######## block 1 ########
Figure 1. Cell area per tile (block 1).
Drawn at 3 px/µm. 12 x 12 tiles, from black (low) to pale yellow (high), 0 to 100% covered.
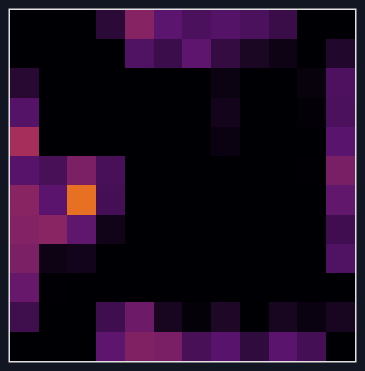

## config.mk

```make
export PLATFORM = sky130hd
export DESIGN_NAME = kronos_mem_arbiter_flat
export DESIGN_NICKNAME = d
export VERILOG_FILES = /design/src/rtl/kronos_mem_arbiter_if.sv /design/src/rtl/kronos_mem_arbiter.sv /design/src/flat_wrapper.sv
export SDC_FILE = /design/constraint.sdc
export NUM_CORES = 1
export LEC_CHECK = 0
export CAP_MARGIN = 40
export CELL_PAD_IN_SITES_DETAIL_PLACEMENT = 1
export CELL_PAD_IN_SITES_GLOBAL_PLACEMENT = 1
export CORE_AREA = 2 2 113 115
export CTS_CLUSTER_SIZE = 24
export DETAILED_ROUTE_END_ITERATION = 16
export DIE_AREA = 0 0 115 117
export DONT_BUFFER_PORTS = 1
export PLACE_DENSITY = 0.38
export REMOVE_ABC_BUFFERS = 1
export SETUP_SLACK_MARGIN = 0.3
export SYNTH_ARGS = -nofsm -noshare
export SYNTH_HDL_FRONTEND = slang
export SYNTH_SLANG_ARGS = --single-unit
```

## constraint.sdc

```tcl
create_clock -name clk_i -period 4.2 [get_ports clk_i]
set_input_delay 0.84 -clock clk_i [delete_from_list [all_inputs] [get_ports clk_i]]
set_output_delay 0.84 -clock clk_i [all_outputs]
set_load 0.005 [all_outputs]
```

## src/rtl/kronos_mem_arbiter_if.sv

```systemverilog
// Bundle of Kronos fetch/LSU req-ack channels and the shared req-gnt memory port.
// slave is the arbiter's view; master is the core-plus-SRAM view driving it.
interface kronos_mem_arbiter_if #(
   parameter int AddrWidth = 20
);
   logic                 instr_req;
   logic [31:0]          instr_addr;
   logic                 instr_ack;
   logic [31:0]          instr_data;

   logic                 data_req;
   logic [31:0]          data_addr;
   logic [31:0]          data_wr_data;
   logic [3:0]           data_mask;
   logic                 data_wr_en;
   logic                 data_ack;
   logic [31:0]          data_rd_data;

   logic                 mem_req;
   logic                 mem_gnt;
   logic [AddrWidth-1:0] mem_addr;
   logic [31:0]          mem_wdata;
   logic [31:0]          mem_strb;
   logic                 mem_we;
   logic [31:0]          mem_rdata;

   modport slave (
      input  instr_req, instr_addr,
      output instr_ack, instr_data,
      input  data_req, data_addr, data_wr_data, data_mask, data_wr_en,
      output data_ack, data_rd_data,
      output mem_req, mem_addr, mem_wdata, mem_strb, mem_we,
      input  mem_gnt, mem_rdata
   );

   modport master (
      output instr_req, instr_addr,
      input  instr_ack, instr_data,
      output data_req, data_addr, data_wr_data, data_mask, data_wr_en,
      input  data_ack, data_rd_data,
      input  mem_req, mem_addr, mem_wdata, mem_strb, mem_we,
      output mem_gnt, mem_rdata
   );
endinterface

```

## src/rtl/kronos_mem_arbiter.sv

```systemverilog
// Fetch/LSU arbiter onto one SRAM port: mem_req 1 cycle after req, ack 2 cycles (+1 per mem_gnt stall), one beat in flight.
// Ties go to data, or alternate when KRONOS_MEM_ARB_RR_EN is defined; core reqs simply wait in IDLE while busy.
module kronos_mem_arbiter #(
   parameter int AddrWidth = 20
) (
   input  logic                clk_i,
   input  logic                rst_i,
   kronos_mem_arbiter_if.slave bus
);

   typedef enum logic [1:0] {
      IDLE = 2'd0,
      REQ  = 2'd1,
      RESP = 2'd2
   } state_t;

   typedef enum logic {
      OWN_INSTR = 1'b0,
      OWN_DATA  = 1'b1
   } owner_t;

   state_t state_q, state_d;
   owner_t owner_q, winner, tie_winner;
   logic   any_req, launch;

   assign any_req = bus.instr_req | bus.data_req;
   assign launch  = (state_q == IDLE) && any_req;

`ifdef KRONOS_MEM_ARB_RR_EN
   owner_t last_owner_q;

   always_ff @(posedge clk_i or posedge rst_i) begin
      if (rst_i) begin
         last_owner_q <= OWN_INSTR;
      end else if (launch) begin
         last_owner_q <= winner;
      end
   end

   assign tie_winner = (last_owner_q == OWN_INSTR) ? OWN_DATA : OWN_INSTR;
`else
   assign tie_winner = OWN_DATA;
`endif

   always_comb begin
      winner = OWN_INSTR;
      if (bus.instr_req && bus.data_req) begin
         winner = tie_winner;
      end else if (bus.data_req) begin
         winner = OWN_DATA;
      end
   end

   // owner is frozen for the whole REQ/RESP pair so the mux cannot glitch on a late req change
   always_ff @(posedge clk_i or posedge rst_i) begin
      if (rst_i) begin
         owner_q <= OWN_INSTR;
      end else if (launch) begin
         owner_q <= winner;
      end
   end

   always_ff @(posedge clk_i or posedge rst_i) begin
      if (rst_i) begin
         state_q <= IDLE;
      end else begin
         state_q <= state_d;
      end
   end

   always_comb begin
      state_d = state_q;
      case (state_q)
         IDLE:    if (any_req) state_d = REQ;
         REQ:     if (bus.mem_gnt) state_d = RESP;
         RESP:    state_d = IDLE;
         default: state_d = IDLE;
      endcase
   end

   always_comb begin
      bus.mem_req      = 1'b0;
      bus.mem_addr     = '0;
      bus.mem_wdata    = '0;
      bus.mem_strb     = '0;
      bus.mem_we       = 1'b0;
      bus.instr_ack    = 1'b0;
      bus.instr_data   = '0;
      bus.data_ack     = 1'b0;
      bus.data_rd_data = '0;
      case (state_q)
         REQ: begin
            bus.mem_req = 1'b1;
            if (owner_q == OWN_DATA) begin
               bus.mem_addr  = bus.data_addr[AddrWidth-1:0];
               bus.mem_wdata = bus.data_wr_data;
               bus.mem_we    = bus.data_wr_en;
               for (int b = 0; b < 4; b++) begin
                  bus.mem_strb[8*b +: 8] = {8{bus.data_mask[b]}};
               end
            end else begin
               bus.mem_addr = bus.instr_addr[AddrWidth-1:0];
            end
         end
         RESP: begin
            if (owner_q == OWN_DATA) begin
               bus.data_ack     = 1'b1;
               bus.data_rd_data = bus.mem_rdata;
            end else begin
               bus.instr_ack  = 1'b1;
               bus.instr_data = bus.mem_rdata;
            end
         end
         default: ;
      endcase
   end

endmodule

```

## src/flat_wrapper.sv

```systemverilog
// flat-port wrapper written by rule: the top's interface ports become plain ports
module kronos_mem_arbiter_flat 
#(
   parameter int AddrWidth = 20
)
  (clk_i, rst_i, bus_instr_req, bus_instr_addr, bus_instr_ack, bus_instr_data, bus_data_req, bus_data_addr, bus_data_wr_data, bus_data_mask, bus_data_wr_en, bus_data_ack, bus_data_rd_data, bus_mem_req, bus_mem_addr, bus_mem_wdata, bus_mem_strb, bus_mem_we, bus_mem_gnt, bus_mem_rdata);
  kronos_mem_arbiter_if #(.AddrWidth(AddrWidth)) bus_i ();
  input  logic clk_i;
  input  logic rst_i;
  input wire logic [$bits(bus_i.instr_req)-1:0] bus_instr_req;
  input wire logic [$bits(bus_i.instr_addr)-1:0] bus_instr_addr;
  output wire logic [$bits(bus_i.instr_ack)-1:0] bus_instr_ack;
  output wire logic [$bits(bus_i.instr_data)-1:0] bus_instr_data;
  input wire logic [$bits(bus_i.data_req)-1:0] bus_data_req;
  input wire logic [$bits(bus_i.data_addr)-1:0] bus_data_addr;
  input wire logic [$bits(bus_i.data_wr_data)-1:0] bus_data_wr_data;
  input wire logic [$bits(bus_i.data_mask)-1:0] bus_data_mask;
  input wire logic [$bits(bus_i.data_wr_en)-1:0] bus_data_wr_en;
  output wire logic [$bits(bus_i.data_ack)-1:0] bus_data_ack;
  output wire logic [$bits(bus_i.data_rd_data)-1:0] bus_data_rd_data;
  output wire logic [$bits(bus_i.mem_req)-1:0] bus_mem_req;
  output wire logic [$bits(bus_i.mem_addr)-1:0] bus_mem_addr;
  output wire logic [$bits(bus_i.mem_wdata)-1:0] bus_mem_wdata;
  output wire logic [$bits(bus_i.mem_strb)-1:0] bus_mem_strb;
  output wire logic [$bits(bus_i.mem_we)-1:0] bus_mem_we;
  input wire logic [$bits(bus_i.mem_gnt)-1:0] bus_mem_gnt;
  input wire logic [$bits(bus_i.mem_rdata)-1:0] bus_mem_rdata;
  assign bus_i.instr_req = bus_instr_req;
  assign bus_i.instr_addr = bus_instr_addr;
  assign bus_instr_ack = bus_i.instr_ack;
  assign bus_instr_data = bus_i.instr_data;
  assign bus_i.data_req = bus_data_req;
  assign bus_i.data_addr = bus_data_addr;
  assign bus_i.data_wr_data = bus_data_wr_data;
  assign bus_i.data_mask = bus_data_mask;
  assign bus_i.data_wr_en = bus_data_wr_en;
  assign bus_data_ack = bus_i.data_ack;
  assign bus_data_rd_data = bus_i.data_rd_data;
  assign bus_mem_req = bus_i.mem_req;
  assign bus_mem_addr = bus_i.mem_addr;
  assign bus_mem_wdata = bus_i.mem_wdata;
  assign bus_mem_strb = bus_i.mem_strb;
  assign bus_mem_we = bus_i.mem_we;
  assign bus_i.mem_gnt = bus_mem_gnt;
  assign bus_i.mem_rdata = bus_mem_rdata;
  kronos_mem_arbiter #(.AddrWidth(AddrWidth)) u_core (.clk_i(clk_i), .rst_i(rst_i), .bus(bus_i));
endmodule
```

######## block 2 ########
--- src/rtl/seg_scan_driver_pkg.sv ---
// seg_scan_driver_pkg: active-low glyph and anode constants for the scan driver
package seg_scan_driver_pkg;
   localparam logic [6:0] SEG_0    = 7'h40;
   localparam logic [6:0] SEG_1    = 7'h79;
   localparam logic [6:0] SEG_2    = 7'h24;
   localparam logic [6:0] SEG_3    = 7'h30;
   localparam logic [6:0] SEG_4    = 7'h19;
   localparam logic [6:0] SEG_5    = 7'h12;
   localparam logic [6:0] SEG_6    = 7'h02;
   localparam logic [6:0] SEG_7    = 7'h78;
   localparam logic [6:0] SEG_8    = 7'h00;
   localparam logic [6:0] SEG_9    = 7'h10;
   localparam logic [6:0] SEG_DASH = 7'h3F;
   localparam logic [6:0] SEG_OFF  = 7'h7F;
   localparam logic [3:0] ANODE_OFF = 4'hF;
endpackage

--- src/rtl/seg_glyph_rom.sv ---
// seg_glyph_rom: 4-bit value to active-low {g..a} pattern; 10..15 render as a dash
module seg_glyph_rom
   import seg_scan_driver_pkg::*;
(
   input  logic [3:0] val,
   output logic [6:0] glyph
);
   always_comb begin
      case (val)
         4'd0:    glyph = SEG_0;
         4'd1:    glyph = SEG_1;
         4'd2:    glyph = SEG_2;
         4'd3:    glyph = SEG_3;
         4'd4:    glyph = SEG_4;
         4'd5:    glyph = SEG_5;
         4'd6:    glyph = SEG_6;
         4'd7:    glyph = SEG_7;
         4'd8:    glyph = SEG_8;
         4'd9:    glyph = SEG_9;
         default: glyph = SEG_DASH;
      endcase
   end
endmodule

--- src/rtl/seg_scan_driver.sv ---
// seg_scan_driver: 4-digit common-anode scanner with per-slot blanking and frame-synchronous input snapshot
module seg_scan_driver
   import seg_scan_driver_pkg::*;
#(
   parameter int CLK_HZ    = 100_000_000,
   parameter int FRAME_HZ  = 1000,
   parameter int BLANK_CYC = 500
) (
   input  logic        clk_fpga,
   input  logic        reset_n,
   input  logic [15:0] digits,
   input  logic [3:0]  dp_in,
   input  logic [3:0]  digit_en,
   input  logic        lz_blank,
   output logic [6:0]  seg,
   output logic        dp,
   output logic [3:0]  anode_sel,
   output logic        frame_tick
);
   localparam int DIG_CYC = CLK_HZ / (FRAME_HZ * 4);
   localparam int CW = $clog2(DIG_CYC);
   localparam logic [CW-1:0] SLOT_LAST  = CW'(DIG_CYC - 1);
   localparam logic [CW-1:0] SLOT_BLANK = CW'(BLANK_CYC);

   logic [CW-1:0] slot_q, slot_d;
   logic [1:0]    idx_q, idx_d;
   logic [15:0]   dig_sh_q, dig_sh_d;
   logic [3:0]    dp_sh_q, dp_sh_d;
   logic [3:0]    en_sh_q, en_sh_d;
   logic          lz_sh_q, lz_sh_d;
   logic [6:0]    seg_q, seg_d;
   logic          dp_q, dp_d;
   logic [3:0]    an_q, an_d;
   logic          last_slot, snap, sup3, sup2, sup1, show;
   logic [3:0]    vis, cur;
   logic [6:0]    glyph;

   seg_glyph_rom u_rom (.val(cur), .glyph(glyph));

   always_comb begin
      last_slot = slot_q == SLOT_LAST;
      snap      = last_slot && idx_q == 2'd3;
      slot_d    = last_slot ? '0 : slot_q + 1'b1;
      idx_d     = last_slot ? idx_q + 2'd1 : idx_q;
      dig_sh_d  = snap ? digits : dig_sh_q;
      dp_sh_d   = snap ? dp_in : dp_sh_q;
      en_sh_d   = snap ? digit_en : en_sh_q;
      lz_sh_d   = snap ? lz_blank : lz_sh_q;
      // suppression ripples down from the leftmost digit; digit0 always shows
      sup3      = lz_sh_q && dig_sh_q[15:12] == 4'd0;
      sup2      = sup3 && dig_sh_q[11:8] == 4'd0;
      sup1      = sup2 && dig_sh_q[7:4] == 4'd0;
      vis       = en_sh_q & ~{sup3, sup2, sup1, 1'b0};
      cur       = dig_sh_q[{idx_q, 2'b00} +: 4];
      show      = slot_q >= SLOT_BLANK && vis[idx_q];
      an_d      = show ? ~(4'b0001 << idx_q) : ANODE_OFF;
      seg_d     = show ? glyph : SEG_OFF;
      dp_d      = show ? ~dp_sh_q[idx_q] : 1'b1;
   end

   always_ff @(posedge clk_fpga or negedge reset_n) begin
      if (!reset_n) begin
         slot_q   <= '0;
         idx_q    <= '0;
         dig_sh_q <= '0;
         dp_sh_q  <= '0;
         en_sh_q  <= '0;
         lz_sh_q  <= 1'b0;
         seg_q    <= SEG_OFF;
         dp_q     <= 1'b1;
         an_q     <= ANODE_OFF;
      end else begin
         slot_q   <= slot_d;
         idx_q    <= idx_d;
         dig_sh_q <= dig_sh_d;
         dp_sh_q  <= dp_sh_d;
         en_sh_q  <= en_sh_d;
         lz_sh_q  <= lz_sh_d;
         seg_q    <= seg_d;
         dp_q     <= dp_d;
         an_q     <= an_d;
      end
   end

   assign seg        = seg_q;
   assign dp         = dp_q;
   assign anode_sel  = an_q;
   assign frame_tick = snap;
endmodule
--- config.mk ---
export PLATFORM = sky130hd
export DESIGN_NAME = seg_scan_driver
export DESIGN_NICKNAME = d
export VERILOG_FILES = /design/src/rtl/seg_scan_driver_pkg.sv /design/src/rtl/seg_glyph_rom.sv /design/src/rtl/seg_scan_driver.sv
export SDC_FILE = /design/constraint.sdc
export NUM_CORES = 1
export LEC_CHECK = 0
export ABC_AREA = 1
export ABC_CLOCK_PERIOD_IN_PS = 5580
export CORE_ASPECT_RATIO = 1.1
export CORE_MARGIN = 2
export CORE_UTILIZATION = 31
export CTS_BUF_LIST = sky130_fd_sc_hd__clkbuf_4 sky130_fd_sc_hd__clkbuf_8
export CTS_CLUSTER_SIZE = 30
export DETAILED_ROUTE_END_ITERATION = 8
export RECOVER_POWER = 50
export SKIP_CTS_REPAIR_TIMING = 1
export SYNTH_ARGS = -nofsm -noshare
export SYNTH_HDL_FRONTEND = slang
export SYNTH_HIERARCHICAL = 1
export SYNTH_SLANG_ARGS = --single-unit
--- constraint.sdc ---
create_clock -name clk_fpga -period 5.58 [get_ports clk_fpga]
set_clock_uncertainty 0.1 [all_clocks]
set_input_delay 1.674 -clock clk_fpga [delete_from_list [all_inputs] [get_ports clk_fpga]]
set_output_delay 1.674 -clock clk_fpga [all_outputs]
set_load 0.01 [all_outputs]
######## block 3 ########
**src/rtl/cpu_mem_bridge.sv**
```systemverilog
// cpu_mem_bridge: single-outstanding CPU-to-memory bridge.
// Latches a CPU request, checks alignment, drives a word-addressed memory
// access with byte-lane masks, and returns a one-cycle response with an
// error flag for misaligned/illegal/conflicting requests and timeouts.
module cpu_mem_bridge #(
  parameter int unsigned TIMEOUT = 64
) (
  input  logic        clk,
  input  logic        rst,
  input  logic        cpu_read,
  input  logic        cpu_write,
  input  logic [31:0] cpu_address,
  input  logic [31:0] cpu_wdata,
  input  logic [1:0]  cpu_size,
  output logic        cpu_resp,
  output logic [31:0] cpu_rdata,
  output logic        cpu_err,
  output logic        pmem_read,
  output logic        pmem_write,
  output logic [31:0] pmem_address,
  output logic [31:0] pmem_wdata,
  output logic [3:0]  pmem_wmask,
  input  logic        pmem_resp,
  input  logic [31:0] pmem_rdata
);

  typedef enum logic [1:0] {
    IDLE   = 2'd0,
    ACCESS = 2'd1,
    DONE   = 2'd2
  } state_t;

  localparam logic [1:0] SIZE_BYTE = 2'b00;
  localparam logic [1:0] SIZE_HALF = 2'b01;
  localparam logic [1:0] SIZE_WORD = 2'b10;

  localparam logic [15:0] LAST_COUNT = 16'(TIMEOUT - 1);

  state_t      state, state_next;
  logic [31:0] addr_q;
  logic [31:0] wdata_q;
  logic [1:0]  size_q;
  logic        write_q;
  logic [15:0] count;
  logic [31:0] rdata_q;
  logic        err_q;

  logic        req_any;
  logic        req_both;
  logic        req_ok;
  logic        timed_out;

  function automatic logic is_aligned(input logic [1:0] size, input logic [1:0] lsb);
    case (size)
      SIZE_BYTE: is_aligned = 1'b1;
      SIZE_HALF: is_aligned = (lsb[0] == 1'b0);
      SIZE_WORD: is_aligned = (lsb == 2'b00);
      default:   is_aligned = 1'b0;
    endcase
  endfunction

  assign req_any   = cpu_read | cpu_write;
  assign req_both  = cpu_read & cpu_write;
  assign req_ok    = req_any && !req_both && is_aligned(cpu_size, cpu_address[1:0]);
  assign timed_out = (count == LAST_COUNT);

  // State register.
  always_ff @(posedge clk) begin
    if (rst) state <= IDLE;
    else     state <= state_next;
  end

  // Next-state logic; a response in the final counted cycle beats the timeout.
  always_comb begin
    state_next = state;
    case (state)
      IDLE: begin
        if (req_any) state_next = req_ok ? ACCESS : DONE;
      end
      ACCESS: begin
        if (pmem_resp || timed_out) state_next = DONE;
      end
      DONE:    state_next = IDLE;
      default: state_next = IDLE;
    endcase
  end

  // Request latches, timeout counter and response capture.
  always_ff @(posedge clk) begin
    if (rst) begin
      addr_q  <= '0;
      wdata_q <= '0;
      size_q  <= '0;
      write_q <= 1'b0;
      count   <= '0;
      rdata_q <= '0;
      err_q   <= 1'b0;
    end else begin
      case (state)
        IDLE: begin
          if (req_any) begin
            addr_q  <= cpu_address;
            wdata_q <= cpu_wdata;
            size_q  <= cpu_size;
            write_q <= cpu_write;
            count   <= '0;
            rdata_q <= '0;
            err_q   <= !req_ok;
          end
        end
        ACCESS: begin
          if (pmem_resp) begin
            rdata_q <= write_q ? '0 : pmem_rdata;
            err_q   <= 1'b0;
          end else begin
            count <= count + 16'd1;
            if (timed_out) begin
              rdata_q <= '0;
              err_q   <= 1'b1;
            end
          end
        end
        default: ;
      endcase
    end
  end

  // Outputs decoded only from registered state and latches, so no input reaches an output combinationally.
  always_comb begin
    cpu_resp     = 1'b0;
    cpu_rdata    = '0;
    cpu_err      = 1'b0;
    pmem_read    = 1'b0;
    pmem_write   = 1'b0;
    pmem_address = '0;
    pmem_wdata   = '0;
    pmem_wmask   = '0;
    case (state)
      ACCESS: begin
        pmem_read    = !write_q;
        pmem_write   = write_q;
        pmem_address = {addr_q[31:2], 2'b00};
        case (size_q)
          SIZE_BYTE: pmem_wdata = {4{wdata_q[7:0]}};
          SIZE_HALF: pmem_wdata = {2{wdata_q[15:0]}};
          default:   pmem_wdata = wdata_q;
        endcase
        if (write_q) begin
          case (size_q)
            SIZE_BYTE: pmem_wmask = 4'b0001 << addr_q[1:0];
            SIZE_HALF: pmem_wmask = addr_q[1] ? 4'b1100 : 4'b0011;
            SIZE_WORD: pmem_wmask = 4'b1111;
            default:   pmem_wmask = 4'b0000;
          endcase
        end
      end
      DONE: begin
        cpu_resp  = 1'b1;
        cpu_rdata = rdata_q;
        cpu_err   = err_q;
      end
      default: ;
    endcase
  end

endmodule

```
**config.mk**
```make
export PLATFORM = sky130hd
export DESIGN_NAME = cpu_mem_bridge
export DESIGN_NICKNAME = d
export VERILOG_FILES = /design/src/rtl/cpu_mem_bridge.sv
export SDC_FILE = /design/constraint.sdc
export NUM_CORES = 1
export LEC_CHECK = 0
export CAP_MARGIN = 20
export CORE_MARGIN = 4
export CORE_UTILIZATION = 35
export CTS_CLUSTER_DIAMETER = 40
export DETAILED_ROUTE_END_ITERATION = 7
export PLACE_DENSITY_LB_ADDON = 0.1
export SYNTH_ARGS = -nofsm -noshare
export SYNTH_HDL_FRONTEND = slang
export SYNTH_SLANG_ARGS = --single-unit
```
**constraint.sdc**
```tcl
create_clock -name clk -period 3.39 [get_ports clk]
set_clock_uncertainty 0.15 [all_clocks]
set_input_delay 0.678 -clock clk [delete_from_list [all_inputs] [get_ports clk]]
set_output_delay 0.678 -clock clk [all_outputs]
set_load 0.01 [all_outputs]
```
######## block 4 ########
[config.mk]
export PLATFORM = sky130hd
export DESIGN_NAME = addsub_result_stage
export DESIGN_NICKNAME = d
export VERILOG_FILES = /design/src/rtl/alu_pkg.sv /design/src/rtl/addsub_flag_calc.sv /design/src/rtl/addsub_result_stage.sv
export SDC_FILE = /design/constraint.sdc
export NUM_CORES = 1
export LEC_CHECK = 0
export CELL_PAD_IN_SITES_DETAIL_PLACEMENT = 2
export CELL_PAD_IN_SITES_GLOBAL_PLACEMENT = 2
export CORE_MARGIN = 3
export CORE_UTILIZATION = 29
export CTS_CLUSTER_DIAMETER = 80
export CTS_CLUSTER_SIZE = 12
export DETAILED_ROUTE_END_ITERATION = 7
export GPL_TIMING_DRIVEN = 0
export HOLD_SLACK_MARGIN = 0.12
export PLACE_DENSITY_LB_ADDON = 0.15
export SLEW_MARGIN = 20
export SYNTH_ARGS = -nofsm -noshare
export SYNTH_HDL_FRONTEND = slang
export SYNTH_HIERARCHICAL = 1
export SYNTH_SLANG_ARGS = --single-unit
[constraint.sdc]
create_clock -name clk -period 1.5 [get_ports clk]
set_input_delay 0.3 -clock clk [delete_from_list [all_inputs] [get_ports clk]]
set_output_delay 0.3 -clock clk [all_outputs]
set_load 0.01 [all_outputs]
[src/rtl/alu_pkg.sv]
// Shared ALU definitions: default width, flag bit positions, mode encoding,
// the buffered result entry and the result-stage occupancy states.
package alu_pkg;

    localparam int unsigned ALU_WIDTH = 4;

    localparam int unsigned FLG_Z = 3;
    localparam int unsigned FLG_N = 2;
    localparam int unsigned FLG_V = 1;
    localparam int unsigned FLG_C = 0;

    localparam logic MODE_ADD = 1'b0;
    localparam logic MODE_SUB = 1'b1;

    typedef struct packed {
        logic [ALU_WIDTH-1:0] s;
        logic                 m;
        logic [3:0]           flags;
    } entry_t;

    typedef enum logic [1:0] {
        OCC_EMPTY = 2'd0,
        OCC_ONE   = 2'd1,
        OCC_FULL  = 2'd2
    } occ_e;

endpackage

[src/rtl/addsub_flag_calc.sv]
// Combinational status flags {Z,N,V,C} for an add/subtract result.
module addsub_flag_calc
    import alu_pkg::*;
#(
    parameter int unsigned WIDTH = ALU_WIDTH
) (
    input  logic [WIDTH-1:0] a_i,
    input  logic [WIDTH-1:0] b_i,
    input  logic             m_i,
    input  logic [WIDTH-1:0] s_i,
    input  logic             c_i,
    output logic [3:0]       flags_o
);

    logic same_sign;

    always_comb begin
        same_sign = (a_i[WIDTH-1] == b_i[WIDTH-1]);
        flags_o        = '0;
        flags_o[FLG_Z] = (s_i == '0);
        flags_o[FLG_N] = s_i[WIDTH-1];
        flags_o[FLG_C] = c_i;
        // Subtract overflows when operand signs differ; add when they match.
        flags_o[FLG_V] = ((m_i == MODE_SUB) ? !same_sign : same_sign)
                         && (s_i[WIDTH-1] != a_i[WIDTH-1]);
    end

endmodule

[src/rtl/addsub_result_stage.sv]
// Registered result stage after addsub: flag generation, 2-entry skid FIFO,
// sticky overflow and retired-op counter. WIDTH must equal alu_pkg::ALU_WIDTH.
module addsub_result_stage
    import alu_pkg::*;
#(
    parameter int unsigned WIDTH = ALU_WIDTH,
    parameter int unsigned CNT_W = 8
) (
    input  logic             clk,
    input  logic             rst_n,
    input  logic             in_valid,
    output logic             in_ready,
    input  logic [WIDTH-1:0] in_a,
    input  logic [WIDTH-1:0] in_b,
    input  logic             in_m,
    input  logic [WIDTH-1:0] in_s,
    input  logic             in_c,
    output logic             out_valid,
    input  logic             out_ready,
    output logic [WIDTH-1:0] out_s,
    output logic             out_m,
    output logic [3:0]       out_flags,
    output logic             sticky_v,
    input  logic             sticky_clr,
    output logic [CNT_W-1:0] op_count
);

    occ_e             occ_q, occ_d;
    entry_t           head_q, head_d;
    entry_t           tail_q, tail_d;
    logic             sticky_q, sticky_d;
    logic [CNT_W-1:0] cnt_q, cnt_d;
    logic             rdy_en_q;

    logic [3:0] in_flags;
    entry_t     in_entry;
    logic       push, pop;

    addsub_flag_calc #(.WIDTH(WIDTH)) u_flag_calc (
        .a_i     (in_a),
        .b_i     (in_b),
        .m_i     (in_m),
        .s_i     (in_s),
        .c_i     (in_c),
        .flags_o (in_flags)
    );

    assign in_entry  = '{s: in_s, m: in_m, flags: in_flags};
    // rdy_en_q keeps in_ready low until the first edge after reset release.
    assign in_ready  = rdy_en_q && (occ_q != OCC_FULL);
    assign out_valid = (occ_q != OCC_EMPTY);
    assign push      = in_valid && in_ready;
    assign pop       = out_valid && out_ready;

    assign out_s     = head_q.s;
    assign out_m     = head_q.m;
    assign out_flags = head_q.flags;
    assign sticky_v  = sticky_q;
    assign op_count  = cnt_q;

    always_comb begin
        occ_d    = occ_q;
        head_d   = head_q;
        tail_d   = tail_q;
        sticky_d = sticky_q;
        cnt_d    = cnt_q;

        // Head register doubles as the output register, so it only changes
        // when a new entry becomes head; an emptied FIFO keeps the last value.
        unique case (occ_q)
            OCC_EMPTY: begin
                if (push) begin
                    head_d = in_entry;
                    occ_d  = OCC_ONE;
                end
            end
            OCC_ONE: begin
                if (push && pop) begin
                    head_d = in_entry;
                end else if (push) begin
                    tail_d = in_entry;
                    occ_d  = OCC_FULL;
                end else if (pop) begin
                    occ_d  = OCC_EMPTY;
                end
            end
            OCC_FULL: begin
                if (pop) begin
                    head_d = tail_q;
                    occ_d  = OCC_ONE;
                end
            end
            default: occ_d = OCC_EMPTY;
        endcase

        if (sticky_clr)               sticky_d = 1'b0;
        if (push && in_flags[FLG_V])  sticky_d = 1'b1;

        if (pop) cnt_d = cnt_q + CNT_W'(1);
    end

    always_ff @(posedge clk or negedge rst_n) begin
        if (!rst_n) begin
            occ_q    <= OCC_EMPTY;
            head_q   <= '0;
            tail_q   <= '0;
            sticky_q <= 1'b0;
            cnt_q    <= '0;
            rdy_en_q <= 1'b0;
        end else begin
            occ_q    <= occ_d;
            head_q   <= head_d;
            tail_q   <= tail_d;
            sticky_q <= sticky_d;
            cnt_q    <= cnt_d;
            rdy_en_q <= 1'b1;
        end
    end

endmodule

## Gallery

Met3 routing.
(a)
Drawn at 4 px/µm.
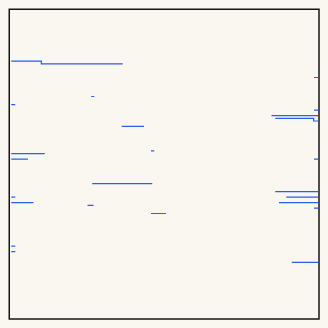
(b)
Drawn at 3 px/µm.
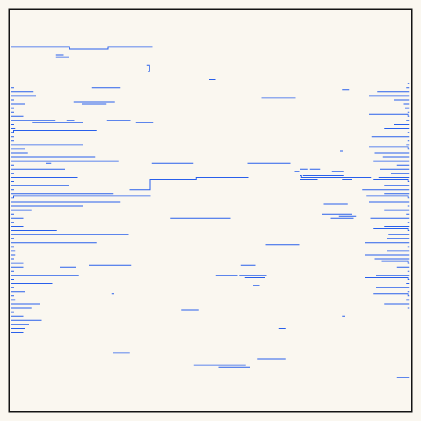
(c)
Drawn at 4 px/µm.
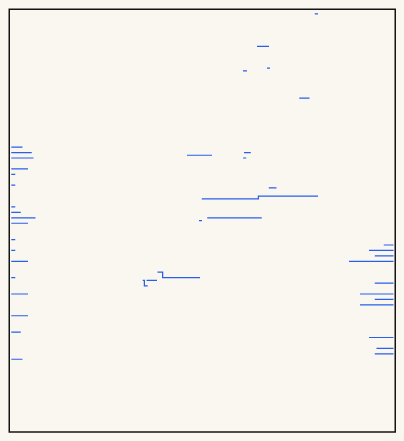
(d)
Drawn at 3 px/µm.
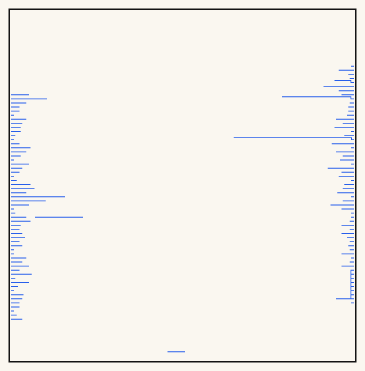
Block 1 is (d).
Block 4 is (a).
Block 3 is (b).
Block 2 is (c).
- largest die: (b)

Key to (c):
nets with wire on the layer: 38
share of all routed wire: 3.0%

Figure 2. Placed cells, one color a class (block 1).
Drawn at 2 px/µm.
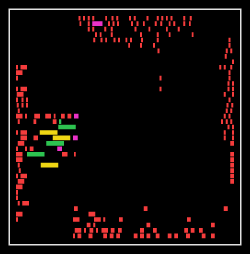
[combinational and other logic] red | cells: 188 | share of their area: 83%
[flops] yellow | cells: 3 | share of their area: 6.6%
[clock drivers and dummy loads] green | cells: 4 | share of their area: 6.9%
[other buffers and delay cells] magenta | cells: 4 | share of their area: 3.3%
Rows: 41
fin util: 10.82%
core area: 12310 µm²
final instance area: 1333 µm²
flop share of the area: 5.634%

## Picture notes: Figure 1
emptiest ninth of the die: center
fullest tile: 67%
nearly empty tiles: 58%
densest ninth of the die: middle left
fp util: 11.07%

==> flow_metrics.py, block 1 <==
# Auto-generated metrics
metrics = {
    "outcome": {
        "status": "complete, no violations",
    },
    "worst_setup_path": {
        "crit_family": "simple AND/OR/NAND/NOR gates",
        "cp.required_ns": 3.36,
        "cp.depth": 3,
        "r2r_end": "u_core.state_q[1]$_DFFE_PP0P_",
        "cp_slowest_cell": "and3b_1",
    },
    "sta": {
        "worst_pin_slew_ns": 0.8763,
    },
    "logic_synthesis": {
        "synth.comb.largest_family": "simple AND/OR/NAND/NOR gates",
        "common_cells": "87 x nor2_1, 38 x and2_1, 32 x nand2_1",
        "adder_share_pct": 0,
        "ys_sh_xor_pct": 0,
    },
    "global_routing": {
        "grt_usage_pct": 5.724,
    },
    "final_layout": {
        "areaGrowthSynthToFinish_pct": -2.204,
        "regArea_um2": 75.07,
    },
    "detailed_routing": {
        "post_drt_via_cell_ratio": 3.931,
        "wirelength_um": 5106,
    },
    "power": {
        "power.share.clock_pct": 21.3,
        "pg_clk_w": 0.000151,
        "irDropWorstVdd_mv": 0.2289,
    },
    "floorplan": {
        "die_h_um": 117,
    },
    "placement": {
        "numPortBuffers": 0,
    },
}
-- block 1: layer usage --
layer,vias to the layer above,GRT usage [%]
met2,112,11.61
met1,645,6.310
met5,-,0
met4,0,0.4819
met3,0,1.184
li1,615,-
-- block 1: state kept, by name, indices dropped and copies added (netlist names) --
| signal | cells |
|---|---|
| u_core.state_q | 2 |
| u_core.owner_q | 1 |
-- block 1: cell families (layout without fill, tap and decap cells) --
| family | after synthesis | after routing |
|---|---|---|
| DFF | 3 | 3 |
| buffers and inverters | 52 | 11 |
| AOI/OAI and AO/OA | 2 | 2 |
| and+or+nand+nor | 163 | 163 |
| muxes | 20 | 20 |
Figure 3. Metal layers overlaid (block 4).
Drawn at 4 px/µm. Only two layers are drawn.
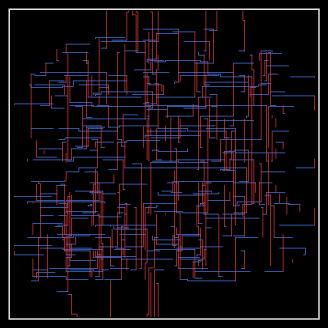
[metal 1] blue | wire length: 1610 µm
[metal 2] red | wire length: 1710 µm
vias: 1030
All-Layer GR Usage: 12.70%
DR WL/cell: 15.48 µm
final wirelength: 3514 µm

Figure 4. Sequential cells colored by netlist name (block 4).
Drawn at 8 px/µm. Other sequential cells in the stronger gray, the rest of the logic in the fainter gray.
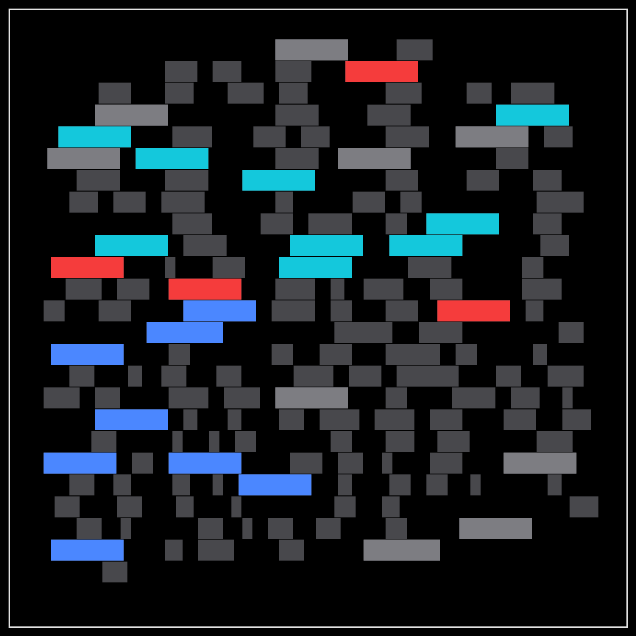
[`op_count`] blue | flops: 8
[`tail_q`] cyan | flops: 9
[`out_flags`] red | flops: 4
not colored: 9
fin util: 44.76%
flop share of the area: 35.16%

==> flow_metrics.py, block 4 <==
# Auto-generated metrics
metrics = {
    "clocking": {
        "path_clk_slew_ns": 0.07,
    },
    "worst_setup_path": {
        "r2r-start": "occ_q[1]$_DFFE_PN0P_",
        "cp_cell_sequence": "buf_4, or2_4, buf_6",
        "path_buffers": 2,
    },
    "final_layout": {
        "largest_reg_flops": 9,
        "regArea_um2": 753.2,
        "areaGrowthSynthToFinish_pct": 46.32,
        "final_cell_mix": "28 x dfrtp_1, 14 x mux2_4, 13 x mux2_2, 12 x buf_4, 10 x clkdlybuf4s50_1",
        "instances_no_fill": 227,
        "layout_top_cell": "dfrtp_1",
        "fillers": 487,
    },
    "sta": {
        "slew_viol_final": 0,
        "setup_viol": 3,
        "setup_ws_ns": -0.01277,
    },
    "floorplan": {
        "fp_util_pct": 30.59,
        "core_um2": 4786,
        "io_pins": 39,
    },
    "outcome": {
        "status": "complete, but fails checks",
        "failed_checks": "negative setup slack",
    },
    "logic_synthesis": {
        "netlist_area_um2": 1464,
        "yosys_area_um2": 1464,
    },
    "power": {
        "irDropWorstVdd_mv": 0.6060,
    },
    "global_routing": {
        "grt_pass1_wl_um": 5920,
        "grt_pass1_vias": 1176,
        "overflow": 0,
    },
}
block 4: where the power goes:
part / leakage (nW) / total, W / switching (W) / internal, W
combinational: 0.661 / 0.00123 / 0.000463 / 0.000767
sequential: 0.373 / 0.00125 / 0.000158 / 0.00109
clock: 0.0482 / 0.000680 / 0.000311 / 0.000370
total: 1.08 / 0.00316 / 0.000932 / 0.00222
block 4: cell type report:
class	instances	share of cell area, %
flip-flops and latches	30	35.16
clock buffers	7	4.030
repair buffers	47	21.61
plain buffers	4	1.752
multi-input cells	70	33.12
inverters	1	0.1752
well taps	67	3.914
clock inverters	1	0.2336
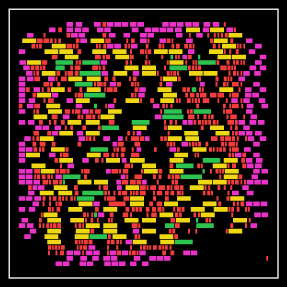
Figure 5: block 3, placed cells, one color a class.
Drawn at 2 px/µm.
[flops] yellow | cells: 118 | share of their area: 29%
[clock drivers and dummy loads] green | cells: 32 | share of their area: 7.9%
[other buffers and delay cells] magenta | cells: 219 | share of their area: 27%
[combinational and other logic] red | cells: 554 | share of their area: 36%
core area: 15310 µm²
Rows: 45
flop share of the area: 28.27%
final instance area: 8362 µm²

==> flow_metrics.py, block 3 <==
# Auto-generated metrics
metrics = {
    "worst_setup_path": {
        "cp_slowest_stage_delay_ns": 0.87,
        "cp_cell_sequence": "mux2i_1, nor2_1, a21oi_1, nor2_1, clkdlybuf4s50_1",
        "cp-endpoint": "pmem_wdata[25]",
        "path_common_cell": "nor2_1",
        "start_kind": "flop",
        "reg2reg_depth": 6,
    },
    "global_routing": {
        "antenna_found_initial": 0,
        "grt_usage_pct": 19.69,
    },
    "outcome": {
        "status": "complete, no violations",
    },
    "sta": {
        "hold_viol_final": 0,
        "max_freq_ghz": 0.3143,
        "period_needed_ns": 3.182,
    },
    "final_layout": {
        "clock_buffers": 23,
        "fin_nets": 1015,
        "num-nonclk-buffers": 219,
    },
    "detailed_routing": {
        "route.met2.wl_um": 8411,
    },
    "min_path": {
        "whs_path_depth": 2,
    },
}
[block 3: state kept, by name, summed over array words and instances, names as in the netlist]
register / cells
rdata_q: 32
state: 2
err_q: 1
wdata_q: 32
write_q: 1
size_q: 2
addr_q: 32
count: 16
[block 3: worst register-to-register path, cell delays in order, from the launching register on]
cell and delay (ns):
dfxtp_1 0.41, nand2b_1 0.19, buf_4 0.22, nor3b_2 0.21
buf_4 0.51, a21oi_1 0.16, a311oi_1 0.32
Figure 6. Sequential cells colored by netlist name (block 2).
Drawn at 6 px/µm. Other sequential cells in the stronger gray, the rest of the logic in the fainter gray.
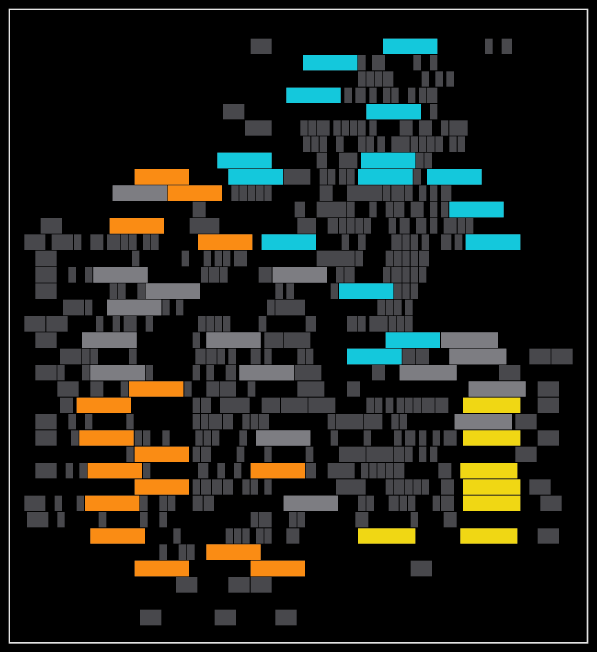
[`slot_q`] cyan | flops: 15
[`dig_sh_q`] orange | flops: 16
[`seg`] yellow | flops: 7 | where: lower right
not colored: 16
fin util: 38.46%
Reg area: 1366 µm²

Figure 7. Cell outlines without signal wires (block 2).
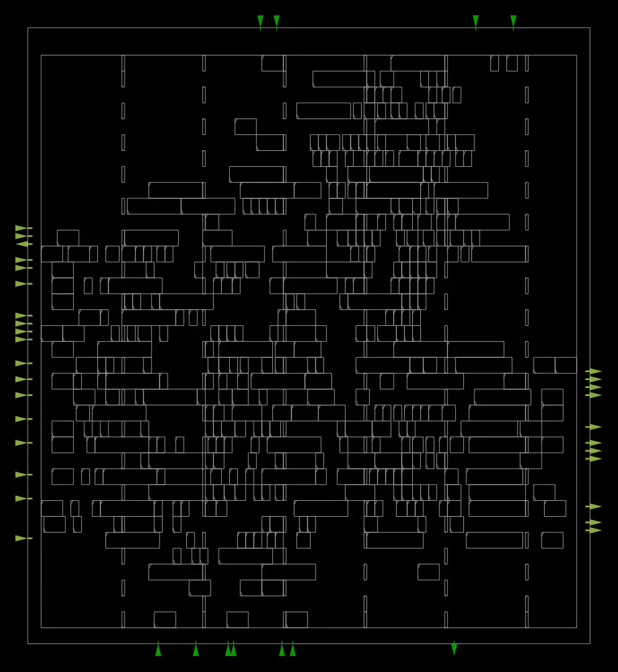
Fill cells: 910
Rows: 36

==> flow_metrics.py, block 2 <==
# Auto-generated metrics
metrics = {
    "outcome": {
        "status": "complete, but fails checks",
        "failed_checks": "max-capacitance violations, max-slew violations",
    },
    "job": {
        "drv_cap": 1,
    },
    "min_path": {
        "worstHoldStart": "en_sh_q[2]$_DFFE_PN0P_",
    },
    "worst_setup_path": {
        "cp_slowest_cell": "clkdlybuf4s50_1",
        "path_class": "reg2out",
        "reg2reg_slack_ns": 2.98,
        "cp-endpoint": "frame_tick",
        "reg2reg_depth": 10,
        "crit_family": "buffers and inverters",
    },
    "final_layout": {
        "clock_buffers": 6,
        "sh_seq_area_pct": 39.64,
        "num-nonclk-buffers": 40,
        "fin_nets": 452,
        "flops": 54,
    },
    "detailed_routing": {
        "num_vias": 2367,
        "wirelength_um": 6129,
        "route.detailed.drc": 0,
        "wl_per_cell_um": 11.59,
    },
    "floorplan": {
        "io_pins": 40,
    },
    "power": {
        "power_density_nw_per_um2": 186.4,
        "p_leak_nw": 1.634,
    },
    "global_routing": {
        "grt_pass1_vias": 2258,
        "grt_max_degree": 55,
    },
    "sta": {
        "slew_viol_final": 55,
    },
    "logic_synthesis": {
        "synth-edff-count": 0,
    },
}
==> block 2: report_power, final <==
part | switching (W) | internal, W
Clock | 0.000131 | 0.0000944
Sequential | 0 | 0.000392
Combinational | 0.0000105 | 0.0000155
Total | 0.000141 | 0.000501
==> block 2: registers in the layout (all words and copies together), names as in the netlist <==
signal	flops
en_sh_q	4
slot_q	15
idx_q	2
dp	1
dig_sh_q	16
dp_sh_q	4
seg	7
anode_sel	4
lz_sh_q	1

######## block 5 ########
Figure 8. Met3 routing (block 5).
Drawn at 6 px/µm.
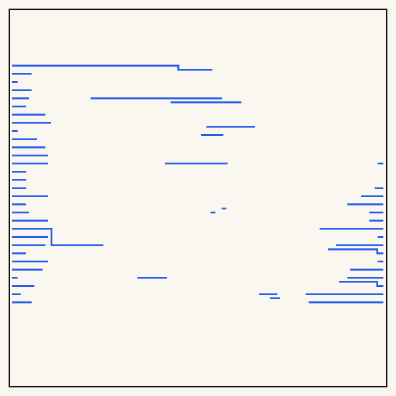

### src/rtl/led_show_pkg.sv
// Shared types and constants for the LED bank arbiter.
package led_show_pkg;

  typedef enum logic [1:0] {
    IDLE  = 2'd0,
    HOLD  = 2'd1,
    BLANK = 2'd2
  } state_t;

  localparam logic [7:0] LED_BLANK     = 8'h00;
  localparam int         DEF_DWELL_MIN = 3;
  localparam int         DEF_HOLD_MAX  = 14;

endpackage

### src/rtl/led_rr_pick.sv
// Combinational winner pick: requester 0 always wins, otherwise rotate from last+1.
module led_rr_pick
  import led_show_pkg::*;
#(
  parameter int NREQ = 4
) (
  input  logic [NREQ-1:0]         req,
  input  logic [$clog2(NREQ)-1:0] last,
  output logic                    any,
  output logic [$clog2(NREQ)-1:0] winner,
  output logic [NREQ-1:0]         onehot
);

  localparam int IW = $clog2(NREQ);

  assign any = |req;

  always_comb begin
    logic             found;
    logic [IW-1:0]    idx;
    winner = '0;
    onehot = '0;
    found  = 1'b0;
    idx    = '0;
    if (req[0]) begin
      found = 1'b1;
    end
    for (int k = 1; k <= NREQ; k++) begin
      idx = IW'((int'(last) + k) % NREQ);
      if (!found && req[idx]) begin
        winner = idx;
        found  = 1'b1;
      end
    end
    if (found) begin
      onehot[winner] = 1'b1;
    end
  end

endmodule

### src/rtl/led_show_arbiter.sv
// Round-robin owner of the 8-bit LED bank with dwell/hold limits and a blank gap.
module led_show_arbiter
  import led_show_pkg::*;
#(
  parameter int NREQ      = 4,
  parameter int DWELL_MIN = DEF_DWELL_MIN,
  parameter int HOLD_MAX  = DEF_HOLD_MAX
) (
  input  logic                    clk1,
  input  logic                    rst,
  input  logic [NREQ-1:0]         req,
  input  logic [NREQ-1:0]         done,
  input  logic [NREQ*8-1:0]       pat_in,
  output logic [NREQ-1:0]         gnt,
  output logic [7:0]              out,
  output logic                    busy,
  output logic [$clog2(NREQ)-1:0] owner
);

  localparam int IW = $clog2(NREQ);
  localparam int CW = $clog2(HOLD_MAX + 1);

  state_t          state;
  logic [IW-1:0]   last;
  logic [CW-1:0]   hold_cnt;
  logic [7:0]      pats [NREQ];
  logic            pick_any;
  logic [IW-1:0]   pick_idx;
  logic [NREQ-1:0] pick_oh;
  logic            rel;

  for (genvar i = 0; i < NREQ; i++) begin : g_pat
    assign pats[i] = pat_in[8*i+7:8*i];
  end

  led_rr_pick #(.NREQ(NREQ)) u_pick (
    .req    (req),
    .last   (last),
    .any    (pick_any),
    .winner (pick_idx),
    .onehot (pick_oh)
  );

  // gnt is the owner's one-hot while holding, so it doubles as the owner mask.
  always_comb begin
    logic own_done;
    logic own_req;
    logic others;
    own_done = |(done & gnt);
    own_req  = |(req & gnt);
    others   = |(req & ~gnt);
    rel = (hold_cnt >= CW'(DWELL_MIN)) &&
          (own_done || !own_req ||
           ((hold_cnt >= CW'(HOLD_MAX)) && others) ||
           ((owner != '0) && req[0]));
  end

  always_ff @(posedge clk1 or negedge rst) begin
    if (!rst) begin
      state    <= IDLE;
      gnt      <= '0;
      out      <= LED_BLANK;
      busy     <= 1'b0;
      owner    <= '0;
      last     <= IW'(NREQ - 1);
      hold_cnt <= '0;
    end else begin
      case (state)
        IDLE, BLANK: begin
          if (pick_any) begin
            owner    <= pick_idx;
            gnt      <= pick_oh;
            out      <= pats[pick_idx];
            hold_cnt <= CW'(1);
            busy     <= 1'b1;
            state    <= HOLD;
          end else if (state == BLANK) begin
            busy  <= 1'b0;
            state <= IDLE;
          end
        end
        HOLD: begin
          if (rel) begin
            gnt      <= '0;
            out      <= LED_BLANK;
            last     <= owner;
            hold_cnt <= '0;
            state    <= BLANK;
          end else begin
            out <= pats[owner];
            if (hold_cnt != CW'(HOLD_MAX)) begin
              hold_cnt <= hold_cnt + 1'b1;
            end
          end
        end
        default: state <= IDLE;
      endcase
    end
  end

endmodule

### config.mk
export PLATFORM = sky130hd
export DESIGN_NAME = led_show_arbiter
export DESIGN_NICKNAME = d
export VERILOG_FILES = /design/src/rtl/led_show_pkg.sv /design/src/rtl/led_rr_pick.sv /design/src/rtl/led_show_arbiter.sv
export SDC_FILE = /design/constraint.sdc
export NUM_CORES = 1
export LEC_CHECK = 0
export CAP_MARGIN = 30
export CORE_MARGIN = 2
export CORE_UTILIZATION = 50
export DETAILED_ROUTE_END_ITERATION = 16
export PLACE_DENSITY = 0.86
export SLEW_MARGIN = 30
export SYNTH_ARGS = -nofsm -noshare
export SYNTH_HDL_FRONTEND = slang
export SYNTH_SLANG_ARGS = --single-unit
### constraint.sdc
create_clock -name clk1 -period 3.4 [get_ports clk1]
set_input_delay 0.51 -clock clk1 [delete_from_list [all_inputs] [get_ports clk1]]
set_output_delay 0.51 -clock clk1 [all_outputs]
set_load 0.05 [all_outputs]
######## block 6 ########
--- src/rtl/burst_external_device_pkg.sv ---
// Shared definitions for the burst external device: FSM encoding, LFSR
// polynomial and default beat geometry.
`timescale 1ns/1ps
package burst_external_device_pkg;

  typedef enum logic [2:0] {
    FILL = 3'd0,
    ARM  = 3'd1,
    IRQ  = 3'd2,
    XFER = 3'd3,
    DONE = 3'd4
  } state_t;

  // Galois mask for x^32 + x^22 + x^2 + x + 1 (right-shifting form)
  localparam logic [31:0] LFSR_TAPS = 32'h8020_0003;

  localparam int DEF_WORD_SIZE  = 16;
  localparam int DEF_BEAT_WORDS = 4;

  function automatic logic [31:0] lfsr_step(input logic [31:0] q);
    return q[0] ? ((q >> 1) ^ LFSR_TAPS) : (q >> 1);
  endfunction

endpackage

--- src/rtl/burst_external_device_lfsr32.sv ---
// 32-bit Galois LFSR that advances only when enabled; reusable by any
// stimulus device that needs a reproducible pseudo-random stream.
`timescale 1ns/1ps
module lfsr32
  import burst_external_device_pkg::*;
#(
  parameter logic [31:0] SEED = 32'hACE1_2468
) (
  input  logic        clk,
  input  logic        reset_n,
  input  logic        en,
  output logic [31:0] q
);

  always_ff @(posedge clk or negedge reset_n) begin
    if (!reset_n) begin
      q <= SEED;
    end else if (en) begin
      q <= lfsr_step(q);
    end
  end

endmodule

--- src/rtl/burst_external_device.sv ---
// Clocked external device: fills beats from an LFSR, raises an interrupt after
// a programmable delay, then serves beat reads to the DMA controller.
`timescale 1ns/1ps
module burst_external_device
  import burst_external_device_pkg::*;
#(
  parameter int          WORD_SIZE   = DEF_WORD_SIZE,
  parameter int          BEAT_WORDS  = DEF_BEAT_WORDS,
  parameter int          DEPTH       = 3,
  parameter int          OFFSET_W    = 2,
  parameter int          FIRE_CYCLES = 200,
  parameter int          IRQ_TIMEOUT = 50,
  parameter int          NUM_BURSTS  = 2,
  parameter logic [31:0] LFSR_SEED   = 32'hACE1_2468
) (
  input  logic                            clk,
  input  logic                            reset_n,
  input  logic                            int_ack,
  input  logic                            rd_en,
  input  logic [OFFSET_W-1:0]             offset,
  output logic                            interrupt,
  output logic [BEAT_WORDS*WORD_SIZE-1:0] data,
  output logic                            data_valid,
  output logic                            rd_err,
  output logic                            busy,
  output logic [7:0]                      burst_cnt,
  output logic [7:0]                      miss_cnt
);

  localparam int DATA_W = BEAT_WORDS * WORD_SIZE;
  localparam int NWORDS = DEPTH * BEAT_WORDS;
  localparam int FILL_W = $clog2(NWORDS + 1);
  localparam int BEAT_W = $clog2(DEPTH + 1);

  localparam logic [FILL_W-1:0] FILL_LAST  = FILL_W'(NWORDS - 1);
  localparam logic [BEAT_W-1:0] BEAT_LAST  = BEAT_W'(DEPTH - 1);
  localparam logic [31:0]       FIRE_LOAD  = 32'(FIRE_CYCLES - 1);
  localparam logic [31:0]       TMO_LAST   = 32'(IRQ_TIMEOUT - 1);
  localparam logic [7:0]        BURST_LAST = 8'(NUM_BURSTS - 1);

  function automatic logic [7:0] sat_inc(input logic [7:0] v);
    return (v == 8'hFF) ? v : v + 8'd1;
  endfunction

  function automatic logic is_busy(input state_t s);
    return (s == FILL) || (s == IRQ) || (s == XFER);
  endfunction

  state_t                state, state_nx;
  logic [FILL_W-1:0]     fill_idx;
  logic [BEAT_W-1:0]     beat_cnt;
  logic [31:0]           timer;
  logic [31:0]           irq_cnt;
  logic [31:0]           lfsr_q;
  logic [WORD_SIZE-1:0]  lfsr_word;
  logic [WORD_SIZE-1:0]  mem [NWORDS];
  logic [DATA_W-1:0]     rd_beat;
  logic [DATA_W-1:0]     data_p1;
  logic                  vld_p1;
  logic                  offset_ok, rd_ok, rd_bad, irq_tmo, last_burst;

  lfsr32 #(.SEED(LFSR_SEED)) u_lfsr (
    .clk     (clk),
    .reset_n (reset_n),
    .en      (state == FILL),
    .q       (lfsr_q)
  );

  assign lfsr_word  = WORD_SIZE'(lfsr_q);
  assign offset_ok  = (32'(offset) < 32'(DEPTH));
  assign rd_ok      = rd_en && (state == XFER) && offset_ok;
  assign rd_bad     = rd_en && !((state == XFER) && offset_ok);
  assign irq_tmo    = (IRQ_TIMEOUT != 0) && (irq_cnt == TMO_LAST);
  assign last_burst = (NUM_BURSTS != 0) && (NUM_BURSTS <= 256) && (burst_cnt == BURST_LAST);

  // Word 0 of a beat sits in the least significant bits of the data bus
  always_comb begin
    rd_beat = '0;
    for (int b = 0; b < DEPTH; b++) begin
      if (offset == OFFSET_W'(b)) begin
        for (int w = 0; w < BEAT_WORDS; w++) begin
          rd_beat[w*WORD_SIZE +: WORD_SIZE] = mem[b*BEAT_WORDS + w];
        end
      end
    end
  end

  always_comb begin
    state_nx = state;
    case (state)
      FILL:    if (fill_idx == FILL_LAST) state_nx = ARM;
      ARM:     if (timer == '0) state_nx = IRQ;
      IRQ: begin
        if (int_ack)      state_nx = XFER;
        else if (irq_tmo) state_nx = ARM;
      end
      XFER: begin
        if (rd_ok && (beat_cnt == BEAT_LAST)) state_nx = last_burst ? DONE : FILL;
      end
      DONE:    state_nx = DONE;
      default: state_nx = FILL;
    endcase
  end

  always_ff @(posedge clk or negedge reset_n) begin
    if (!reset_n) begin
      state     <= FILL;
      fill_idx  <= '0;
      beat_cnt  <= '0;
      timer     <= '0;
      irq_cnt   <= '0;
      interrupt <= 1'b0;
      busy      <= 1'b0;
      rd_err    <= 1'b0;
      burst_cnt <= '0;
      miss_cnt  <= '0;
    end else begin
      state     <= state_nx;
      interrupt <= (state_nx == IRQ);
      busy      <= is_busy(state_nx);
      rd_err    <= rd_bad;

      if (state == FILL) fill_idx <= (fill_idx == FILL_LAST) ? '0 : fill_idx + 1'b1;

      // Delay reloads on every ARM entry, including re-arm after a missed ack
      if ((state != ARM) && (state_nx == ARM)) timer <= FIRE_LOAD;
      else if ((state == ARM) && (timer != '0)) timer <= timer - 1'b1;

      irq_cnt <= (state == IRQ) ? irq_cnt + 1'b1 : '0;

      if ((state == IRQ) && !int_ack && irq_tmo) miss_cnt <= sat_inc(miss_cnt);

      if (rd_ok) begin
        beat_cnt <= (beat_cnt == BEAT_LAST) ? '0 : beat_cnt + 1'b1;
        if (beat_cnt == BEAT_LAST) burst_cnt <= sat_inc(burst_cnt);
      end
    end
  end

  // Storage and read stage; both are cleared by reset so no stale beat survives
  always_ff @(posedge clk or negedge reset_n) begin
    if (!reset_n) begin
      for (int i = 0; i < NWORDS; i++) mem[i] <= '0;
    end else if (state == FILL) begin
      for (int i = 0; i < NWORDS; i++) begin
        if (fill_idx == FILL_W'(i)) mem[i] <= lfsr_word;
      end
    end
  end

  always_ff @(posedge clk or negedge reset_n) begin
    if (!reset_n) begin
      data_p1 <= '0;
      vld_p1  <= 1'b0;
    end else begin
      vld_p1 <= rd_ok;
      if (rd_ok)                          data_p1 <= rd_beat;
      else if (rd_en && (state == XFER))  data_p1 <= '0;
    end
  end

  assign data       = data_p1;
  assign data_valid = vld_p1;

endmodule
--- config.mk ---
export PLATFORM = sky130hd
export DESIGN_NAME = burst_external_device
export DESIGN_NICKNAME = d
export VERILOG_FILES = /design/src/rtl/burst_external_device_pkg.sv /design/src/rtl/burst_external_device_lfsr32.sv /design/src/rtl/burst_external_device.sv
export SDC_FILE = /design/constraint.sdc
export NUM_CORES = 1
export LEC_CHECK = 0
export CAP_MARGIN = 10
export CORE_MARGIN = 4
export CORE_UTILIZATION = 35
export DETAILED_ROUTE_END_ITERATION = 10
export GPL_TIMING_DRIVEN = 0
export PLACE_DENSITY_LB_ADDON = 0.25
export SLEW_MARGIN = 20
export SYNTH_ARGS = -nofsm -noshare
export SYNTH_HDL_FRONTEND = slang
export SYNTH_SLANG_ARGS = --single-unit
--- constraint.sdc ---
create_clock -name clk -period 5.76 [get_ports clk]
set_input_delay 0.576 -clock clk [delete_from_list [all_inputs] [get_ports clk]]
set_output_delay 0.576 -clock clk [all_outputs]
set_load 0.02 [all_outputs]

==> notes/layouts.md <==
Pictures saved along the way, in no particular order.

Sequential cells colored by netlist name.
shot_01.png
Drawn at 10 px/µm. Other sequential cells in the stronger gray, the rest of the logic in the fainter gray.
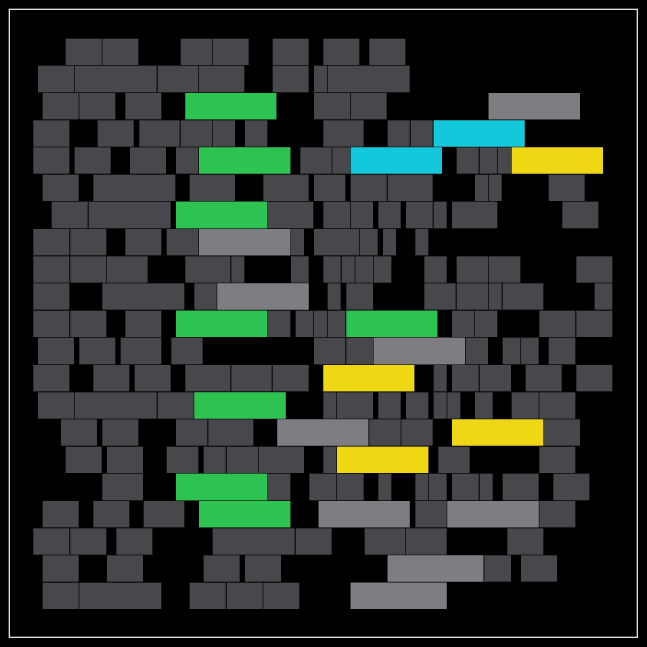
shot_02.png
Drawn at 2 px/µm. Other sequential cells in the stronger gray, the rest of the logic in the fainter gray.
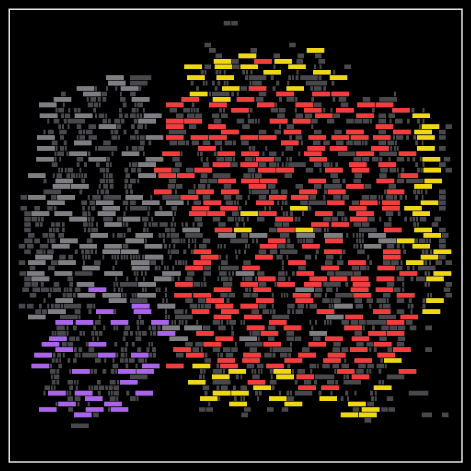
Of these, largest die: shot_02.png
Of these, most sequential cells: shot_02.png
For block 5, see shot_01.png.
For block 6, see shot_02.png.

Key to shot_01.png:
[`out`] green | flops: 8
[`state`] cyan | flops: 2
[`gnt`] yellow | flops: 4
not colored: 9

Figure 9. Placed cells, one color a class (block 5).
Drawn at 4 px/µm.
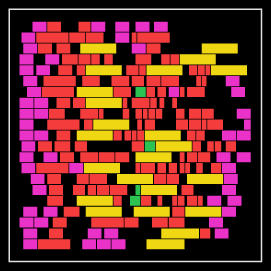
[clock drivers and dummy loads] green | cells: 4 | share of their area: 1.2%
[other buffers and delay cells] magenta | cells: 57 | share of their area: 25%
[combinational and other logic] red | cells: 124 | share of their area: 48%
[flops] yellow | cells: 23 | share of their area: 26%
Rows: 21
core area: 3311 µm²
fin util: 69.73%
flop share of the area: 25.04%
final instance area: 2308 µm²

Figure 10. Metal layers overlaid (block 5).
Drawn at 6 px/µm. Only two layers are drawn.
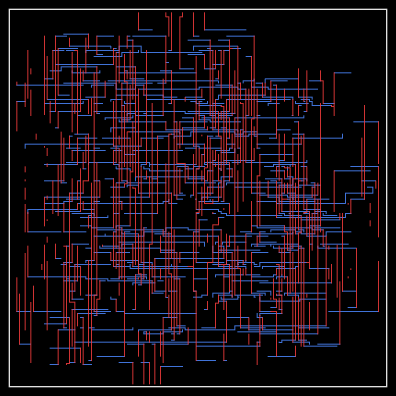
[metal 2] red | wire length: 2250 µm
[metal 1] blue | wire length: 1760 µm
DR WL/cell: 17.12 µm
vias: 1528
final wirelength: 4348 µm
All-Layer GR Usage: 24.34%

Notes on Figure 8 above:
main direction: horizontal
nets with wire on the layer: 53
longest straight run: 27.6 µm
share of all routed wire: 6.9%
met3 GRT Util: 4.685%

==> flow_metrics.py, block 5 <==
# Auto-generated metrics
metrics = {
    "logic_synthesis": {
        "async_flop_share_pct": 100.0,
        "common_cells": "21 x dfrtp_1, 16 x mux2i_1, 9 x nor2_1",
        "mux_share_pct": 26.33,
        "ys_sh_aoi_pct": 20.07,
        "synth_top_cell_by_area": "dfrtp_1",
        "syn_avg_cell_area_um2": 11.03,
        "synth-edff-count": 0,
        "adder_share_pct": 1.455,
        "ys.warnings.count": 0,
    },
    "clocking": {
        "clock_latency_ns": 0.32,
        "cts_buffers": 3,
        "post_cts_resized": 0,
    },
    "global_routing": {
        "grt_pass1_wl_um": 7521,
    },
    "power": {
        "power_density_nw_per_um2": 855.6,
        "irDropWorstVdd_mv": 0.4628,
    },
    "outcome": {
        "status": "complete, no violations",
    },
    "detailed_routing": {
        "drtPass1Iterations": 4,
    },
    "sta": {
        "slew_viol_final": 0,
        "fin_crit_sh_pct": 74.08,
        "holdWs_ns": 0.1471,
        "slew-limit-headroom_pct": 38.84,
    },
    "final_layout": {
        "num-nonclk-buffers": 57,
        "comb_share_pct": 46.29,
        "comb_area_um2": 1069,
        "clock_buffers": 4,
        "instances_no_fill": 254,
    },
    "placement": {
        "placed_area_um2": 2282,
        "dp_cells": 250,
    },
    "worst_setup_path": {
        "path_class": "reg2out",
    },
}
## block 5: report_power, final
group	switching (W)	internal [W]	leakage, nW	total, W
clock	0.0000818	0.0000459	0.0150	0.000128
sequential	0.000151	0.000400	0.281	0.000550
combinational	0.000746	0.000552	0.696	0.00130
total	0.000978	0.000997	0.992	0.00198
## block 5: layer usage
metal  GRT usage (%)  part of all wire, %  vias to the layer above
li1                -                    -                      699
met1           29.31                   40                      762
met2           43.28                   52                       63
met3           4.685                  6.9                        4
met4           8.611                 0.83                        0
met5               0                    0                        -
Figure 11. Cell outlines without signal wires (block 6).
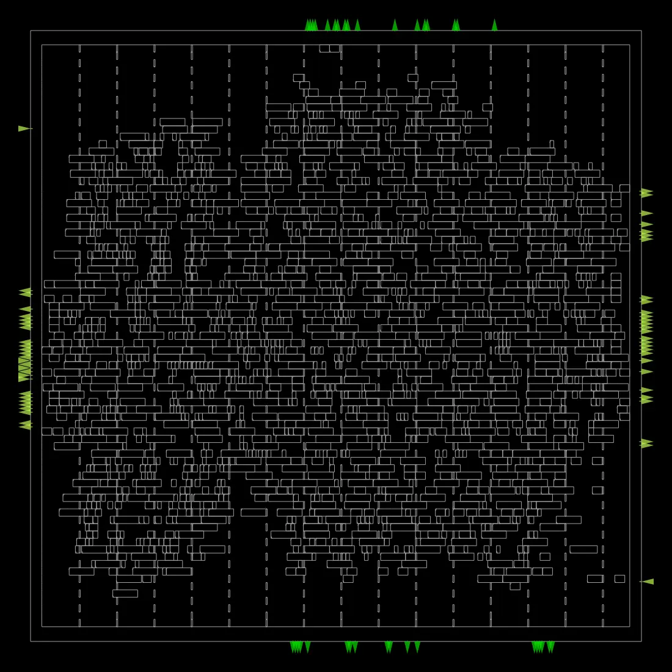
flop share of the area: 48.43%
core area: 46650 µm²
fin util: 42.27%
Non-Filler Instances: 2246

Figure 12. Metal layers overlaid (block 6).
Drawn at 1.5 px/µm. Only two layers are drawn.
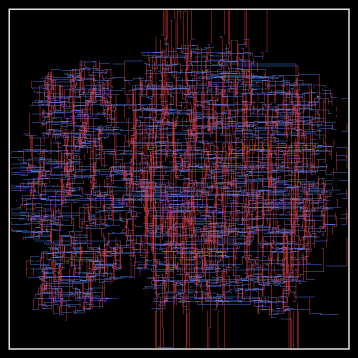
[metal 2] red | wire length: 18900 µm
[metal 1] blue | wire length: 18800 µm
vias: 11220
All-Layer GR Usage: 15.77%
final wirelength: 40190 µm
DR WL/cell: 17.90 µm

==> flow_metrics.py, block 6 <==
# Auto-generated metrics
metrics = {
    "logic_synthesis": {
        "synth.area.top_cells": "dfrtp_1 56%, mux2_2 13%, nand2_1 4.5%",
        "yosys_area_um2": 16570,
        "ys_ff": 381,
        "ys_sh_aoi_pct": 5.663,
    },
    "placement": {
        "numPortBuffers": 89,
        "placed_area_um2": 18340,
        "gp_congestion": 0.7617,
    },
    "job": {
        "drv_cap": 0,
    },
    "power": {
        "power_switching_w": 0.001179,
        "power.share.clock_pct": 48.8,
    },
    "clocking": {
        "postCtsHoldBufs": 1,
        "clockBufferDepth": 3,
    },
    "sta": {
        "setup_ws_ns": 2.674,
        "period_needed_ns": 3.086,
    },
    "final_layout": {
        "antennaDiodeCount": 0,
    },
    "outcome": {
        "status": "complete, no violations",
    },
    "detailed_routing": {
        "route.met3.wl_um": 1715,
        "drtPass1Iterations": 5,
        "route.detailed.drc": 0,
    },
}
[block 6: critical path: cells and delay by family, from the launching register on]
kind	cells	cell delay (ns)
AOI/OAI and AO/OA	1	0.11
buffers and inverters	4	1.94
DFF	1	0.42
and+or+nand+nor	3	0.51
[block 6: final cells by class]
cell class	instances	area, µm²
clock inverter	18	151.4
clock buffer	58	1222
multi-input combinational	990	6640
inverter	13	48.80
tap	607	759.5
sequential	381	9550
timing repair buffer	94	1016
fill	4485	26940
buffer	85	330.3

######## block 7 ########
<file path="config.mk">
export PLATFORM = sky130hd
export DESIGN_NAME = vga_sprite_engine
export DESIGN_NICKNAME = d
export VERILOG_FILES = /design/src/rtl/vga_pkg.sv /design/src/rtl/vga_timing.sv /design/src/rtl/vga_sprite_engine.sv
export SDC_FILE = /design/constraint.sdc
export NUM_CORES = 1
export LEC_CHECK = 0
export CAP_MARGIN = 0
export CORE_UTILIZATION = 55
export DETAILED_ROUTE_END_ITERATION = 12
export GPL_TIMING_DRIVEN = 0
export PLACE_DENSITY = 0.84
export REMOVE_ABC_BUFFERS = 1
export SETUP_SLACK_MARGIN = 0.4
export SLEW_MARGIN = 25
export SYNTH_ARGS = -nofsm -noshare
export SYNTH_HDL_FRONTEND = slang
export SYNTH_SLANG_ARGS = --single-unit
</file>
<file path="constraint.sdc">
create_clock -name clk_i -period 20.1 [get_ports clk_i]
set_input_delay 4.02 -clock clk_i [delete_from_list [all_inputs] [get_ports clk_i]]
set_output_delay 4.02 -clock clk_i [all_outputs]
set_load 0.02 [all_outputs]
</file>
<file path="src/rtl/vga_pkg.sv">
// Shared VGA timing defaults, coordinate type and width helpers used by all
// display blocks.
package vga_pkg;

    localparam int COORD_W = 10;
    typedef logic [COORD_W-1:0] coord_t;

    localparam int H_ACTIVE_DEF = 640;
    localparam int H_FP_DEF     = 16;
    localparam int H_SYNC_DEF   = 96;
    localparam int H_BP_DEF     = 48;
    localparam int V_ACTIVE_DEF = 480;
    localparam int V_FP_DEF     = 10;
    localparam int V_SYNC_DEF   = 2;
    localparam int V_BP_DEF     = 33;

    function automatic int line_total(input int active, input int fp, input int sync, input int bp);
        return active + fp + sync + bp;
    endfunction

    localparam int H_TOTAL_DEF = line_total(H_ACTIVE_DEF, H_FP_DEF, H_SYNC_DEF, H_BP_DEF);
    localparam int V_TOTAL_DEF = line_total(V_ACTIVE_DEF, V_FP_DEF, V_SYNC_DEF, V_BP_DEF);

    // Width of a packed {R,G,B} tuple.
    function automatic int color_tuple_w(input int color_w);
        return 3 * color_w;
    endfunction

endpackage

</file>
<file path="src/rtl/vga_timing.sv">
// Pixel-enable driven h/v raster counters with active-region flag and
// active-low sync decode; syncs are combinational from the counters.
module vga_timing
    import vga_pkg::*;
#(
    parameter int H_ACTIVE = H_ACTIVE_DEF,
    parameter int H_FP     = H_FP_DEF,
    parameter int H_SYNC   = H_SYNC_DEF,
    parameter int H_BP     = H_BP_DEF,
    parameter int V_ACTIVE = V_ACTIVE_DEF,
    parameter int V_FP     = V_FP_DEF,
    parameter int V_SYNC   = V_SYNC_DEF,
    parameter int V_BP     = V_BP_DEF
) (
    input  logic   clk_i,
    input  logic   rst_i,
    input  logic   pix_en_i,
    output coord_t h_o,
    output coord_t v_o,
    output logic   active_o,
    output logic   hsync_n_o,
    output logic   vsync_n_o,
    output logic   frame_end_o
);

    localparam int     H_TOTAL  = line_total(H_ACTIVE, H_FP, H_SYNC, H_BP);
    localparam int     V_TOTAL  = line_total(V_ACTIVE, V_FP, V_SYNC, V_BP);
    localparam coord_t H_LAST   = coord_t'(H_TOTAL - 1);
    localparam coord_t V_LAST   = coord_t'(V_TOTAL - 1);
    localparam coord_t HS_FIRST = coord_t'(H_ACTIVE + H_FP);
    localparam coord_t HS_LAST  = coord_t'(H_ACTIVE + H_FP + H_SYNC - 1);
    localparam coord_t VS_FIRST = coord_t'(V_ACTIVE + V_FP);
    localparam coord_t VS_LAST  = coord_t'(V_ACTIVE + V_FP + V_SYNC - 1);

    coord_t h_q, h_d;
    coord_t v_q, v_d;

    always_comb begin
        h_d = h_q;
        v_d = v_q;
        if (pix_en_i) begin
            if (h_q == H_LAST) begin
                h_d = '0;
                v_d = (v_q == V_LAST) ? '0 : v_q + 1'b1;
            end else begin
                h_d = h_q + 1'b1;
            end
        end
    end

    always_ff @(posedge clk_i or posedge rst_i) begin
        if (rst_i) begin
            h_q <= '0;
            v_q <= '0;
        end else begin
            h_q <= h_d;
            v_q <= v_d;
        end
    end

    assign h_o         = h_q;
    assign v_o         = v_q;
    assign active_o    = (h_q < coord_t'(H_ACTIVE)) && (v_q < coord_t'(V_ACTIVE));
    assign hsync_n_o   = !((h_q >= HS_FIRST) && (h_q <= HS_LAST));
    assign vsync_n_o   = !((v_q >= VS_FIRST) && (v_q <= VS_LAST));
    // Last pixel of the frame is being consumed this cycle.
    assign frame_end_o = pix_en_i && (h_q == H_LAST) && (v_q == V_LAST);

endmodule

</file>
<file path="src/rtl/vga_sprite_engine.sv">
// VGA sprite overlay: double-buffered sprite registers swapped at frame end,
// lowest-index priority hit selection and a one-pixel registered output stage.
module vga_sprite_engine
    import vga_pkg::*;
#(
    parameter int N_SPRITES   = 4,
    parameter int SPRITE_SIZE = 8,
    parameter int COLOR_W     = 4,
    parameter int H_ACTIVE    = H_ACTIVE_DEF,
    parameter int H_FP        = H_FP_DEF,
    parameter int H_SYNC      = H_SYNC_DEF,
    parameter int H_BP        = H_BP_DEF,
    parameter int V_ACTIVE    = V_ACTIVE_DEF,
    parameter int V_FP        = V_FP_DEF,
    parameter int V_SYNC      = V_SYNC_DEF,
    parameter int V_BP        = V_BP_DEF,
    localparam int IDX_W      = (N_SPRITES > 1) ? $clog2(N_SPRITES) : 1,
    localparam int CT_W       = color_tuple_w(COLOR_W)
) (
    input  logic               clk_i,
    input  logic               rst_i,
    input  logic               pix_en_i,
    // A write transfers on a cycle where wr_valid_i && wr_ready_o; the master
    // holds all wr_* fields stable while wr_valid_i is high and not yet accepted.
    input  logic               wr_valid_i,
    output logic               wr_ready_o,
    input  logic [IDX_W-1:0]   wr_idx_i,
    input  coord_t             wr_x_i,
    input  coord_t             wr_y_i,
    input  logic               wr_en_i,
    input  logic [CT_W-1:0]    wr_color_i,
    input  logic [CT_W-1:0]    bg_color_i,
    output logic               hsync_o,
    output logic               vsync_o,
    output logic [COLOR_W-1:0] red_o,
    output logic [COLOR_W-1:0] green_o,
    output logic [COLOR_W-1:0] blue_o,
    output logic               frame_start_o
);

    localparam logic [COORD_W:0] SIZE_EXT = (COORD_W + 1)'(SPRITE_SIZE);

    coord_t h, v;
    logic   active, hsync_n, vsync_n, commit;

    vga_timing #(
        .H_ACTIVE(H_ACTIVE), .H_FP(H_FP), .H_SYNC(H_SYNC), .H_BP(H_BP),
        .V_ACTIVE(V_ACTIVE), .V_FP(V_FP), .V_SYNC(V_SYNC), .V_BP(V_BP)
    ) u_timing (
        .clk_i       (clk_i),
        .rst_i       (rst_i),
        .pix_en_i    (pix_en_i),
        .h_o         (h),
        .v_o         (v),
        .active_o    (active),
        .hsync_n_o   (hsync_n),
        .vsync_n_o   (vsync_n),
        .frame_end_o (commit)
    );

    coord_t            pend_x_q [N_SPRITES], pend_x_d [N_SPRITES];
    coord_t            pend_y_q [N_SPRITES], pend_y_d [N_SPRITES];
    logic              pend_en_q[N_SPRITES], pend_en_d[N_SPRITES];
    logic [CT_W-1:0]   pend_c_q [N_SPRITES], pend_c_d [N_SPRITES];
    coord_t            act_x_q  [N_SPRITES], act_x_d  [N_SPRITES];
    coord_t            act_y_q  [N_SPRITES], act_y_d  [N_SPRITES];
    logic              act_en_q [N_SPRITES], act_en_d [N_SPRITES];
    logic [CT_W-1:0]   act_c_q  [N_SPRITES], act_c_d  [N_SPRITES];

    logic              ready_q;
    logic              hsync_q, hsync_d;
    logic              vsync_q, vsync_d;
    logic [CT_W-1:0]   rgb_q, rgb_d;
    logic              fs_q, fs_d;

    logic              wr_fire, idx_ok;
    logic [N_SPRITES-1:0] hit;
    logic [CT_W-1:0]   pix_color;

    // Holding ready low during the swap keeps a write from landing half in
    // the old frame's pending set and half in the new active set.
    assign wr_ready_o = ready_q && !commit;
    assign wr_fire    = wr_valid_i && wr_ready_o;
    assign idx_ok     = int'(wr_idx_i) < N_SPRITES;

    // 11-bit compares so a sprite starting near 1023 cannot wrap onto column/row 0.
    for (genvar i = 0; i < N_SPRITES; i++) begin : g_hit
        assign hit[i] = act_en_q[i]
                     && ({1'b0, h} >= {1'b0, act_x_q[i]})
                     && ({1'b0, h} <  ({1'b0, act_x_q[i]} + SIZE_EXT))
                     && ({1'b0, v} >= {1'b0, act_y_q[i]})
                     && ({1'b0, v} <  ({1'b0, act_y_q[i]} + SIZE_EXT));
    end

    always_comb begin
        pix_color = bg_color_i;
        for (int i = N_SPRITES - 1; i >= 0; i--) begin
            if (hit[i]) pix_color = act_c_q[i];
        end
    end

    always_comb begin
        pend_x_d  = pend_x_q;
        pend_y_d  = pend_y_q;
        pend_en_d = pend_en_q;
        pend_c_d  = pend_c_q;
        act_x_d   = act_x_q;
        act_y_d   = act_y_q;
        act_en_d  = act_en_q;
        act_c_d   = act_c_q;
        hsync_d   = hsync_q;
        vsync_d   = vsync_q;
        rgb_d     = rgb_q;
        fs_d      = pix_en_i && (h == '0) && (v == '0);
        if (pix_en_i) begin
            hsync_d = hsync_n;
            vsync_d = vsync_n;
            rgb_d   = active ? pix_color : '0;
        end
        if (commit) begin
            act_x_d  = pend_x_q;
            act_y_d  = pend_y_q;
            act_en_d = pend_en_q;
            act_c_d  = pend_c_q;
        end
        if (wr_fire && idx_ok) begin
            pend_x_d[wr_idx_i]  = wr_x_i;
            pend_y_d[wr_idx_i]  = wr_y_i;
            pend_en_d[wr_idx_i] = wr_en_i;
            pend_c_d[wr_idx_i]  = wr_color_i;
        end
    end

    always_ff @(posedge clk_i or posedge rst_i) begin
        if (rst_i) begin
            ready_q <= 1'b0;
            hsync_q <= 1'b1;
            vsync_q <= 1'b1;
            rgb_q   <= '0;
            fs_q    <= 1'b0;
            for (int i = 0; i < N_SPRITES; i++) begin
                pend_x_q[i]  <= '0;
                pend_y_q[i]  <= '0;
                pend_en_q[i] <= 1'b0;
                pend_c_q[i]  <= '0;
                act_x_q[i]   <= '0;
                act_y_q[i]   <= '0;
                act_en_q[i]  <= 1'b0;
                act_c_q[i]   <= '0;
            end
        end else begin
            ready_q   <= 1'b1;
            hsync_q   <= hsync_d;
            vsync_q   <= vsync_d;
            rgb_q     <= rgb_d;
            fs_q      <= fs_d;
            pend_x_q  <= pend_x_d;
            pend_y_q  <= pend_y_d;
            pend_en_q <= pend_en_d;
            pend_c_q  <= pend_c_d;
            act_x_q   <= act_x_d;
            act_y_q   <= act_y_d;
            act_en_q  <= act_en_d;
            act_c_q   <= act_c_d;
        end
    end

    assign hsync_o       = hsync_q;
    assign vsync_o       = vsync_q;
    assign red_o         = rgb_q[CT_W-1 -: COLOR_W];
    assign green_o       = rgb_q[2*COLOR_W-1 -: COLOR_W];
    assign blue_o        = rgb_q[COLOR_W-1:0];
    assign frame_start_o = fs_q;

endmodule

</file>
######## block 8 ########
$ cat config.mk
export PLATFORM = sky130hd
export DESIGN_NAME = ps2_frame_rx
export DESIGN_NICKNAME = d
export VERILOG_FILES = /design/src/rtl/ps2_pkg.sv /design/src/rtl/ps2_sync_filter.sv /design/src/rtl/ps2_frame_rx.sv
export SDC_FILE = /design/constraint.sdc
export NUM_CORES = 1
export LEC_CHECK = 0
export ABC_AREA = 1
export CAP_MARGIN = 20
export CORE_UTILIZATION = 60
export CTS_BUF_LIST = sky130_fd_sc_hd__clkbuf_2 sky130_fd_sc_hd__clkbuf_4 sky130_fd_sc_hd__clkbuf_8
export DETAILED_ROUTE_END_ITERATION = 7
export PLACE_DENSITY = 0.8
export SKIP_LAST_GASP = 1
export SLEW_MARGIN = 40
export SYNTH_ARGS = -nofsm -noshare
export SYNTH_HDL_FRONTEND = slang
export SYNTH_HIERARCHICAL = 1
export SYNTH_SLANG_ARGS = --single-unit
$ cat constraint.sdc
create_clock -name clk -period 1.8 [get_ports clk]
set_input_delay 0.36 -clock clk [delete_from_list [all_inputs] [get_ports clk]]
set_output_delay 0.36 -clock clk [all_outputs]
set_load 0.02 [all_outputs]
$ cat src/rtl/ps2_pkg.sv
// rtl/ps2_pkg.sv - shared PS/2 receive types and constants
package ps2_pkg;

  typedef enum logic [1:0] {
    ST_IDLE = 2'd0,
    ST_RECV = 2'd1,
    ST_DONE = 2'd2
  } ps2_state_e;

  typedef enum logic [1:0] {
    ERR_NONE    = 2'd0,
    ERR_PARITY  = 2'd1,
    ERR_FRAME   = 2'd2,
    ERR_TIMEOUT = 2'd3
  } ps2_err_e;

  // start + 8 data + parity + stop
  localparam int FRAME_BITS = 11;
  localparam int BIT_CNT_W  = 4;

  // PS/2 uses odd parity over the data byte plus the parity bit
  function automatic logic frame_parity_ok(input logic [7:0] data, input logic par);
    return ^{data, par};
  endfunction

endpackage

$ cat src/rtl/ps2_sync_filter.sv
// rtl/ps2_sync_filter.sv - 2-flop synchronizer plus glitch filter for one PS/2 line
module ps2_sync_filter
  import ps2_pkg::*;
#(
  parameter int FILTER_LEN = 8
) (
  input  logic clk,
  input  logic rst_n,
  input  logic line_in,
  output logic level,
  output logic fall
);

  localparam int CNT_W = (FILTER_LEN > 1) ? $clog2(FILTER_LEN) : 1;
  localparam logic [CNT_W-1:0] CNT_LAST = CNT_W'(FILTER_LEN - 1);

  logic             sync_q1;
  logic             sync_q2;
  logic [CNT_W-1:0] cnt;

  // Bring the asynchronous line into the clk domain; idle line level is high
  always_ff @(posedge clk or negedge rst_n) begin
    if (!rst_n) begin
      sync_q1 <= 1'b1;
      sync_q2 <= 1'b1;
    end else begin
      sync_q1 <= line_in;
      sync_q2 <= sync_q1;
    end
  end

  // Accept a new level only after FILTER_LEN consecutive samples agree; flag the high-to-low switch
  always_ff @(posedge clk or negedge rst_n) begin
    if (!rst_n) begin
      level <= 1'b1;
      cnt   <= '0;
      fall  <= 1'b0;
    end else begin
      fall <= 1'b0;
      if (sync_q2 == level) begin
        cnt <= '0;
      end else if (cnt == CNT_LAST) begin
        level <= sync_q2;
        cnt   <= '0;
        fall  <= level;
      end else begin
        cnt <= cnt + 1'b1;
      end
    end
  end

endmodule

$ cat src/rtl/ps2_frame_rx.sv
// rtl/ps2_frame_rx.sv - PS/2 device-to-host frame receiver with parity, framing and timeout checks
module ps2_frame_rx
  import ps2_pkg::*;
#(
  parameter int FILTER_LEN  = 8,
  parameter int TIMEOUT_CYC = 100000
) (
  input  logic       clk,
  input  logic       rst_n,
  input  logic       ps2_clk,
  input  logic       ps2_data,
  output logic [7:0] rx_data,
  output logic       rx_valid,
  output logic       rx_err,
  output logic [1:0] err_code,
  output logic       busy
);

  localparam int TMO_W = $clog2(TIMEOUT_CYC + 1);
  localparam logic [TMO_W-1:0] TMO_LAST = TMO_W'(TIMEOUT_CYC - 1);

  logic clk_level;
  logic clk_fall;
  logic data_level;
  logic data_fall;
  logic unused_filt;

  ps2_state_e           state;
  logic [BIT_CNT_W-1:0] bit_cnt;
  logic [TMO_W-1:0]     tmo_cnt;
  logic [7:0]           shreg;
  logic                 par_bit;

  ps2_sync_filter #(.FILTER_LEN(FILTER_LEN)) u_clk_filt (
    .clk     (clk),
    .rst_n   (rst_n),
    .line_in (ps2_clk),
    .level   (clk_level),
    .fall    (clk_fall)
  );

  ps2_sync_filter #(.FILTER_LEN(FILTER_LEN)) u_data_filt (
    .clk     (clk),
    .rst_n   (rst_n),
    .line_in (ps2_data),
    .level   (data_level),
    .fall    (data_fall)
  );

  // Only the clock falling edge and the data level drive the receiver
  assign unused_filt = &{1'b0, clk_level, data_fall};

  // Frame FSM: outputs are decided on the stop-bit edge so they appear together with DONE
  always_ff @(posedge clk or negedge rst_n) begin
    if (!rst_n) begin
      state    <= ST_IDLE;
      bit_cnt  <= '0;
      tmo_cnt  <= '0;
      shreg    <= '0;
      par_bit  <= 1'b0;
      rx_data  <= '0;
      rx_valid <= 1'b0;
      rx_err   <= 1'b0;
      err_code <= ERR_NONE;
      busy     <= 1'b0;
    end else begin
      rx_valid <= 1'b0;
      rx_err   <= 1'b0;
      case (state)
        ST_IDLE: begin
          tmo_cnt <= '0;
          if (clk_fall && !data_level) begin
            state   <= ST_RECV;
            bit_cnt <= '0;
            busy    <= 1'b1;
          end
        end
        ST_RECV: begin
          if (clk_fall) begin
            // an edge always beats a coincident terminal count
            tmo_cnt <= '0;
            bit_cnt <= bit_cnt + 1'b1;
            if (bit_cnt < BIT_CNT_W'(8)) begin
              shreg <= {data_level, shreg[7:1]};
            end else if (bit_cnt == BIT_CNT_W'(8)) begin
              par_bit <= data_level;
            end else begin
              state <= ST_DONE;
              if (!data_level) begin
                rx_err   <= 1'b1;
                err_code <= ERR_FRAME;
              end else if (!frame_parity_ok(shreg, par_bit)) begin
                rx_err   <= 1'b1;
                err_code <= ERR_PARITY;
              end else begin
                rx_data  <= shreg;
                rx_valid <= 1'b1;
              end
            end
          end else if (tmo_cnt == TMO_LAST) begin
            state    <= ST_IDLE;
            busy     <= 1'b0;
            bit_cnt  <= '0;
            shreg    <= '0;
            rx_err   <= 1'b1;
            err_code <= ERR_TIMEOUT;
          end else begin
            tmo_cnt <= tmo_cnt + 1'b1;
          end
        end
        ST_DONE: begin
          // edges here are ignored; legal PS/2 timing cannot produce one
          state   <= ST_IDLE;
          busy    <= 1'b0;
          bit_cnt <= '0;
          tmo_cnt <= '0;
        end
        default: begin
          state <= ST_IDLE;
          busy  <= 1'b0;
        end
      endcase
    end
  end

endmodule

Figure 13. Sequential cells colored by netlist name (block 7).
Drawn at 3 px/µm. Other sequential cells in the stronger gray, the rest of the logic in the fainter gray.
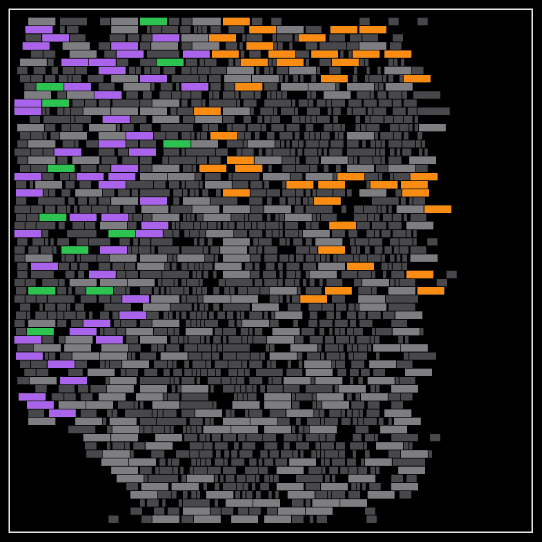
[`pend_c_q`] purple | flops: 48
[`rgb_q`] green | flops: 12
[`pend_x_q`] orange | flops: 40
not colored: 200
flop share of the area: 40.41%
Reg area: 7510 µm²

==> flow_metrics.py, block 7 <==
# Auto-generated metrics
metrics = {
    "outcome": {
        "status": "complete, no violations",
    },
    "global_routing": {
        "antenna_found_initial": 0,
        "grt_pass1_wl_um": 64000,
        "grtUsageMet3_pct": 3.969,
    },
    "clocking": {
        "cts-root-buf": "clkbuf_16",
        "cts_num_sinks": 300,
    },
    "sta": {
        "worst_pin_slew_ns": 0.8508,
        "rsz0062_at_grt": "no",
        "period_needed_ns": 9.912,
    },
    "placement": {
        "dp_cells": 1851,
        "hpwlAfterDp_um": 25620,
    },
    "final_layout": {
        "drive_gt1_share_pct": 19.50,
        "instances_no_fill": 1907,
        "logic_gates": 971,
        "antennaDiodeCount": 0,
        "buf_share_pct": 5.669,
    },
    "power": {
        "p_sw_share_pct": 25.18,
        "p_comb_w": 0.000207,
        "power_switching_w": 0.0003895,
    },
    "logic_synthesis": {
        "async_flop_share_pct": 100.0,
    },
    "detailed_routing": {
        "route.detailed.drc": 0,
        "ant_nets": 0,
        "top_layer": "met4",
        "num_vias": 11690,
    },
    "worst_setup_path": {
        "reg2reg_slack_ns": 15.96,
        "start_kind": "input pin",
        "r2r-start": "act_y_q[33]$_DFFE_PP0P_",
    },
    "floorplan": {
        "rows": 62,
    },
}
[block 7: stage by stage]
stage | utilization [%] | worst slack [ns] | hold slack, ns | power, W
CTS | 64.39 | 10.22 | 0.4762 | 0.001549
global route | 64.39 | 10.13 | 0.5042 | 0.001602
floorplan | - | 7.794 | 0.4428 | 0.0008649
finish | 64.39 | 10.19 | 0.4761 | 0.001547
global placement | 59.12 | 4.547 | 0.4510 | 0.0009217
detailed placement | 60.68 | 10.23 | 0.4651 | 0.0009408
Figure 14. Met3 routing (block 8).
Drawn at 4 px/µm.
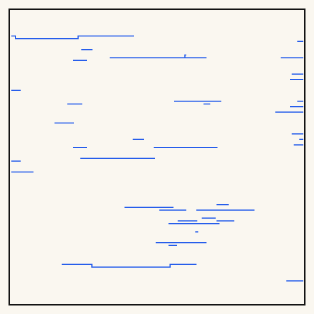
main direction: horizontal
share of all routed wire: 4.6%
nets with wire on the layer: 32
longest straight run: 23.9 µm
met3 GRT Util: 6.996%
final wirelength: 6007 µm
vias: 2445

Figure 15. Metal layers overlaid (block 8).
Drawn at 4 px/µm. Only two layers are drawn.
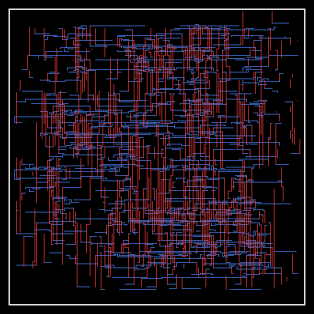
[metal 2] red | wire length: 2970 µm
[metal 1] blue | wire length: 2700 µm
DR WL/cell: 13.14 µm
All-Layer GR Usage: 26.03%

==> flow_metrics.py, block 8 <==
# Auto-generated metrics
metrics = {
    "outcome": {
        "status": "complete, no violations",
    },
    "sta": {
        "holdWs_ns": 0.3585,
        "max_freq_ghz": 0.5984,
        "setup_ws_ns": 0.1288,
    },
    "floorplan": {
        "dieArea_um2": 5399,
        "core_um2": 4817,
        "fp_util_pct": 63.64,
        "rows": 25,
    },
    "detailed_routing": {
        "ant_nets": 0,
        "route.met3.wl_um": 273,
        "drtPass1Iterations": 4,
    },
    "placement": {
        "gp_congestion": 0.9036,
        "numPortBuffers": 16,
    },
    "clocking": {
        "post_cts_buffers": 0,
        "post_cts_resized": 0,
        "postCtsHoldBufs": 1,
        "cts-root-buf": "clkbuf_8",
        "tritoncts": "done",
        "path_clk_slew_ns": 0.06,
    },
    "worst_setup_path": {
        "end_kind": "output port",
        "cp_cell_sequence": "clkdlybuf4s50_1",
        "cp.arrival_ns": 1.31,
        "crit_start": "busy$_DFFE_PN0P_",
        "r2r_end": "rx_data[7]$_DFFE_PN0P_",
        "cp.required_ns": 1.44,
    },
    "final_layout": {
        "regMostFlops": "tmo_cnt",
        "largest_reg_flops": 17,
    },
    "power": {
        "irDropWorstVdd_mv": 0.6052,
    },
    "global_routing": {
        "grt_use_met2_pct": 40.57,
    },
}
## block 8: area by class of cell
cell class	count	area (µm²)	share of cell area, %
clock inverter	7	68.82	1.926
inverter	57	214.0	5.989
clock buffer	9	123.9	3.468
sequential	58	1459	40.84
timing repair buffer	26	257.7	7.215
tap	67	83.83	2.347
multi-input combinational	233	1365	38.21
## block 8: where the power goes
group	internal [W]	leakage, nW	switching [W]
logic	0.000128	0.835	0.000212
registers	0.00141	0.784	0.0000525
clock network	0.000635	0.0954	0.000529
total	0.00217	1.71	0.000794

######## block 9 ########
Figure 16. Placed cells, one color a class (block 9).
Drawn at 3 px/µm.
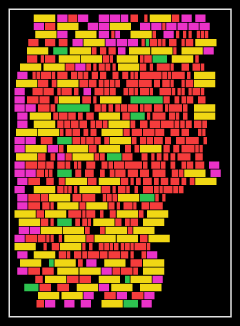

==> config.mk <==
export PLATFORM = sky130hd
export DESIGN_NAME = mant_div11
export DESIGN_NICKNAME = d
export VERILOG_FILES = /design/src/rtl/mant_div11.sv
export SDC_FILE = /design/constraint.sdc
export NUM_CORES = 1
export LEC_CHECK = 0
export ABC_AREA = 0
export ABC_CLOCK_PERIOD_IN_PS = 6860
export CORE_ASPECT_RATIO = 1.4
export CORE_UTILIZATION = 58
export DETAILED_ROUTE_END_ITERATION = 16
export PLACE_DENSITY = 0.95
export SLEW_MARGIN = 20
export SYNTH_ARGS = -nofsm -noshare
export SYNTH_HDL_FRONTEND = slang
export SYNTH_SLANG_ARGS = --single-unit
export TNS_END_PERCENT = 20
==> constraint.sdc <==
create_clock -name clk -period 6.86 [get_ports clk]
set_input_delay 0.686 -clock clk [delete_from_list [all_inputs] [get_ports clk]]
set_output_delay 0.686 -clock clk [all_outputs]
set_load 0.02 [all_outputs]
==> src/rtl/mant_div11.sv <==
// Iterative radix-2 restoring divider for floating-point mantissas.
// Produces floor(a*2^W/b), the remainder and a sticky bit, one quotient bit per cycle.
module mant_div11 #(
    parameter int W = 11
) (
    input  logic             clk,
    input  logic             rst_n,
    input  logic             in_valid,
    output logic             in_ready,
    input  logic [W-1:0]     a,
    input  logic [W-1:0]     b,
    output logic             out_valid,
    input  logic             out_ready,
    output logic [2*W-1:0]   q,
    output logic [W-1:0]     r,
    output logic             sticky,
    output logic             dz
);

    localparam int CW = $clog2(2*W);
    localparam logic [CW-1:0] LAST_STEP = CW'(2*W-1);

    typedef enum logic [1:0] {
        IDLE = 2'd0,
        BUSY = 2'd1,
        DONE = 2'd2
    } state_t;

    state_t           state_r;
    logic [2*W-1:0]   dvd_r;
    logic [W-1:0]     rem_r;
    logic [W-1:0]     b_r;
    logic [CW-1:0]    cnt_r;
    logic [2*W-1:0]   q_r;
    logic [W-1:0]     r_r;
    logic             sticky_r;
    logic             dz_r;
    logic             out_valid_r;

    logic [W:0]       t_s;
    logic [W:0]       diff_s;
    logic             qbit_s;
    logic [W-1:0]     rem_nxt_s;
    logic [2*W-1:0]   dvd_nxt_s;
    logic             zero_div_s;

    assign in_ready  = (state_r == IDLE);
    assign out_valid = out_valid_r;
    assign q         = q_r;
    assign r         = r_r;
    assign sticky    = sticky_r;
    assign dz        = dz_r;

    // One restoring step: shift in the next dividend bit, trial-subtract the divisor.
    always_comb begin
        t_s        = {rem_r, dvd_r[2*W-1]};
        diff_s     = t_s - {1'b0, b_r};
        zero_div_s = (b_r == {W{1'b0}});
        if (t_s >= {1'b0, b_r}) begin
            qbit_s    = 1'b1;
            rem_nxt_s = diff_s[W-1:0];
        end else begin
            qbit_s    = 1'b0;
            rem_nxt_s = t_s[W-1:0];
        end
        dvd_nxt_s = {dvd_r[2*W-2:0], qbit_s};
    end

    // Control FSM, datapath registers and registered result outputs.
    always_ff @(posedge clk) begin
        if (!rst_n) begin
            state_r     <= IDLE;
            dvd_r       <= {(2*W){1'b0}};
            rem_r       <= {W{1'b0}};
            b_r         <= {W{1'b0}};
            cnt_r       <= {CW{1'b0}};
            q_r         <= {(2*W){1'b0}};
            r_r         <= {W{1'b0}};
            sticky_r    <= 1'b0;
            dz_r        <= 1'b0;
            out_valid_r <= 1'b0;
        end else begin
            case (state_r)
                IDLE: begin
                    if (in_valid) begin
                        dvd_r   <= {a, {W{1'b0}}};
                        rem_r   <= {W{1'b0}};
                        b_r     <= b;
                        cnt_r   <= {CW{1'b0}};
                        state_r <= BUSY;
                    end else begin
                        state_r <= IDLE;
                    end
                end
                BUSY: begin
                    // A zero divisor spends exactly one cycle here and reports the saturated result.
                    if (zero_div_s) begin
                        q_r         <= {(2*W){1'b1}};
                        r_r         <= dvd_r[2*W-1:W];
                        sticky_r    <= (dvd_r[2*W-1:W] != {W{1'b0}});
                        dz_r        <= 1'b1;
                        out_valid_r <= 1'b1;
                        state_r     <= DONE;
                    end else begin
                        dvd_r <= dvd_nxt_s;
                        rem_r <= rem_nxt_s;
                        cnt_r <= cnt_r + CW'(1);
                        if (cnt_r == LAST_STEP) begin
                            q_r         <= dvd_nxt_s;
                            r_r         <= rem_nxt_s;
                            sticky_r    <= (rem_nxt_s != {W{1'b0}});
                            dz_r        <= 1'b0;
                            out_valid_r <= 1'b1;
                            state_r     <= DONE;
                        end else begin
                            state_r <= BUSY;
                        end
                    end
                end
                DONE: begin
                    if (out_ready) begin
                        out_valid_r <= 1'b0;
                        state_r     <= IDLE;
                    end else begin
                        state_r <= DONE;
                    end
                end
                default: begin
                    out_valid_r <= 1'b0;
                    state_r     <= IDLE;
                end
            endcase
        end
    end

endmodule

######## block 10 ########
===== src/rtl/traffic_pkg.sv =====
// Shared definitions for the traffic light controller: phase encoding,
// lamp patterns {red,yellow,green} and default phase durations.
package traffic_pkg;

    typedef enum logic [1:0] {
        NS_GREEN  = 2'd0,
        NS_YELLOW = 2'd1,
        EW_GREEN  = 2'd2,
        EW_YELLOW = 2'd3
    } phase_t;

    localparam logic [2:0] LAMP_RED = 3'b100;
    localparam logic [2:0] LAMP_YEL = 3'b010;
    localparam logic [2:0] LAMP_GRN = 3'b001;

    localparam int unsigned DEF_GREEN_S  = 10;
    localparam int unsigned DEF_YELLOW_S = 3;

    function automatic logic is_green(input phase_t p);
        return (p == NS_GREEN) || (p == EW_GREEN);
    endfunction

endpackage


===== src/rtl/traffic_light_ctrl_phase_timer.sv =====
// 4-bit loadable down-counter holding the seconds left in a phase.
// Counts down to 1 and stops there; expire flags the last second.
module phase_timer (
    input  logic       clk_out,
    input  logic       load,
    input  logic [3:0] load_val,
    input  logic       en,
    output logic [3:0] count,
    output logic       expire
);

    always_ff @(posedge clk_out) begin
        if (load)
            count <= load_val;
        else if (en && count > 4'd1)
            count <= count - 4'd1;
    end

    assign expire = (count == 4'd1);

endmodule


===== src/rtl/traffic_light_ctrl.sv =====
// Four-phase intersection controller with a pedestrian request that
// shortens the current green down to the yellow length.
module traffic_light_ctrl
    import traffic_pkg::*;
#(
    parameter int unsigned GREEN_S  = DEF_GREEN_S,
    parameter int unsigned YELLOW_S = DEF_YELLOW_S
) (
    input  logic       clk_out,
    input  logic       rst,
    input  logic       en,
    input  logic       ped_req,
    output logic [2:0] ns_light,
    output logic [2:0] ew_light,
    output logic [1:0] phase,
    output logic [3:0] sec_left
);

    localparam logic [3:0] GREEN_LEN  = 4'(GREEN_S);
    localparam logic [3:0] YELLOW_LEN = 4'(YELLOW_S);

    phase_t     state, state_next;
    logic       ped_pend, ped_pend_next;
    logic       ped_want;
    logic       tmr_load;
    logic [3:0] tmr_load_val;
    logic       tmr_expire;
    logic [3:0] tmr_count;

    phase_timer u_timer (
        .clk_out  (clk_out),
        .load     (tmr_load),
        .load_val (tmr_load_val),
        .en       (en),
        .count    (tmr_count),
        .expire   (tmr_expire)
    );

    always_ff @(posedge clk_out) begin
        if (rst) begin
            state    <= NS_GREEN;
            ped_pend <= 1'b0;
        end else begin
            state    <= state_next;
            ped_pend <= ped_pend_next;
        end
    end

    // A request arriving on the same edge counts immediately; any enabled
    // green cycle consumes the request, whether or not it shortened the phase.
    always_comb begin
        state_next    = state;
        ped_pend_next = ped_pend | ped_req;
        ped_want      = ped_pend | ped_req;
        tmr_load      = 1'b0;
        tmr_load_val  = GREEN_LEN;
        if (rst) begin
            tmr_load     = 1'b1;
            tmr_load_val = GREEN_LEN;
        end else if (en) begin
            if (is_green(state)) begin
                ped_pend_next = 1'b0;
                if (ped_want && tmr_count > YELLOW_LEN) begin
                    tmr_load     = 1'b1;
                    tmr_load_val = YELLOW_LEN;
                end
            end
            if (!tmr_load && tmr_expire) begin
                tmr_load     = 1'b1;
                tmr_load_val = is_green(state) ? YELLOW_LEN : GREEN_LEN;
                case (state)
                    NS_GREEN:  state_next = NS_YELLOW;
                    NS_YELLOW: state_next = EW_GREEN;
                    EW_GREEN:  state_next = EW_YELLOW;
                    default:   state_next = NS_GREEN;
                endcase
            end
        end
    end

    always_comb begin
        ns_light = LAMP_RED;
        ew_light = LAMP_RED;
        case (state)
            NS_GREEN:  ns_light = LAMP_GRN;
            NS_YELLOW: ns_light = LAMP_YEL;
            EW_GREEN:  ew_light = LAMP_GRN;
            default:   ew_light = LAMP_YEL;
        endcase
    end

    assign phase    = state;
    assign sec_left = tmr_count;

endmodule


===== config.mk =====
export PLATFORM = sky130hd
export DESIGN_NAME = traffic_light_ctrl
export DESIGN_NICKNAME = d
export VERILOG_FILES = /design/src/rtl/traffic_pkg.sv /design/src/rtl/traffic_light_ctrl_phase_timer.sv /design/src/rtl/traffic_light_ctrl.sv
export SDC_FILE = /design/constraint.sdc
export NUM_CORES = 1
export LEC_CHECK = 0
export CAP_MARGIN = 20
export CELL_PAD_IN_SITES_DETAIL_PLACEMENT = 1
export CELL_PAD_IN_SITES_GLOBAL_PLACEMENT = 1
export CORE_UTILIZATION = 29
export DETAILED_ROUTE_END_ITERATION = 16
export PLACE_DENSITY = 0.81
export SLEW_MARGIN = 5
export SYNTH_ARGS = -nofsm -noshare
export SYNTH_HDL_FRONTEND = slang
export SYNTH_SLANG_ARGS = --single-unit

===== constraint.sdc =====
create_clock -name clk_out -period 1.5 [get_ports clk_out]
set_input_delay 0.225 -clock clk_out [delete_from_list [all_inputs] [get_ports clk_out]]
set_output_delay 0.225 -clock clk_out [all_outputs]
set_load 0.01 [all_outputs]

######## block 11 ########
===== config.mk =====
export PLATFORM = sky130hd
export DESIGN_NAME = wave_capture
export DESIGN_NICKNAME = d
export VERILOG_FILES = /design/src/rtl/wave_pkg.sv /design/src/rtl/sample_prescaler.sv /design/src/rtl/wave_capture.sv
export SDC_FILE = /design/constraint.sdc
export NUM_CORES = 1
export LEC_CHECK = 0
export CORE_UTILIZATION = 40
export DETAILED_ROUTE_END_ITERATION = 16
export DONT_BUFFER_PORTS = 1
export PLACE_DENSITY = 0.53
export SLEW_MARGIN = 40
export SYNTH_ARGS = -nofsm -noshare
export SYNTH_HDL_FRONTEND = slang
export SYNTH_SLANG_ARGS = --single-unit

===== constraint.sdc =====
create_clock -name i_clk -period 2.5 [get_ports i_clk]
set_clock_uncertainty 0.2 [all_clocks]
set_input_delay 0.75 -clock i_clk [delete_from_list [all_inputs] [get_ports i_clk]]
set_output_delay 0.75 -clock i_clk [all_outputs]
set_load 0.02 [all_outputs]

===== src/rtl/wave_pkg.sv =====
// Purpose: shared encodings for the waveform capture buffer: modes, FSM states, trigger polarity.
// Latency: n/a (types and constants only).
// Backpressure: n/a.
package wave_pkg;

  // Board switch sw[1:0] mode selection
  localparam logic [1:0] MODE_RUN    = 2'b00;
  localparam logic [1:0] MODE_SINGLE = 2'b01;
  localparam logic [1:0] MODE_HOLD   = 2'b10;
  localparam logic [1:0] MODE_CLR    = 2'b11;

  // Board switch sw[2] trigger polarity
  localparam logic POL_RISE = 1'b0;
  localparam logic POL_FALL = 1'b1;

  typedef enum logic [2:0] {
    ST_RUN   = 3'd0,
    ST_ARMED = 3'd1,
    ST_CAPT  = 3'd2,
    ST_DONE  = 3'd3,
    ST_HOLD  = 3'd4,
    ST_CLR   = 3'd5
  } state_t;

  // State a mode lands in when it is freshly selected (or out of reset).
  function automatic state_t mode_entry_state(input logic [1:0] mode);
    state_t st;
    case (mode)
      MODE_RUN:    st = ST_RUN;
      MODE_SINGLE: st = ST_ARMED;
      MODE_HOLD:   st = ST_HOLD;
      default:     st = ST_CLR;
    endcase
    return st;
  endfunction

endpackage


===== src/rtl/sample_prescaler.sv =====
// Purpose: sample-rate divider; o_strobe pulses once every i_div+1 clocks.
// Latency: combinational strobe from the counter register; i_div changes act on the next compare.
// Backpressure: none; i_clr holds the counter at zero and suppresses the strobe.
// Ports: i_clk, i_rst (sync, active-high), i_clr (hold counter at 0), i_div, o_strobe.
module sample_prescaler #(
  parameter int DIV_W = 8
) (
  input  logic             i_clk,
  input  logic             i_rst,
  input  logic             i_clr,
  input  logic [DIV_W-1:0] i_div,
  output logic             o_strobe
);

  logic [DIV_W-1:0] r_cnt;

  // >= rather than == so that lowering i_div below the running count
  // strobes on the very next clock instead of waiting for a wrap.
  assign o_strobe = !i_clr && (r_cnt >= i_div);

  always_ff @(posedge i_clk) begin
    if (i_rst || i_clr) begin
      r_cnt <= '0;
    end else if (o_strobe) begin
      r_cnt <= '0;
    end else begin
      r_cnt <= r_cnt + DIV_W'(1);
    end
  end

endmodule


===== src/rtl/wave_capture.sv =====
// Purpose: multi-channel circular waveform capture with run / single-shot / hold / clear modes.
// Latency: a sample written on a strobe edge is visible on o_wave_form the next cycle.
// Backpressure: none; the buffer is always readable, writes are paced only by the prescaler.
// Ports: i_clk, i_rst (sync, active-high), i_sw[1:0] mode / [2] trigger polarity / [3] re-arm,
//        i_sample_in (bit 0 = trigger channel), i_div (strobe every i_div+1 clocks),
//        o_wave_form (slot k at [k*CH +: CH]), o_wr_ptr, o_capturing, o_done.
module wave_capture
  import wave_pkg::*;
#(
  parameter  int DEPTH = 20,
  parameter  int CH    = 1,
  parameter  int DIV_W = 8,
  localparam int PTR_W = $clog2(DEPTH)
) (
  input  logic                i_clk,
  input  logic                i_rst,
  input  logic [3:0]          i_sw,
  input  logic [CH-1:0]       i_sample_in,
  input  logic [DIV_W-1:0]    i_div,
  output logic [DEPTH*CH-1:0] o_wave_form,
  output logic [PTR_W-1:0]    o_wr_ptr,
  output logic                o_capturing,
  output logic                o_done
);

  logic [DEPTH*CH-1:0] r_wave;
  logic [PTR_W-1:0]    r_wr_ptr;
  logic                r_prev_trig;
  logic                r_sw3_d;
  logic                r_done;
  logic                r_capturing;
  state_t              r_state;

  logic [1:0]          w_mode;
  logic                w_strobe;
  logic                w_trig;
  logic                w_rearm;
  logic                w_ptr_last;
  logic [PTR_W-1:0]    w_ptr_inc;
  state_t              w_next_state;
  logic [PTR_W-1:0]    w_next_ptr;
  logic                w_next_done;
  logic                w_we;
  logic                w_clr;

  assign w_mode = i_sw[1:0];

  sample_prescaler #(.DIV_W(DIV_W)) u_prescaler (
    .i_clk    (i_clk),
    .i_rst    (i_rst),
    .i_clr    (w_clr),
    .i_div    (i_div),
    .o_strobe (w_strobe)
  );

  // Edge detection only looks at strobe-aligned samples, so the trigger
  // sees the same decimated signal that ends up in the buffer.
  always_comb begin
    w_trig = 1'b0;
    if (w_strobe) begin
      if (i_sw[2] == POL_RISE) w_trig = !r_prev_trig && i_sample_in[0];
      else                     w_trig = r_prev_trig && !i_sample_in[0];
    end
  end

  assign w_rearm    = i_sw[3] && !r_sw3_d;
  assign w_ptr_last = (r_wr_ptr == PTR_W'(DEPTH - 1));
  assign w_ptr_inc  = w_ptr_last ? '0 : r_wr_ptr + PTR_W'(1);

  // Next-state logic. The current mode is decoded first so that a mode change
  // overrides whatever the previous state would have done this clock.
  always_comb begin
    w_next_state = r_state;
    w_next_ptr   = r_wr_ptr;
    w_next_done  = r_done;
    w_we         = 1'b0;
    w_clr        = 1'b0;

    case (w_mode)
      MODE_RUN: begin
        w_next_state = ST_RUN;
        w_next_done  = 1'b0;
        if (w_strobe) begin
          w_we       = 1'b1;
          w_next_ptr = w_ptr_inc;
        end
      end

      MODE_SINGLE: begin
        if (r_state != ST_ARMED && r_state != ST_CAPT && r_state != ST_DONE) begin
          // Freshly selected: start a new single shot from slot 0.
          w_next_state = ST_ARMED;
          w_next_ptr   = '0;
          w_next_done  = 1'b0;
        end else if (w_rearm && (r_state == ST_CAPT || r_state == ST_DONE)) begin
          // Re-arm wins over a coincident trigger; that edge is dropped.
          w_next_state = ST_ARMED;
          w_next_ptr   = '0;
          w_next_done  = 1'b0;
        end else begin
          case (r_state)
            ST_ARMED: begin
              if (w_trig) begin
                w_we         = 1'b1;
                w_next_ptr   = PTR_W'(1);
                w_next_state = ST_CAPT;
              end
            end
            ST_CAPT: begin
              if (w_strobe) begin
                w_we = 1'b1;
                if (w_ptr_last) begin
                  w_next_state = ST_DONE;
                  w_next_ptr   = '0;
                  w_next_done  = 1'b1;
                end else begin
                  w_next_ptr = w_ptr_inc;
                end
              end
            end
            default: ;  // ST_DONE: buffer frozen, done held
          endcase
        end
      end

      MODE_HOLD: begin
        w_next_state = ST_HOLD;
        w_next_done  = 1'b0;
      end

      default: begin  // MODE_CLR
        w_next_state = ST_CLR;
        w_next_ptr   = '0;
        w_next_done  = 1'b0;
        w_clr        = 1'b1;
      end
    endcase
  end

  always_ff @(posedge i_clk) begin
    if (i_rst) begin
      r_wave      <= '0;
      r_wr_ptr    <= '0;
      r_prev_trig <= 1'b0;
      r_sw3_d     <= 1'b0;
      r_done      <= 1'b0;
      r_capturing <= 1'b0;
      r_state     <= mode_entry_state(w_mode);
    end else begin
      r_state     <= w_next_state;
      r_wr_ptr    <= w_next_ptr;
      r_done      <= w_next_done;
      r_capturing <= (w_next_state == ST_ARMED) || (w_next_state == ST_CAPT);
      r_sw3_d     <= i_sw[3];
      if (w_strobe) r_prev_trig <= i_sample_in[0];
      if (w_clr) begin
        r_wave <= '0;
      end else begin
        for (int k = 0; k < DEPTH; k++) begin
          if (w_we && (r_wr_ptr == PTR_W'(k))) r_wave[k*CH +: CH] <= i_sample_in;
        end
      end
    end
  end

  assign o_wave_form = r_wave;
  assign o_wr_ptr    = r_wr_ptr;
  assign o_done      = r_done;
  assign o_capturing = r_capturing;

endmodule



==> screenshots <==
Sequential cells colored by netlist name.
image #1
Drawn at 8 px/µm. Other sequential cells in the stronger gray, the rest of the logic in the fainter gray.
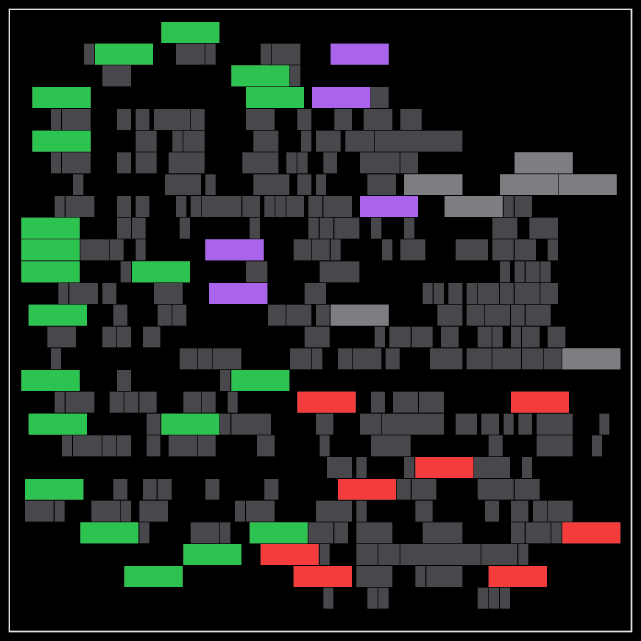
image #2
Drawn at 6 px/µm. Other sequential cells in the stronger gray, the rest of the logic in the fainter gray.
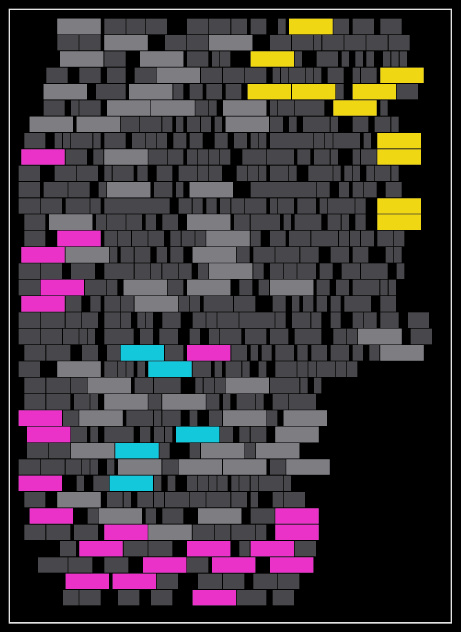
image #3
Drawn at 12 px/µm. Other sequential cells in the stronger gray, the rest of the logic in the fainter gray.
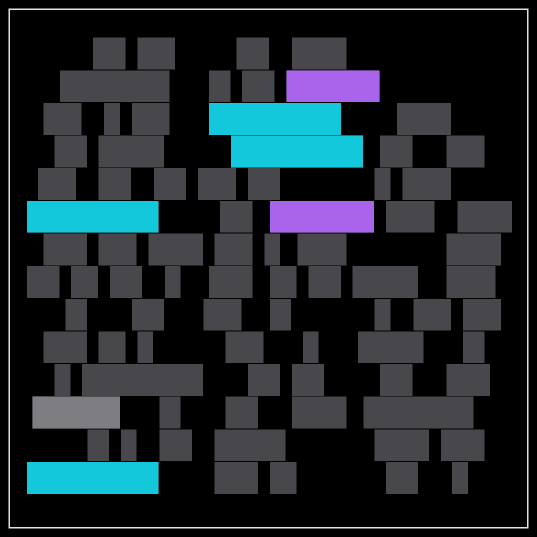
- block 10 = image #3
- block 11 = image #1
- block 9 = image #2

Key to image #2:
[`b_r`] yellow | flops: 11 | where: upper right
[`q`] magenta | flops: 22
[`cnt_r`] cyan | flops: 5

Figure 17. Metal layers overlaid (block 10).
Drawn at 8 px/µm. Only two layers are drawn.
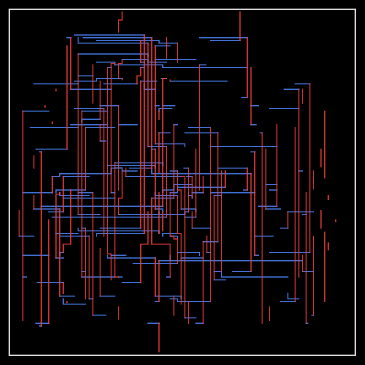
[metal 2] red | wire length: 881 µm
[metal 1] blue | wire length: 512 µm
DR WL/cell: 15.80 µm
vias: 505
final wirelength: 1548 µm
All-Layer GR Usage: 19.89%

Figure 18. Cell outlines without signal wires (block 10).
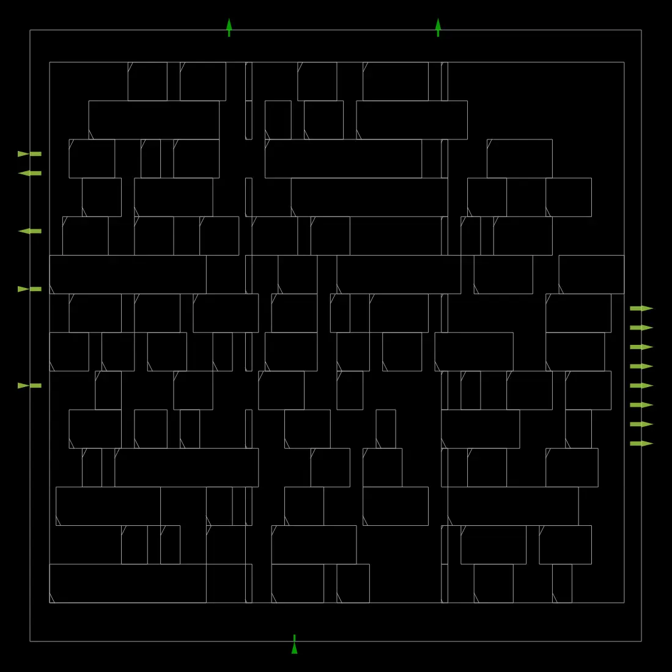
Rows: 14
Non-Filler Instances: 98
fin util: 56.90%
Tap Cells: 16

==> flow_metrics.py, block 10 <==
# Auto-generated metrics
metrics = {
    "clocking": {
        "path_clk_slew_ns": 0.05,
        "h-tree-depth": 1,
        "tritoncts": "done",
    },
    "worst_setup_path": {
        "path_buffers": 3,
        "reg2reg_depth": 7,
        "r2r_end": "u_timer.count[0]$_DFFE_PP_",
        "crit_start": "phase[0]$_SDFFE_PP0P_",
    },
    "final_layout": {
        "fillers": 184,
        "fin_nets": 95,
        "stdcell_area_um2": 877.1,
        "drive_gt1_share_pct": 46.34,
    },
    "floorplan": {
        "die_w_um": 43.07,
        "die_h_um": 43.07,
        "core_um2": 1541,
    },
    "power": {
        "p_seq_share_pct": 36.6,
        "power_leader": "combinational logic",
    },
    "outcome": {
        "failed_checks": "negative setup slack",
        "status": "complete, but fails checks",
    },
    "logic_synthesis": {
        "ys_sh_aoi_pct": 15.35,
        "ys_ff": 7,
        "common_cells": "8 x ha_1, 6 x inv_1, 4 x edfxtp_1",
        "adder_share_pct": 20.46,
    },
    "detailed_routing": {
        "route.met2.wl_um": 881,
        "route.met3.wl_um": 85,
    },
    "sta": {
        "tns_ns": -0.2003,
        "setup_ws_ns": -0.04459,
        "setup_viol": 5,
    },
}
## block 10: worst reg2reg max path: cells and delay by family (launching register included)
| kind | cells | cell delay (ns) |
|---|---|---|
| buffers and inverters | 3 | 0.29 |
| AOI/OAI and AO/OA | 2 | 0.36 |
| adders and majority gates | 1 | 0.17 |
| DFF | 1 | 0.36 |
| and+or+nand+nor | 1 | 0.11 |
## block 10: layout make-up
type	count	area, µm²	share of cell area, %
tap	16	20.02	2.282
inverter	6	22.52	2.568
multi-input combinational	34	347.8	39.66
sequential	7	185.2	21.11
clock buffer	4	26.28	2.996
timing repair buffer	31	275.3	31.38
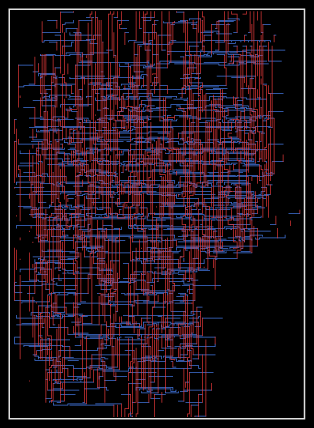
Figure 19: block 9, metal layers overlaid.
Drawn at 4 px/µm. Only two layers are drawn.
[metal 1] blue | wire length: 4200 µm
[metal 2] red | wire length: 5420 µm
DR WL/cell: 17.81 µm
All-Layer GR Usage: 29.77%
final wirelength: 10830 µm
vias: 3788

Notes on Figure 16 above:
[combinational and other logic] red | cells: 345 | share of their area: 47%
[other buffers and delay cells] magenta | cells: 66 | share of their area: 13%
[clock drivers and dummy loads] green | cells: 15 | share of their area: 4.3%
[flops] yellow | cells: 87 | share of their area: 36%
Rows: 36
flop share of the area: 34.88%
fin util: 71.99%
final instance area: 4994 µm²
core area: 6937 µm²

==> flow_metrics.py, block 9 <==
# Auto-generated metrics
metrics = {
    "worst_setup_path": {
        "crit_start": "b_r[5]$_SDFFE_PN0P_",
        "cp_cell_sequence": "inv_1, ha_1, a21o_1, a221oi_1, nand3b_1, o21ai_2, mux2_2, o21ai_0, o211a_1",
    },
    "final_layout": {
        "buf_share_pct": 12.93,
        "num-nonclk-buffers": 66,
    },
    "sta": {
        "worst_pin_slew_ns": 0.8907,
        "max_freq_ghz": 0.3139,
        "holdWs_ns": 0.4881,
        "fin_crit_sh_pct": 46.45,
    },
    "logic_synthesis": {
        "ys_ff": 87,
        "synth_top_cell_by_area": "dfxtp_1",
        "synth-main-ff-cell": "dfxtp_1",
    },
    "outcome": {
        "status": "complete, no violations",
    },
    "floorplan": {
        "io_pins": 63,
        "die_w_um": 73.44,
    },
    "detailed_routing": {
        "drt-initial-drc-count": 267,
        "drtPass1Iterations": 5,
        "route.detailed.drc": 0,
    },
    "global_routing": {
        "grt_max_degree": 95,
        "antenna_found_initial": 0,
    },
    "clocking": {
        "post_cts_resized": 0,
        "cts-root-buf": "clkbuf_8",
    },
    "power": {
        "power_w": 0.001439,
        "power_switching_w": 0.0004913,
        "p_leak_nw": 1.937,
        "power_density_nw_per_um2": 288.3,
    },
    "placement": {
        "hpwlAfterDp_um": 7318,
        "numPortBuffers": 62,
    },
    "min_path": {
        "whs_path_depth": 2,
    },
}
[block 9: layer usage]
metal  global-route usage [%]  vias up  share of wire (%)
li1                         -     1776                  -
met1                    34.41     1794                 39
met2                    48.76      171                 50
met3                    6.805       47                6.2
met4                    19.67        0                5.0
met5                        0        -                  0
[block 9: cells by family (layout without fill, tap and decap cells)]
group,Yosys count,in the layout,synth area share [%]
flip-flops,87,87,42.03
XOR/XNOR,12,12,2.536
adder cells (fa/ha/maj),14,14,4.408
buffers and inverters,47,94,4.318
AND/OR/NAND/NOR,153,153,17.81
AND-OR/OR-AND,138,138,25.21
multiplexers,15,15,3.683
Figure 20. Cell outlines without signal wires (block 11).
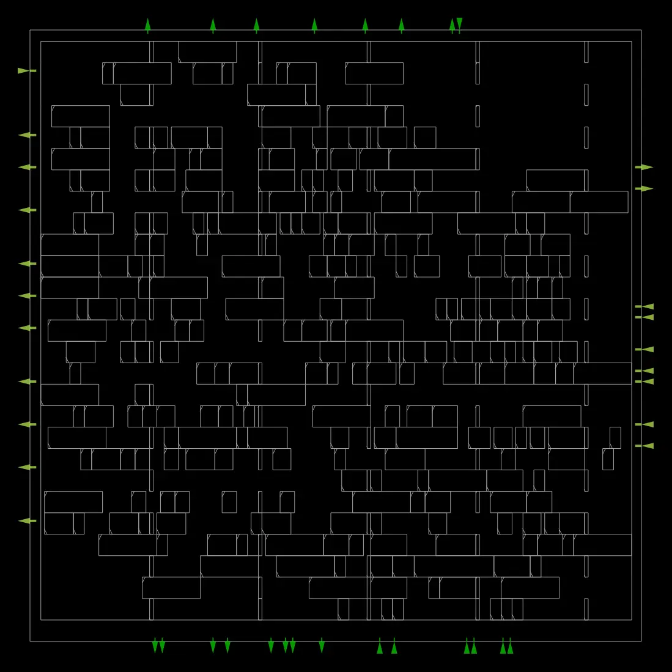
Fill cells: 549
Rows: 27
flop share of the area: 32.18%

==> flow_metrics.py, block 11 <==
# Auto-generated metrics
metrics = {
    "logic_synthesis": {
        "common_cells": "40 x dfxtp_1, 35 x nand2_1, 31 x nand3_1",
        "synth.comb.largest_family": "simple AND/OR/NAND/NOR gates",
        "top_cell_area_share_pct": 35.03,
        "synth.area.top_cells": "dfxtp_1 35%, mux2i_1 10%, ha_1 7.7%",
        "mux_share_pct": 10.07,
    },
    "floorplan": {
        "die_h_um": 77.60,
    },
    "detailed_routing": {
        "ant_nets": 0,
    },
    "worst_setup_path": {
        "path_buffers": 0,
        "crit_family": "AND-OR/OR-AND gates",
        "start_kind": "input pin",
    },
    "clocking": {
        "post_cts_resized": 0,
        "postCtsHoldBufs": 0,
    },
    "final_layout": {
        "antennaDiodeCount": 0,
        "final_cell_mix": "40 x dfxtp_1, 35 x nand2_1, 31 x nand3_1, 23 x mux2i_1, 20 x nor2_1",
        "largest_reg_flops": 20,
        "num-nonclk-buffers": 7,
    },
    "min_path": {
        "hold_path.class": "in2reg",
    },
    "outcome": {
        "status": "complete, no violations",
    },
    "sta": {
        "tns_ns": 0,
    },
}
-- block 11: report_power, final --
part	internal (W)	leakage (nW)	switching, W	total, W
clock network	0.000297	0.0552	0.000231	0.000528
registers	0.000644	0.324	0.00000942	0.000653
logic	0.0000466	0.697	0.0000651	0.000112
-- block 11: routing by layer --
metal  track usage [%]  wire (µm)  up-vias
li1                  -          -      962
met1             23.40       2496      846
met2             29.47       2329       29
met3             4.706        201        4
met4             5.094         33        0
met5                 0          0        -
-- block 11: cell families after synthesis --
kind of cell    after synthesis
simple gates                134
flops                        40
compound gates               28
buf+inv                      28
mux                          23
fa+ha+maj                    14
xor+xnor                      6


## Gallery

Cell outlines without signal wires.
Plate I
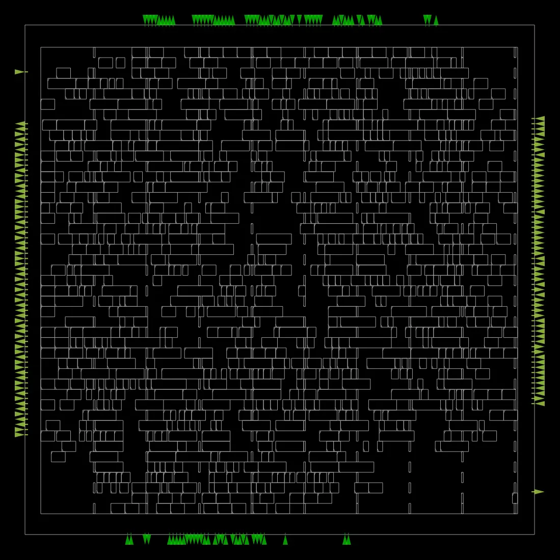
Plate II
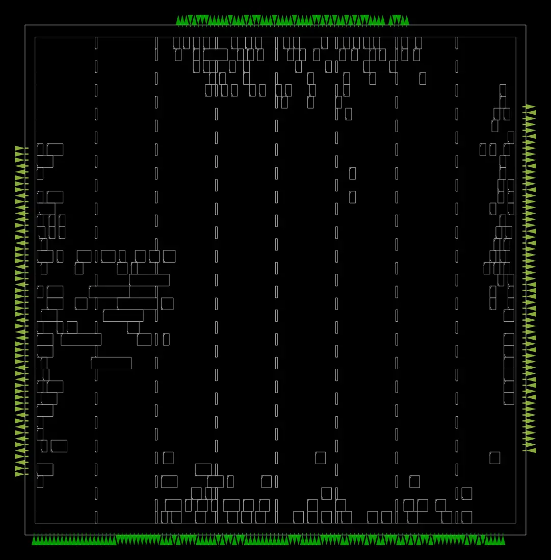
Plate III
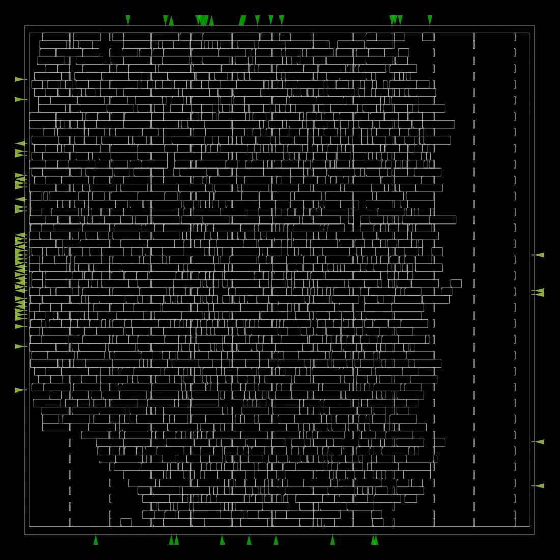
Plate IV
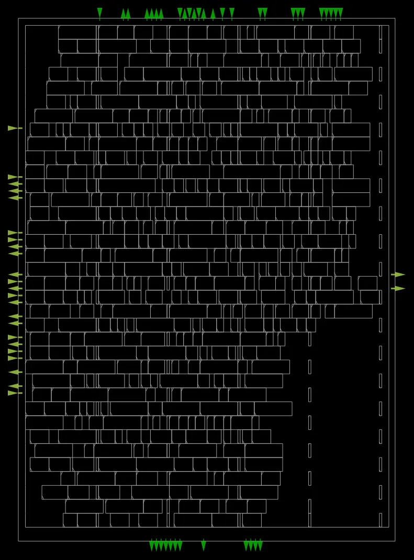
Plate V
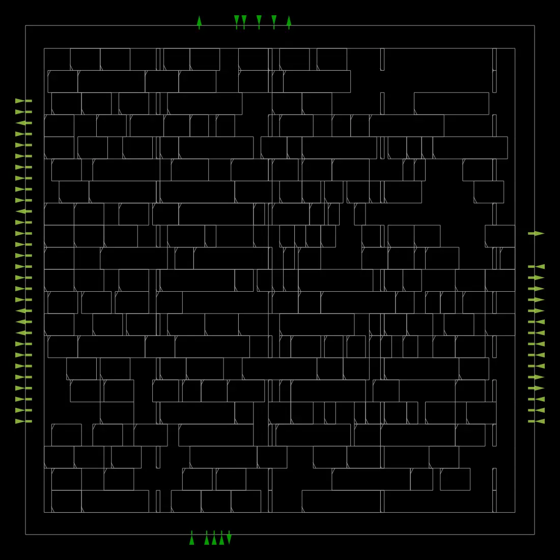
Plate VI
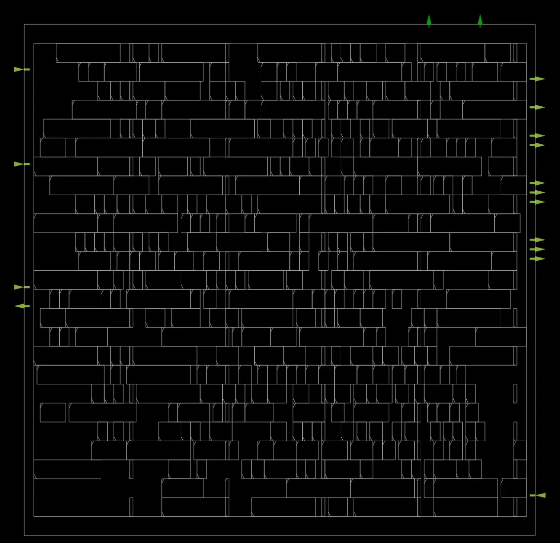
Plate VI is block 8.
Plate II is block 1.
Plate III is block 7.
Plate V is block 5.
Plate I is block 3.
Plate IV is block 9.


==> notes/layouts.md <==
Pictures saved along the way, in no particular order.

Metal layers overlaid.
panel A
Drawn at 4 px/µm. Only two layers are drawn.
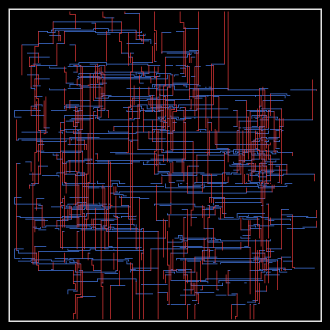
panel B
Drawn at 2 px/µm. Only two layers are drawn.
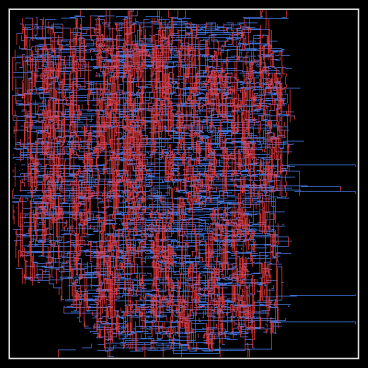
panel C
Drawn at 4 px/µm. Only two layers are drawn.
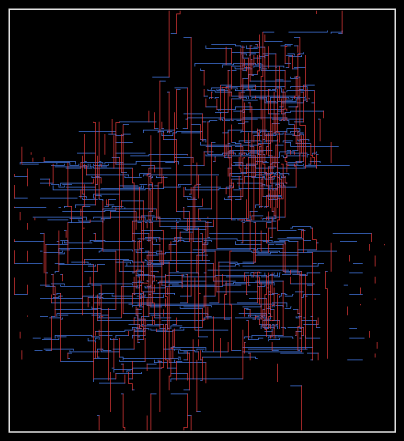
panel D
Drawn at 3 px/µm. Only two layers are drawn.
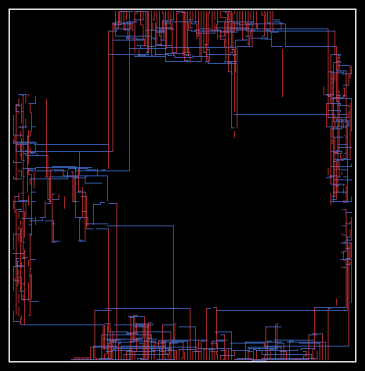
panel E
Drawn at 3 px/µm. Only two layers are drawn.
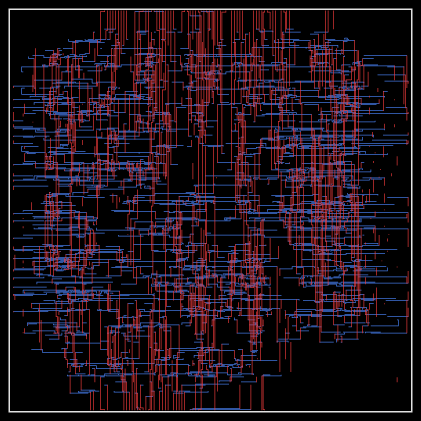
The one with the most wire is panel B.
panel A: block 11
panel E: block 3
panel D: block 1
panel C: block 2
panel B: block 7

Key to panel C:
[metal 1] blue | wire length: 3050 µm
[metal 2] red | wire length: 2780 µm

Power figures rest on the tool's default switching activity, not on a simulated workload.
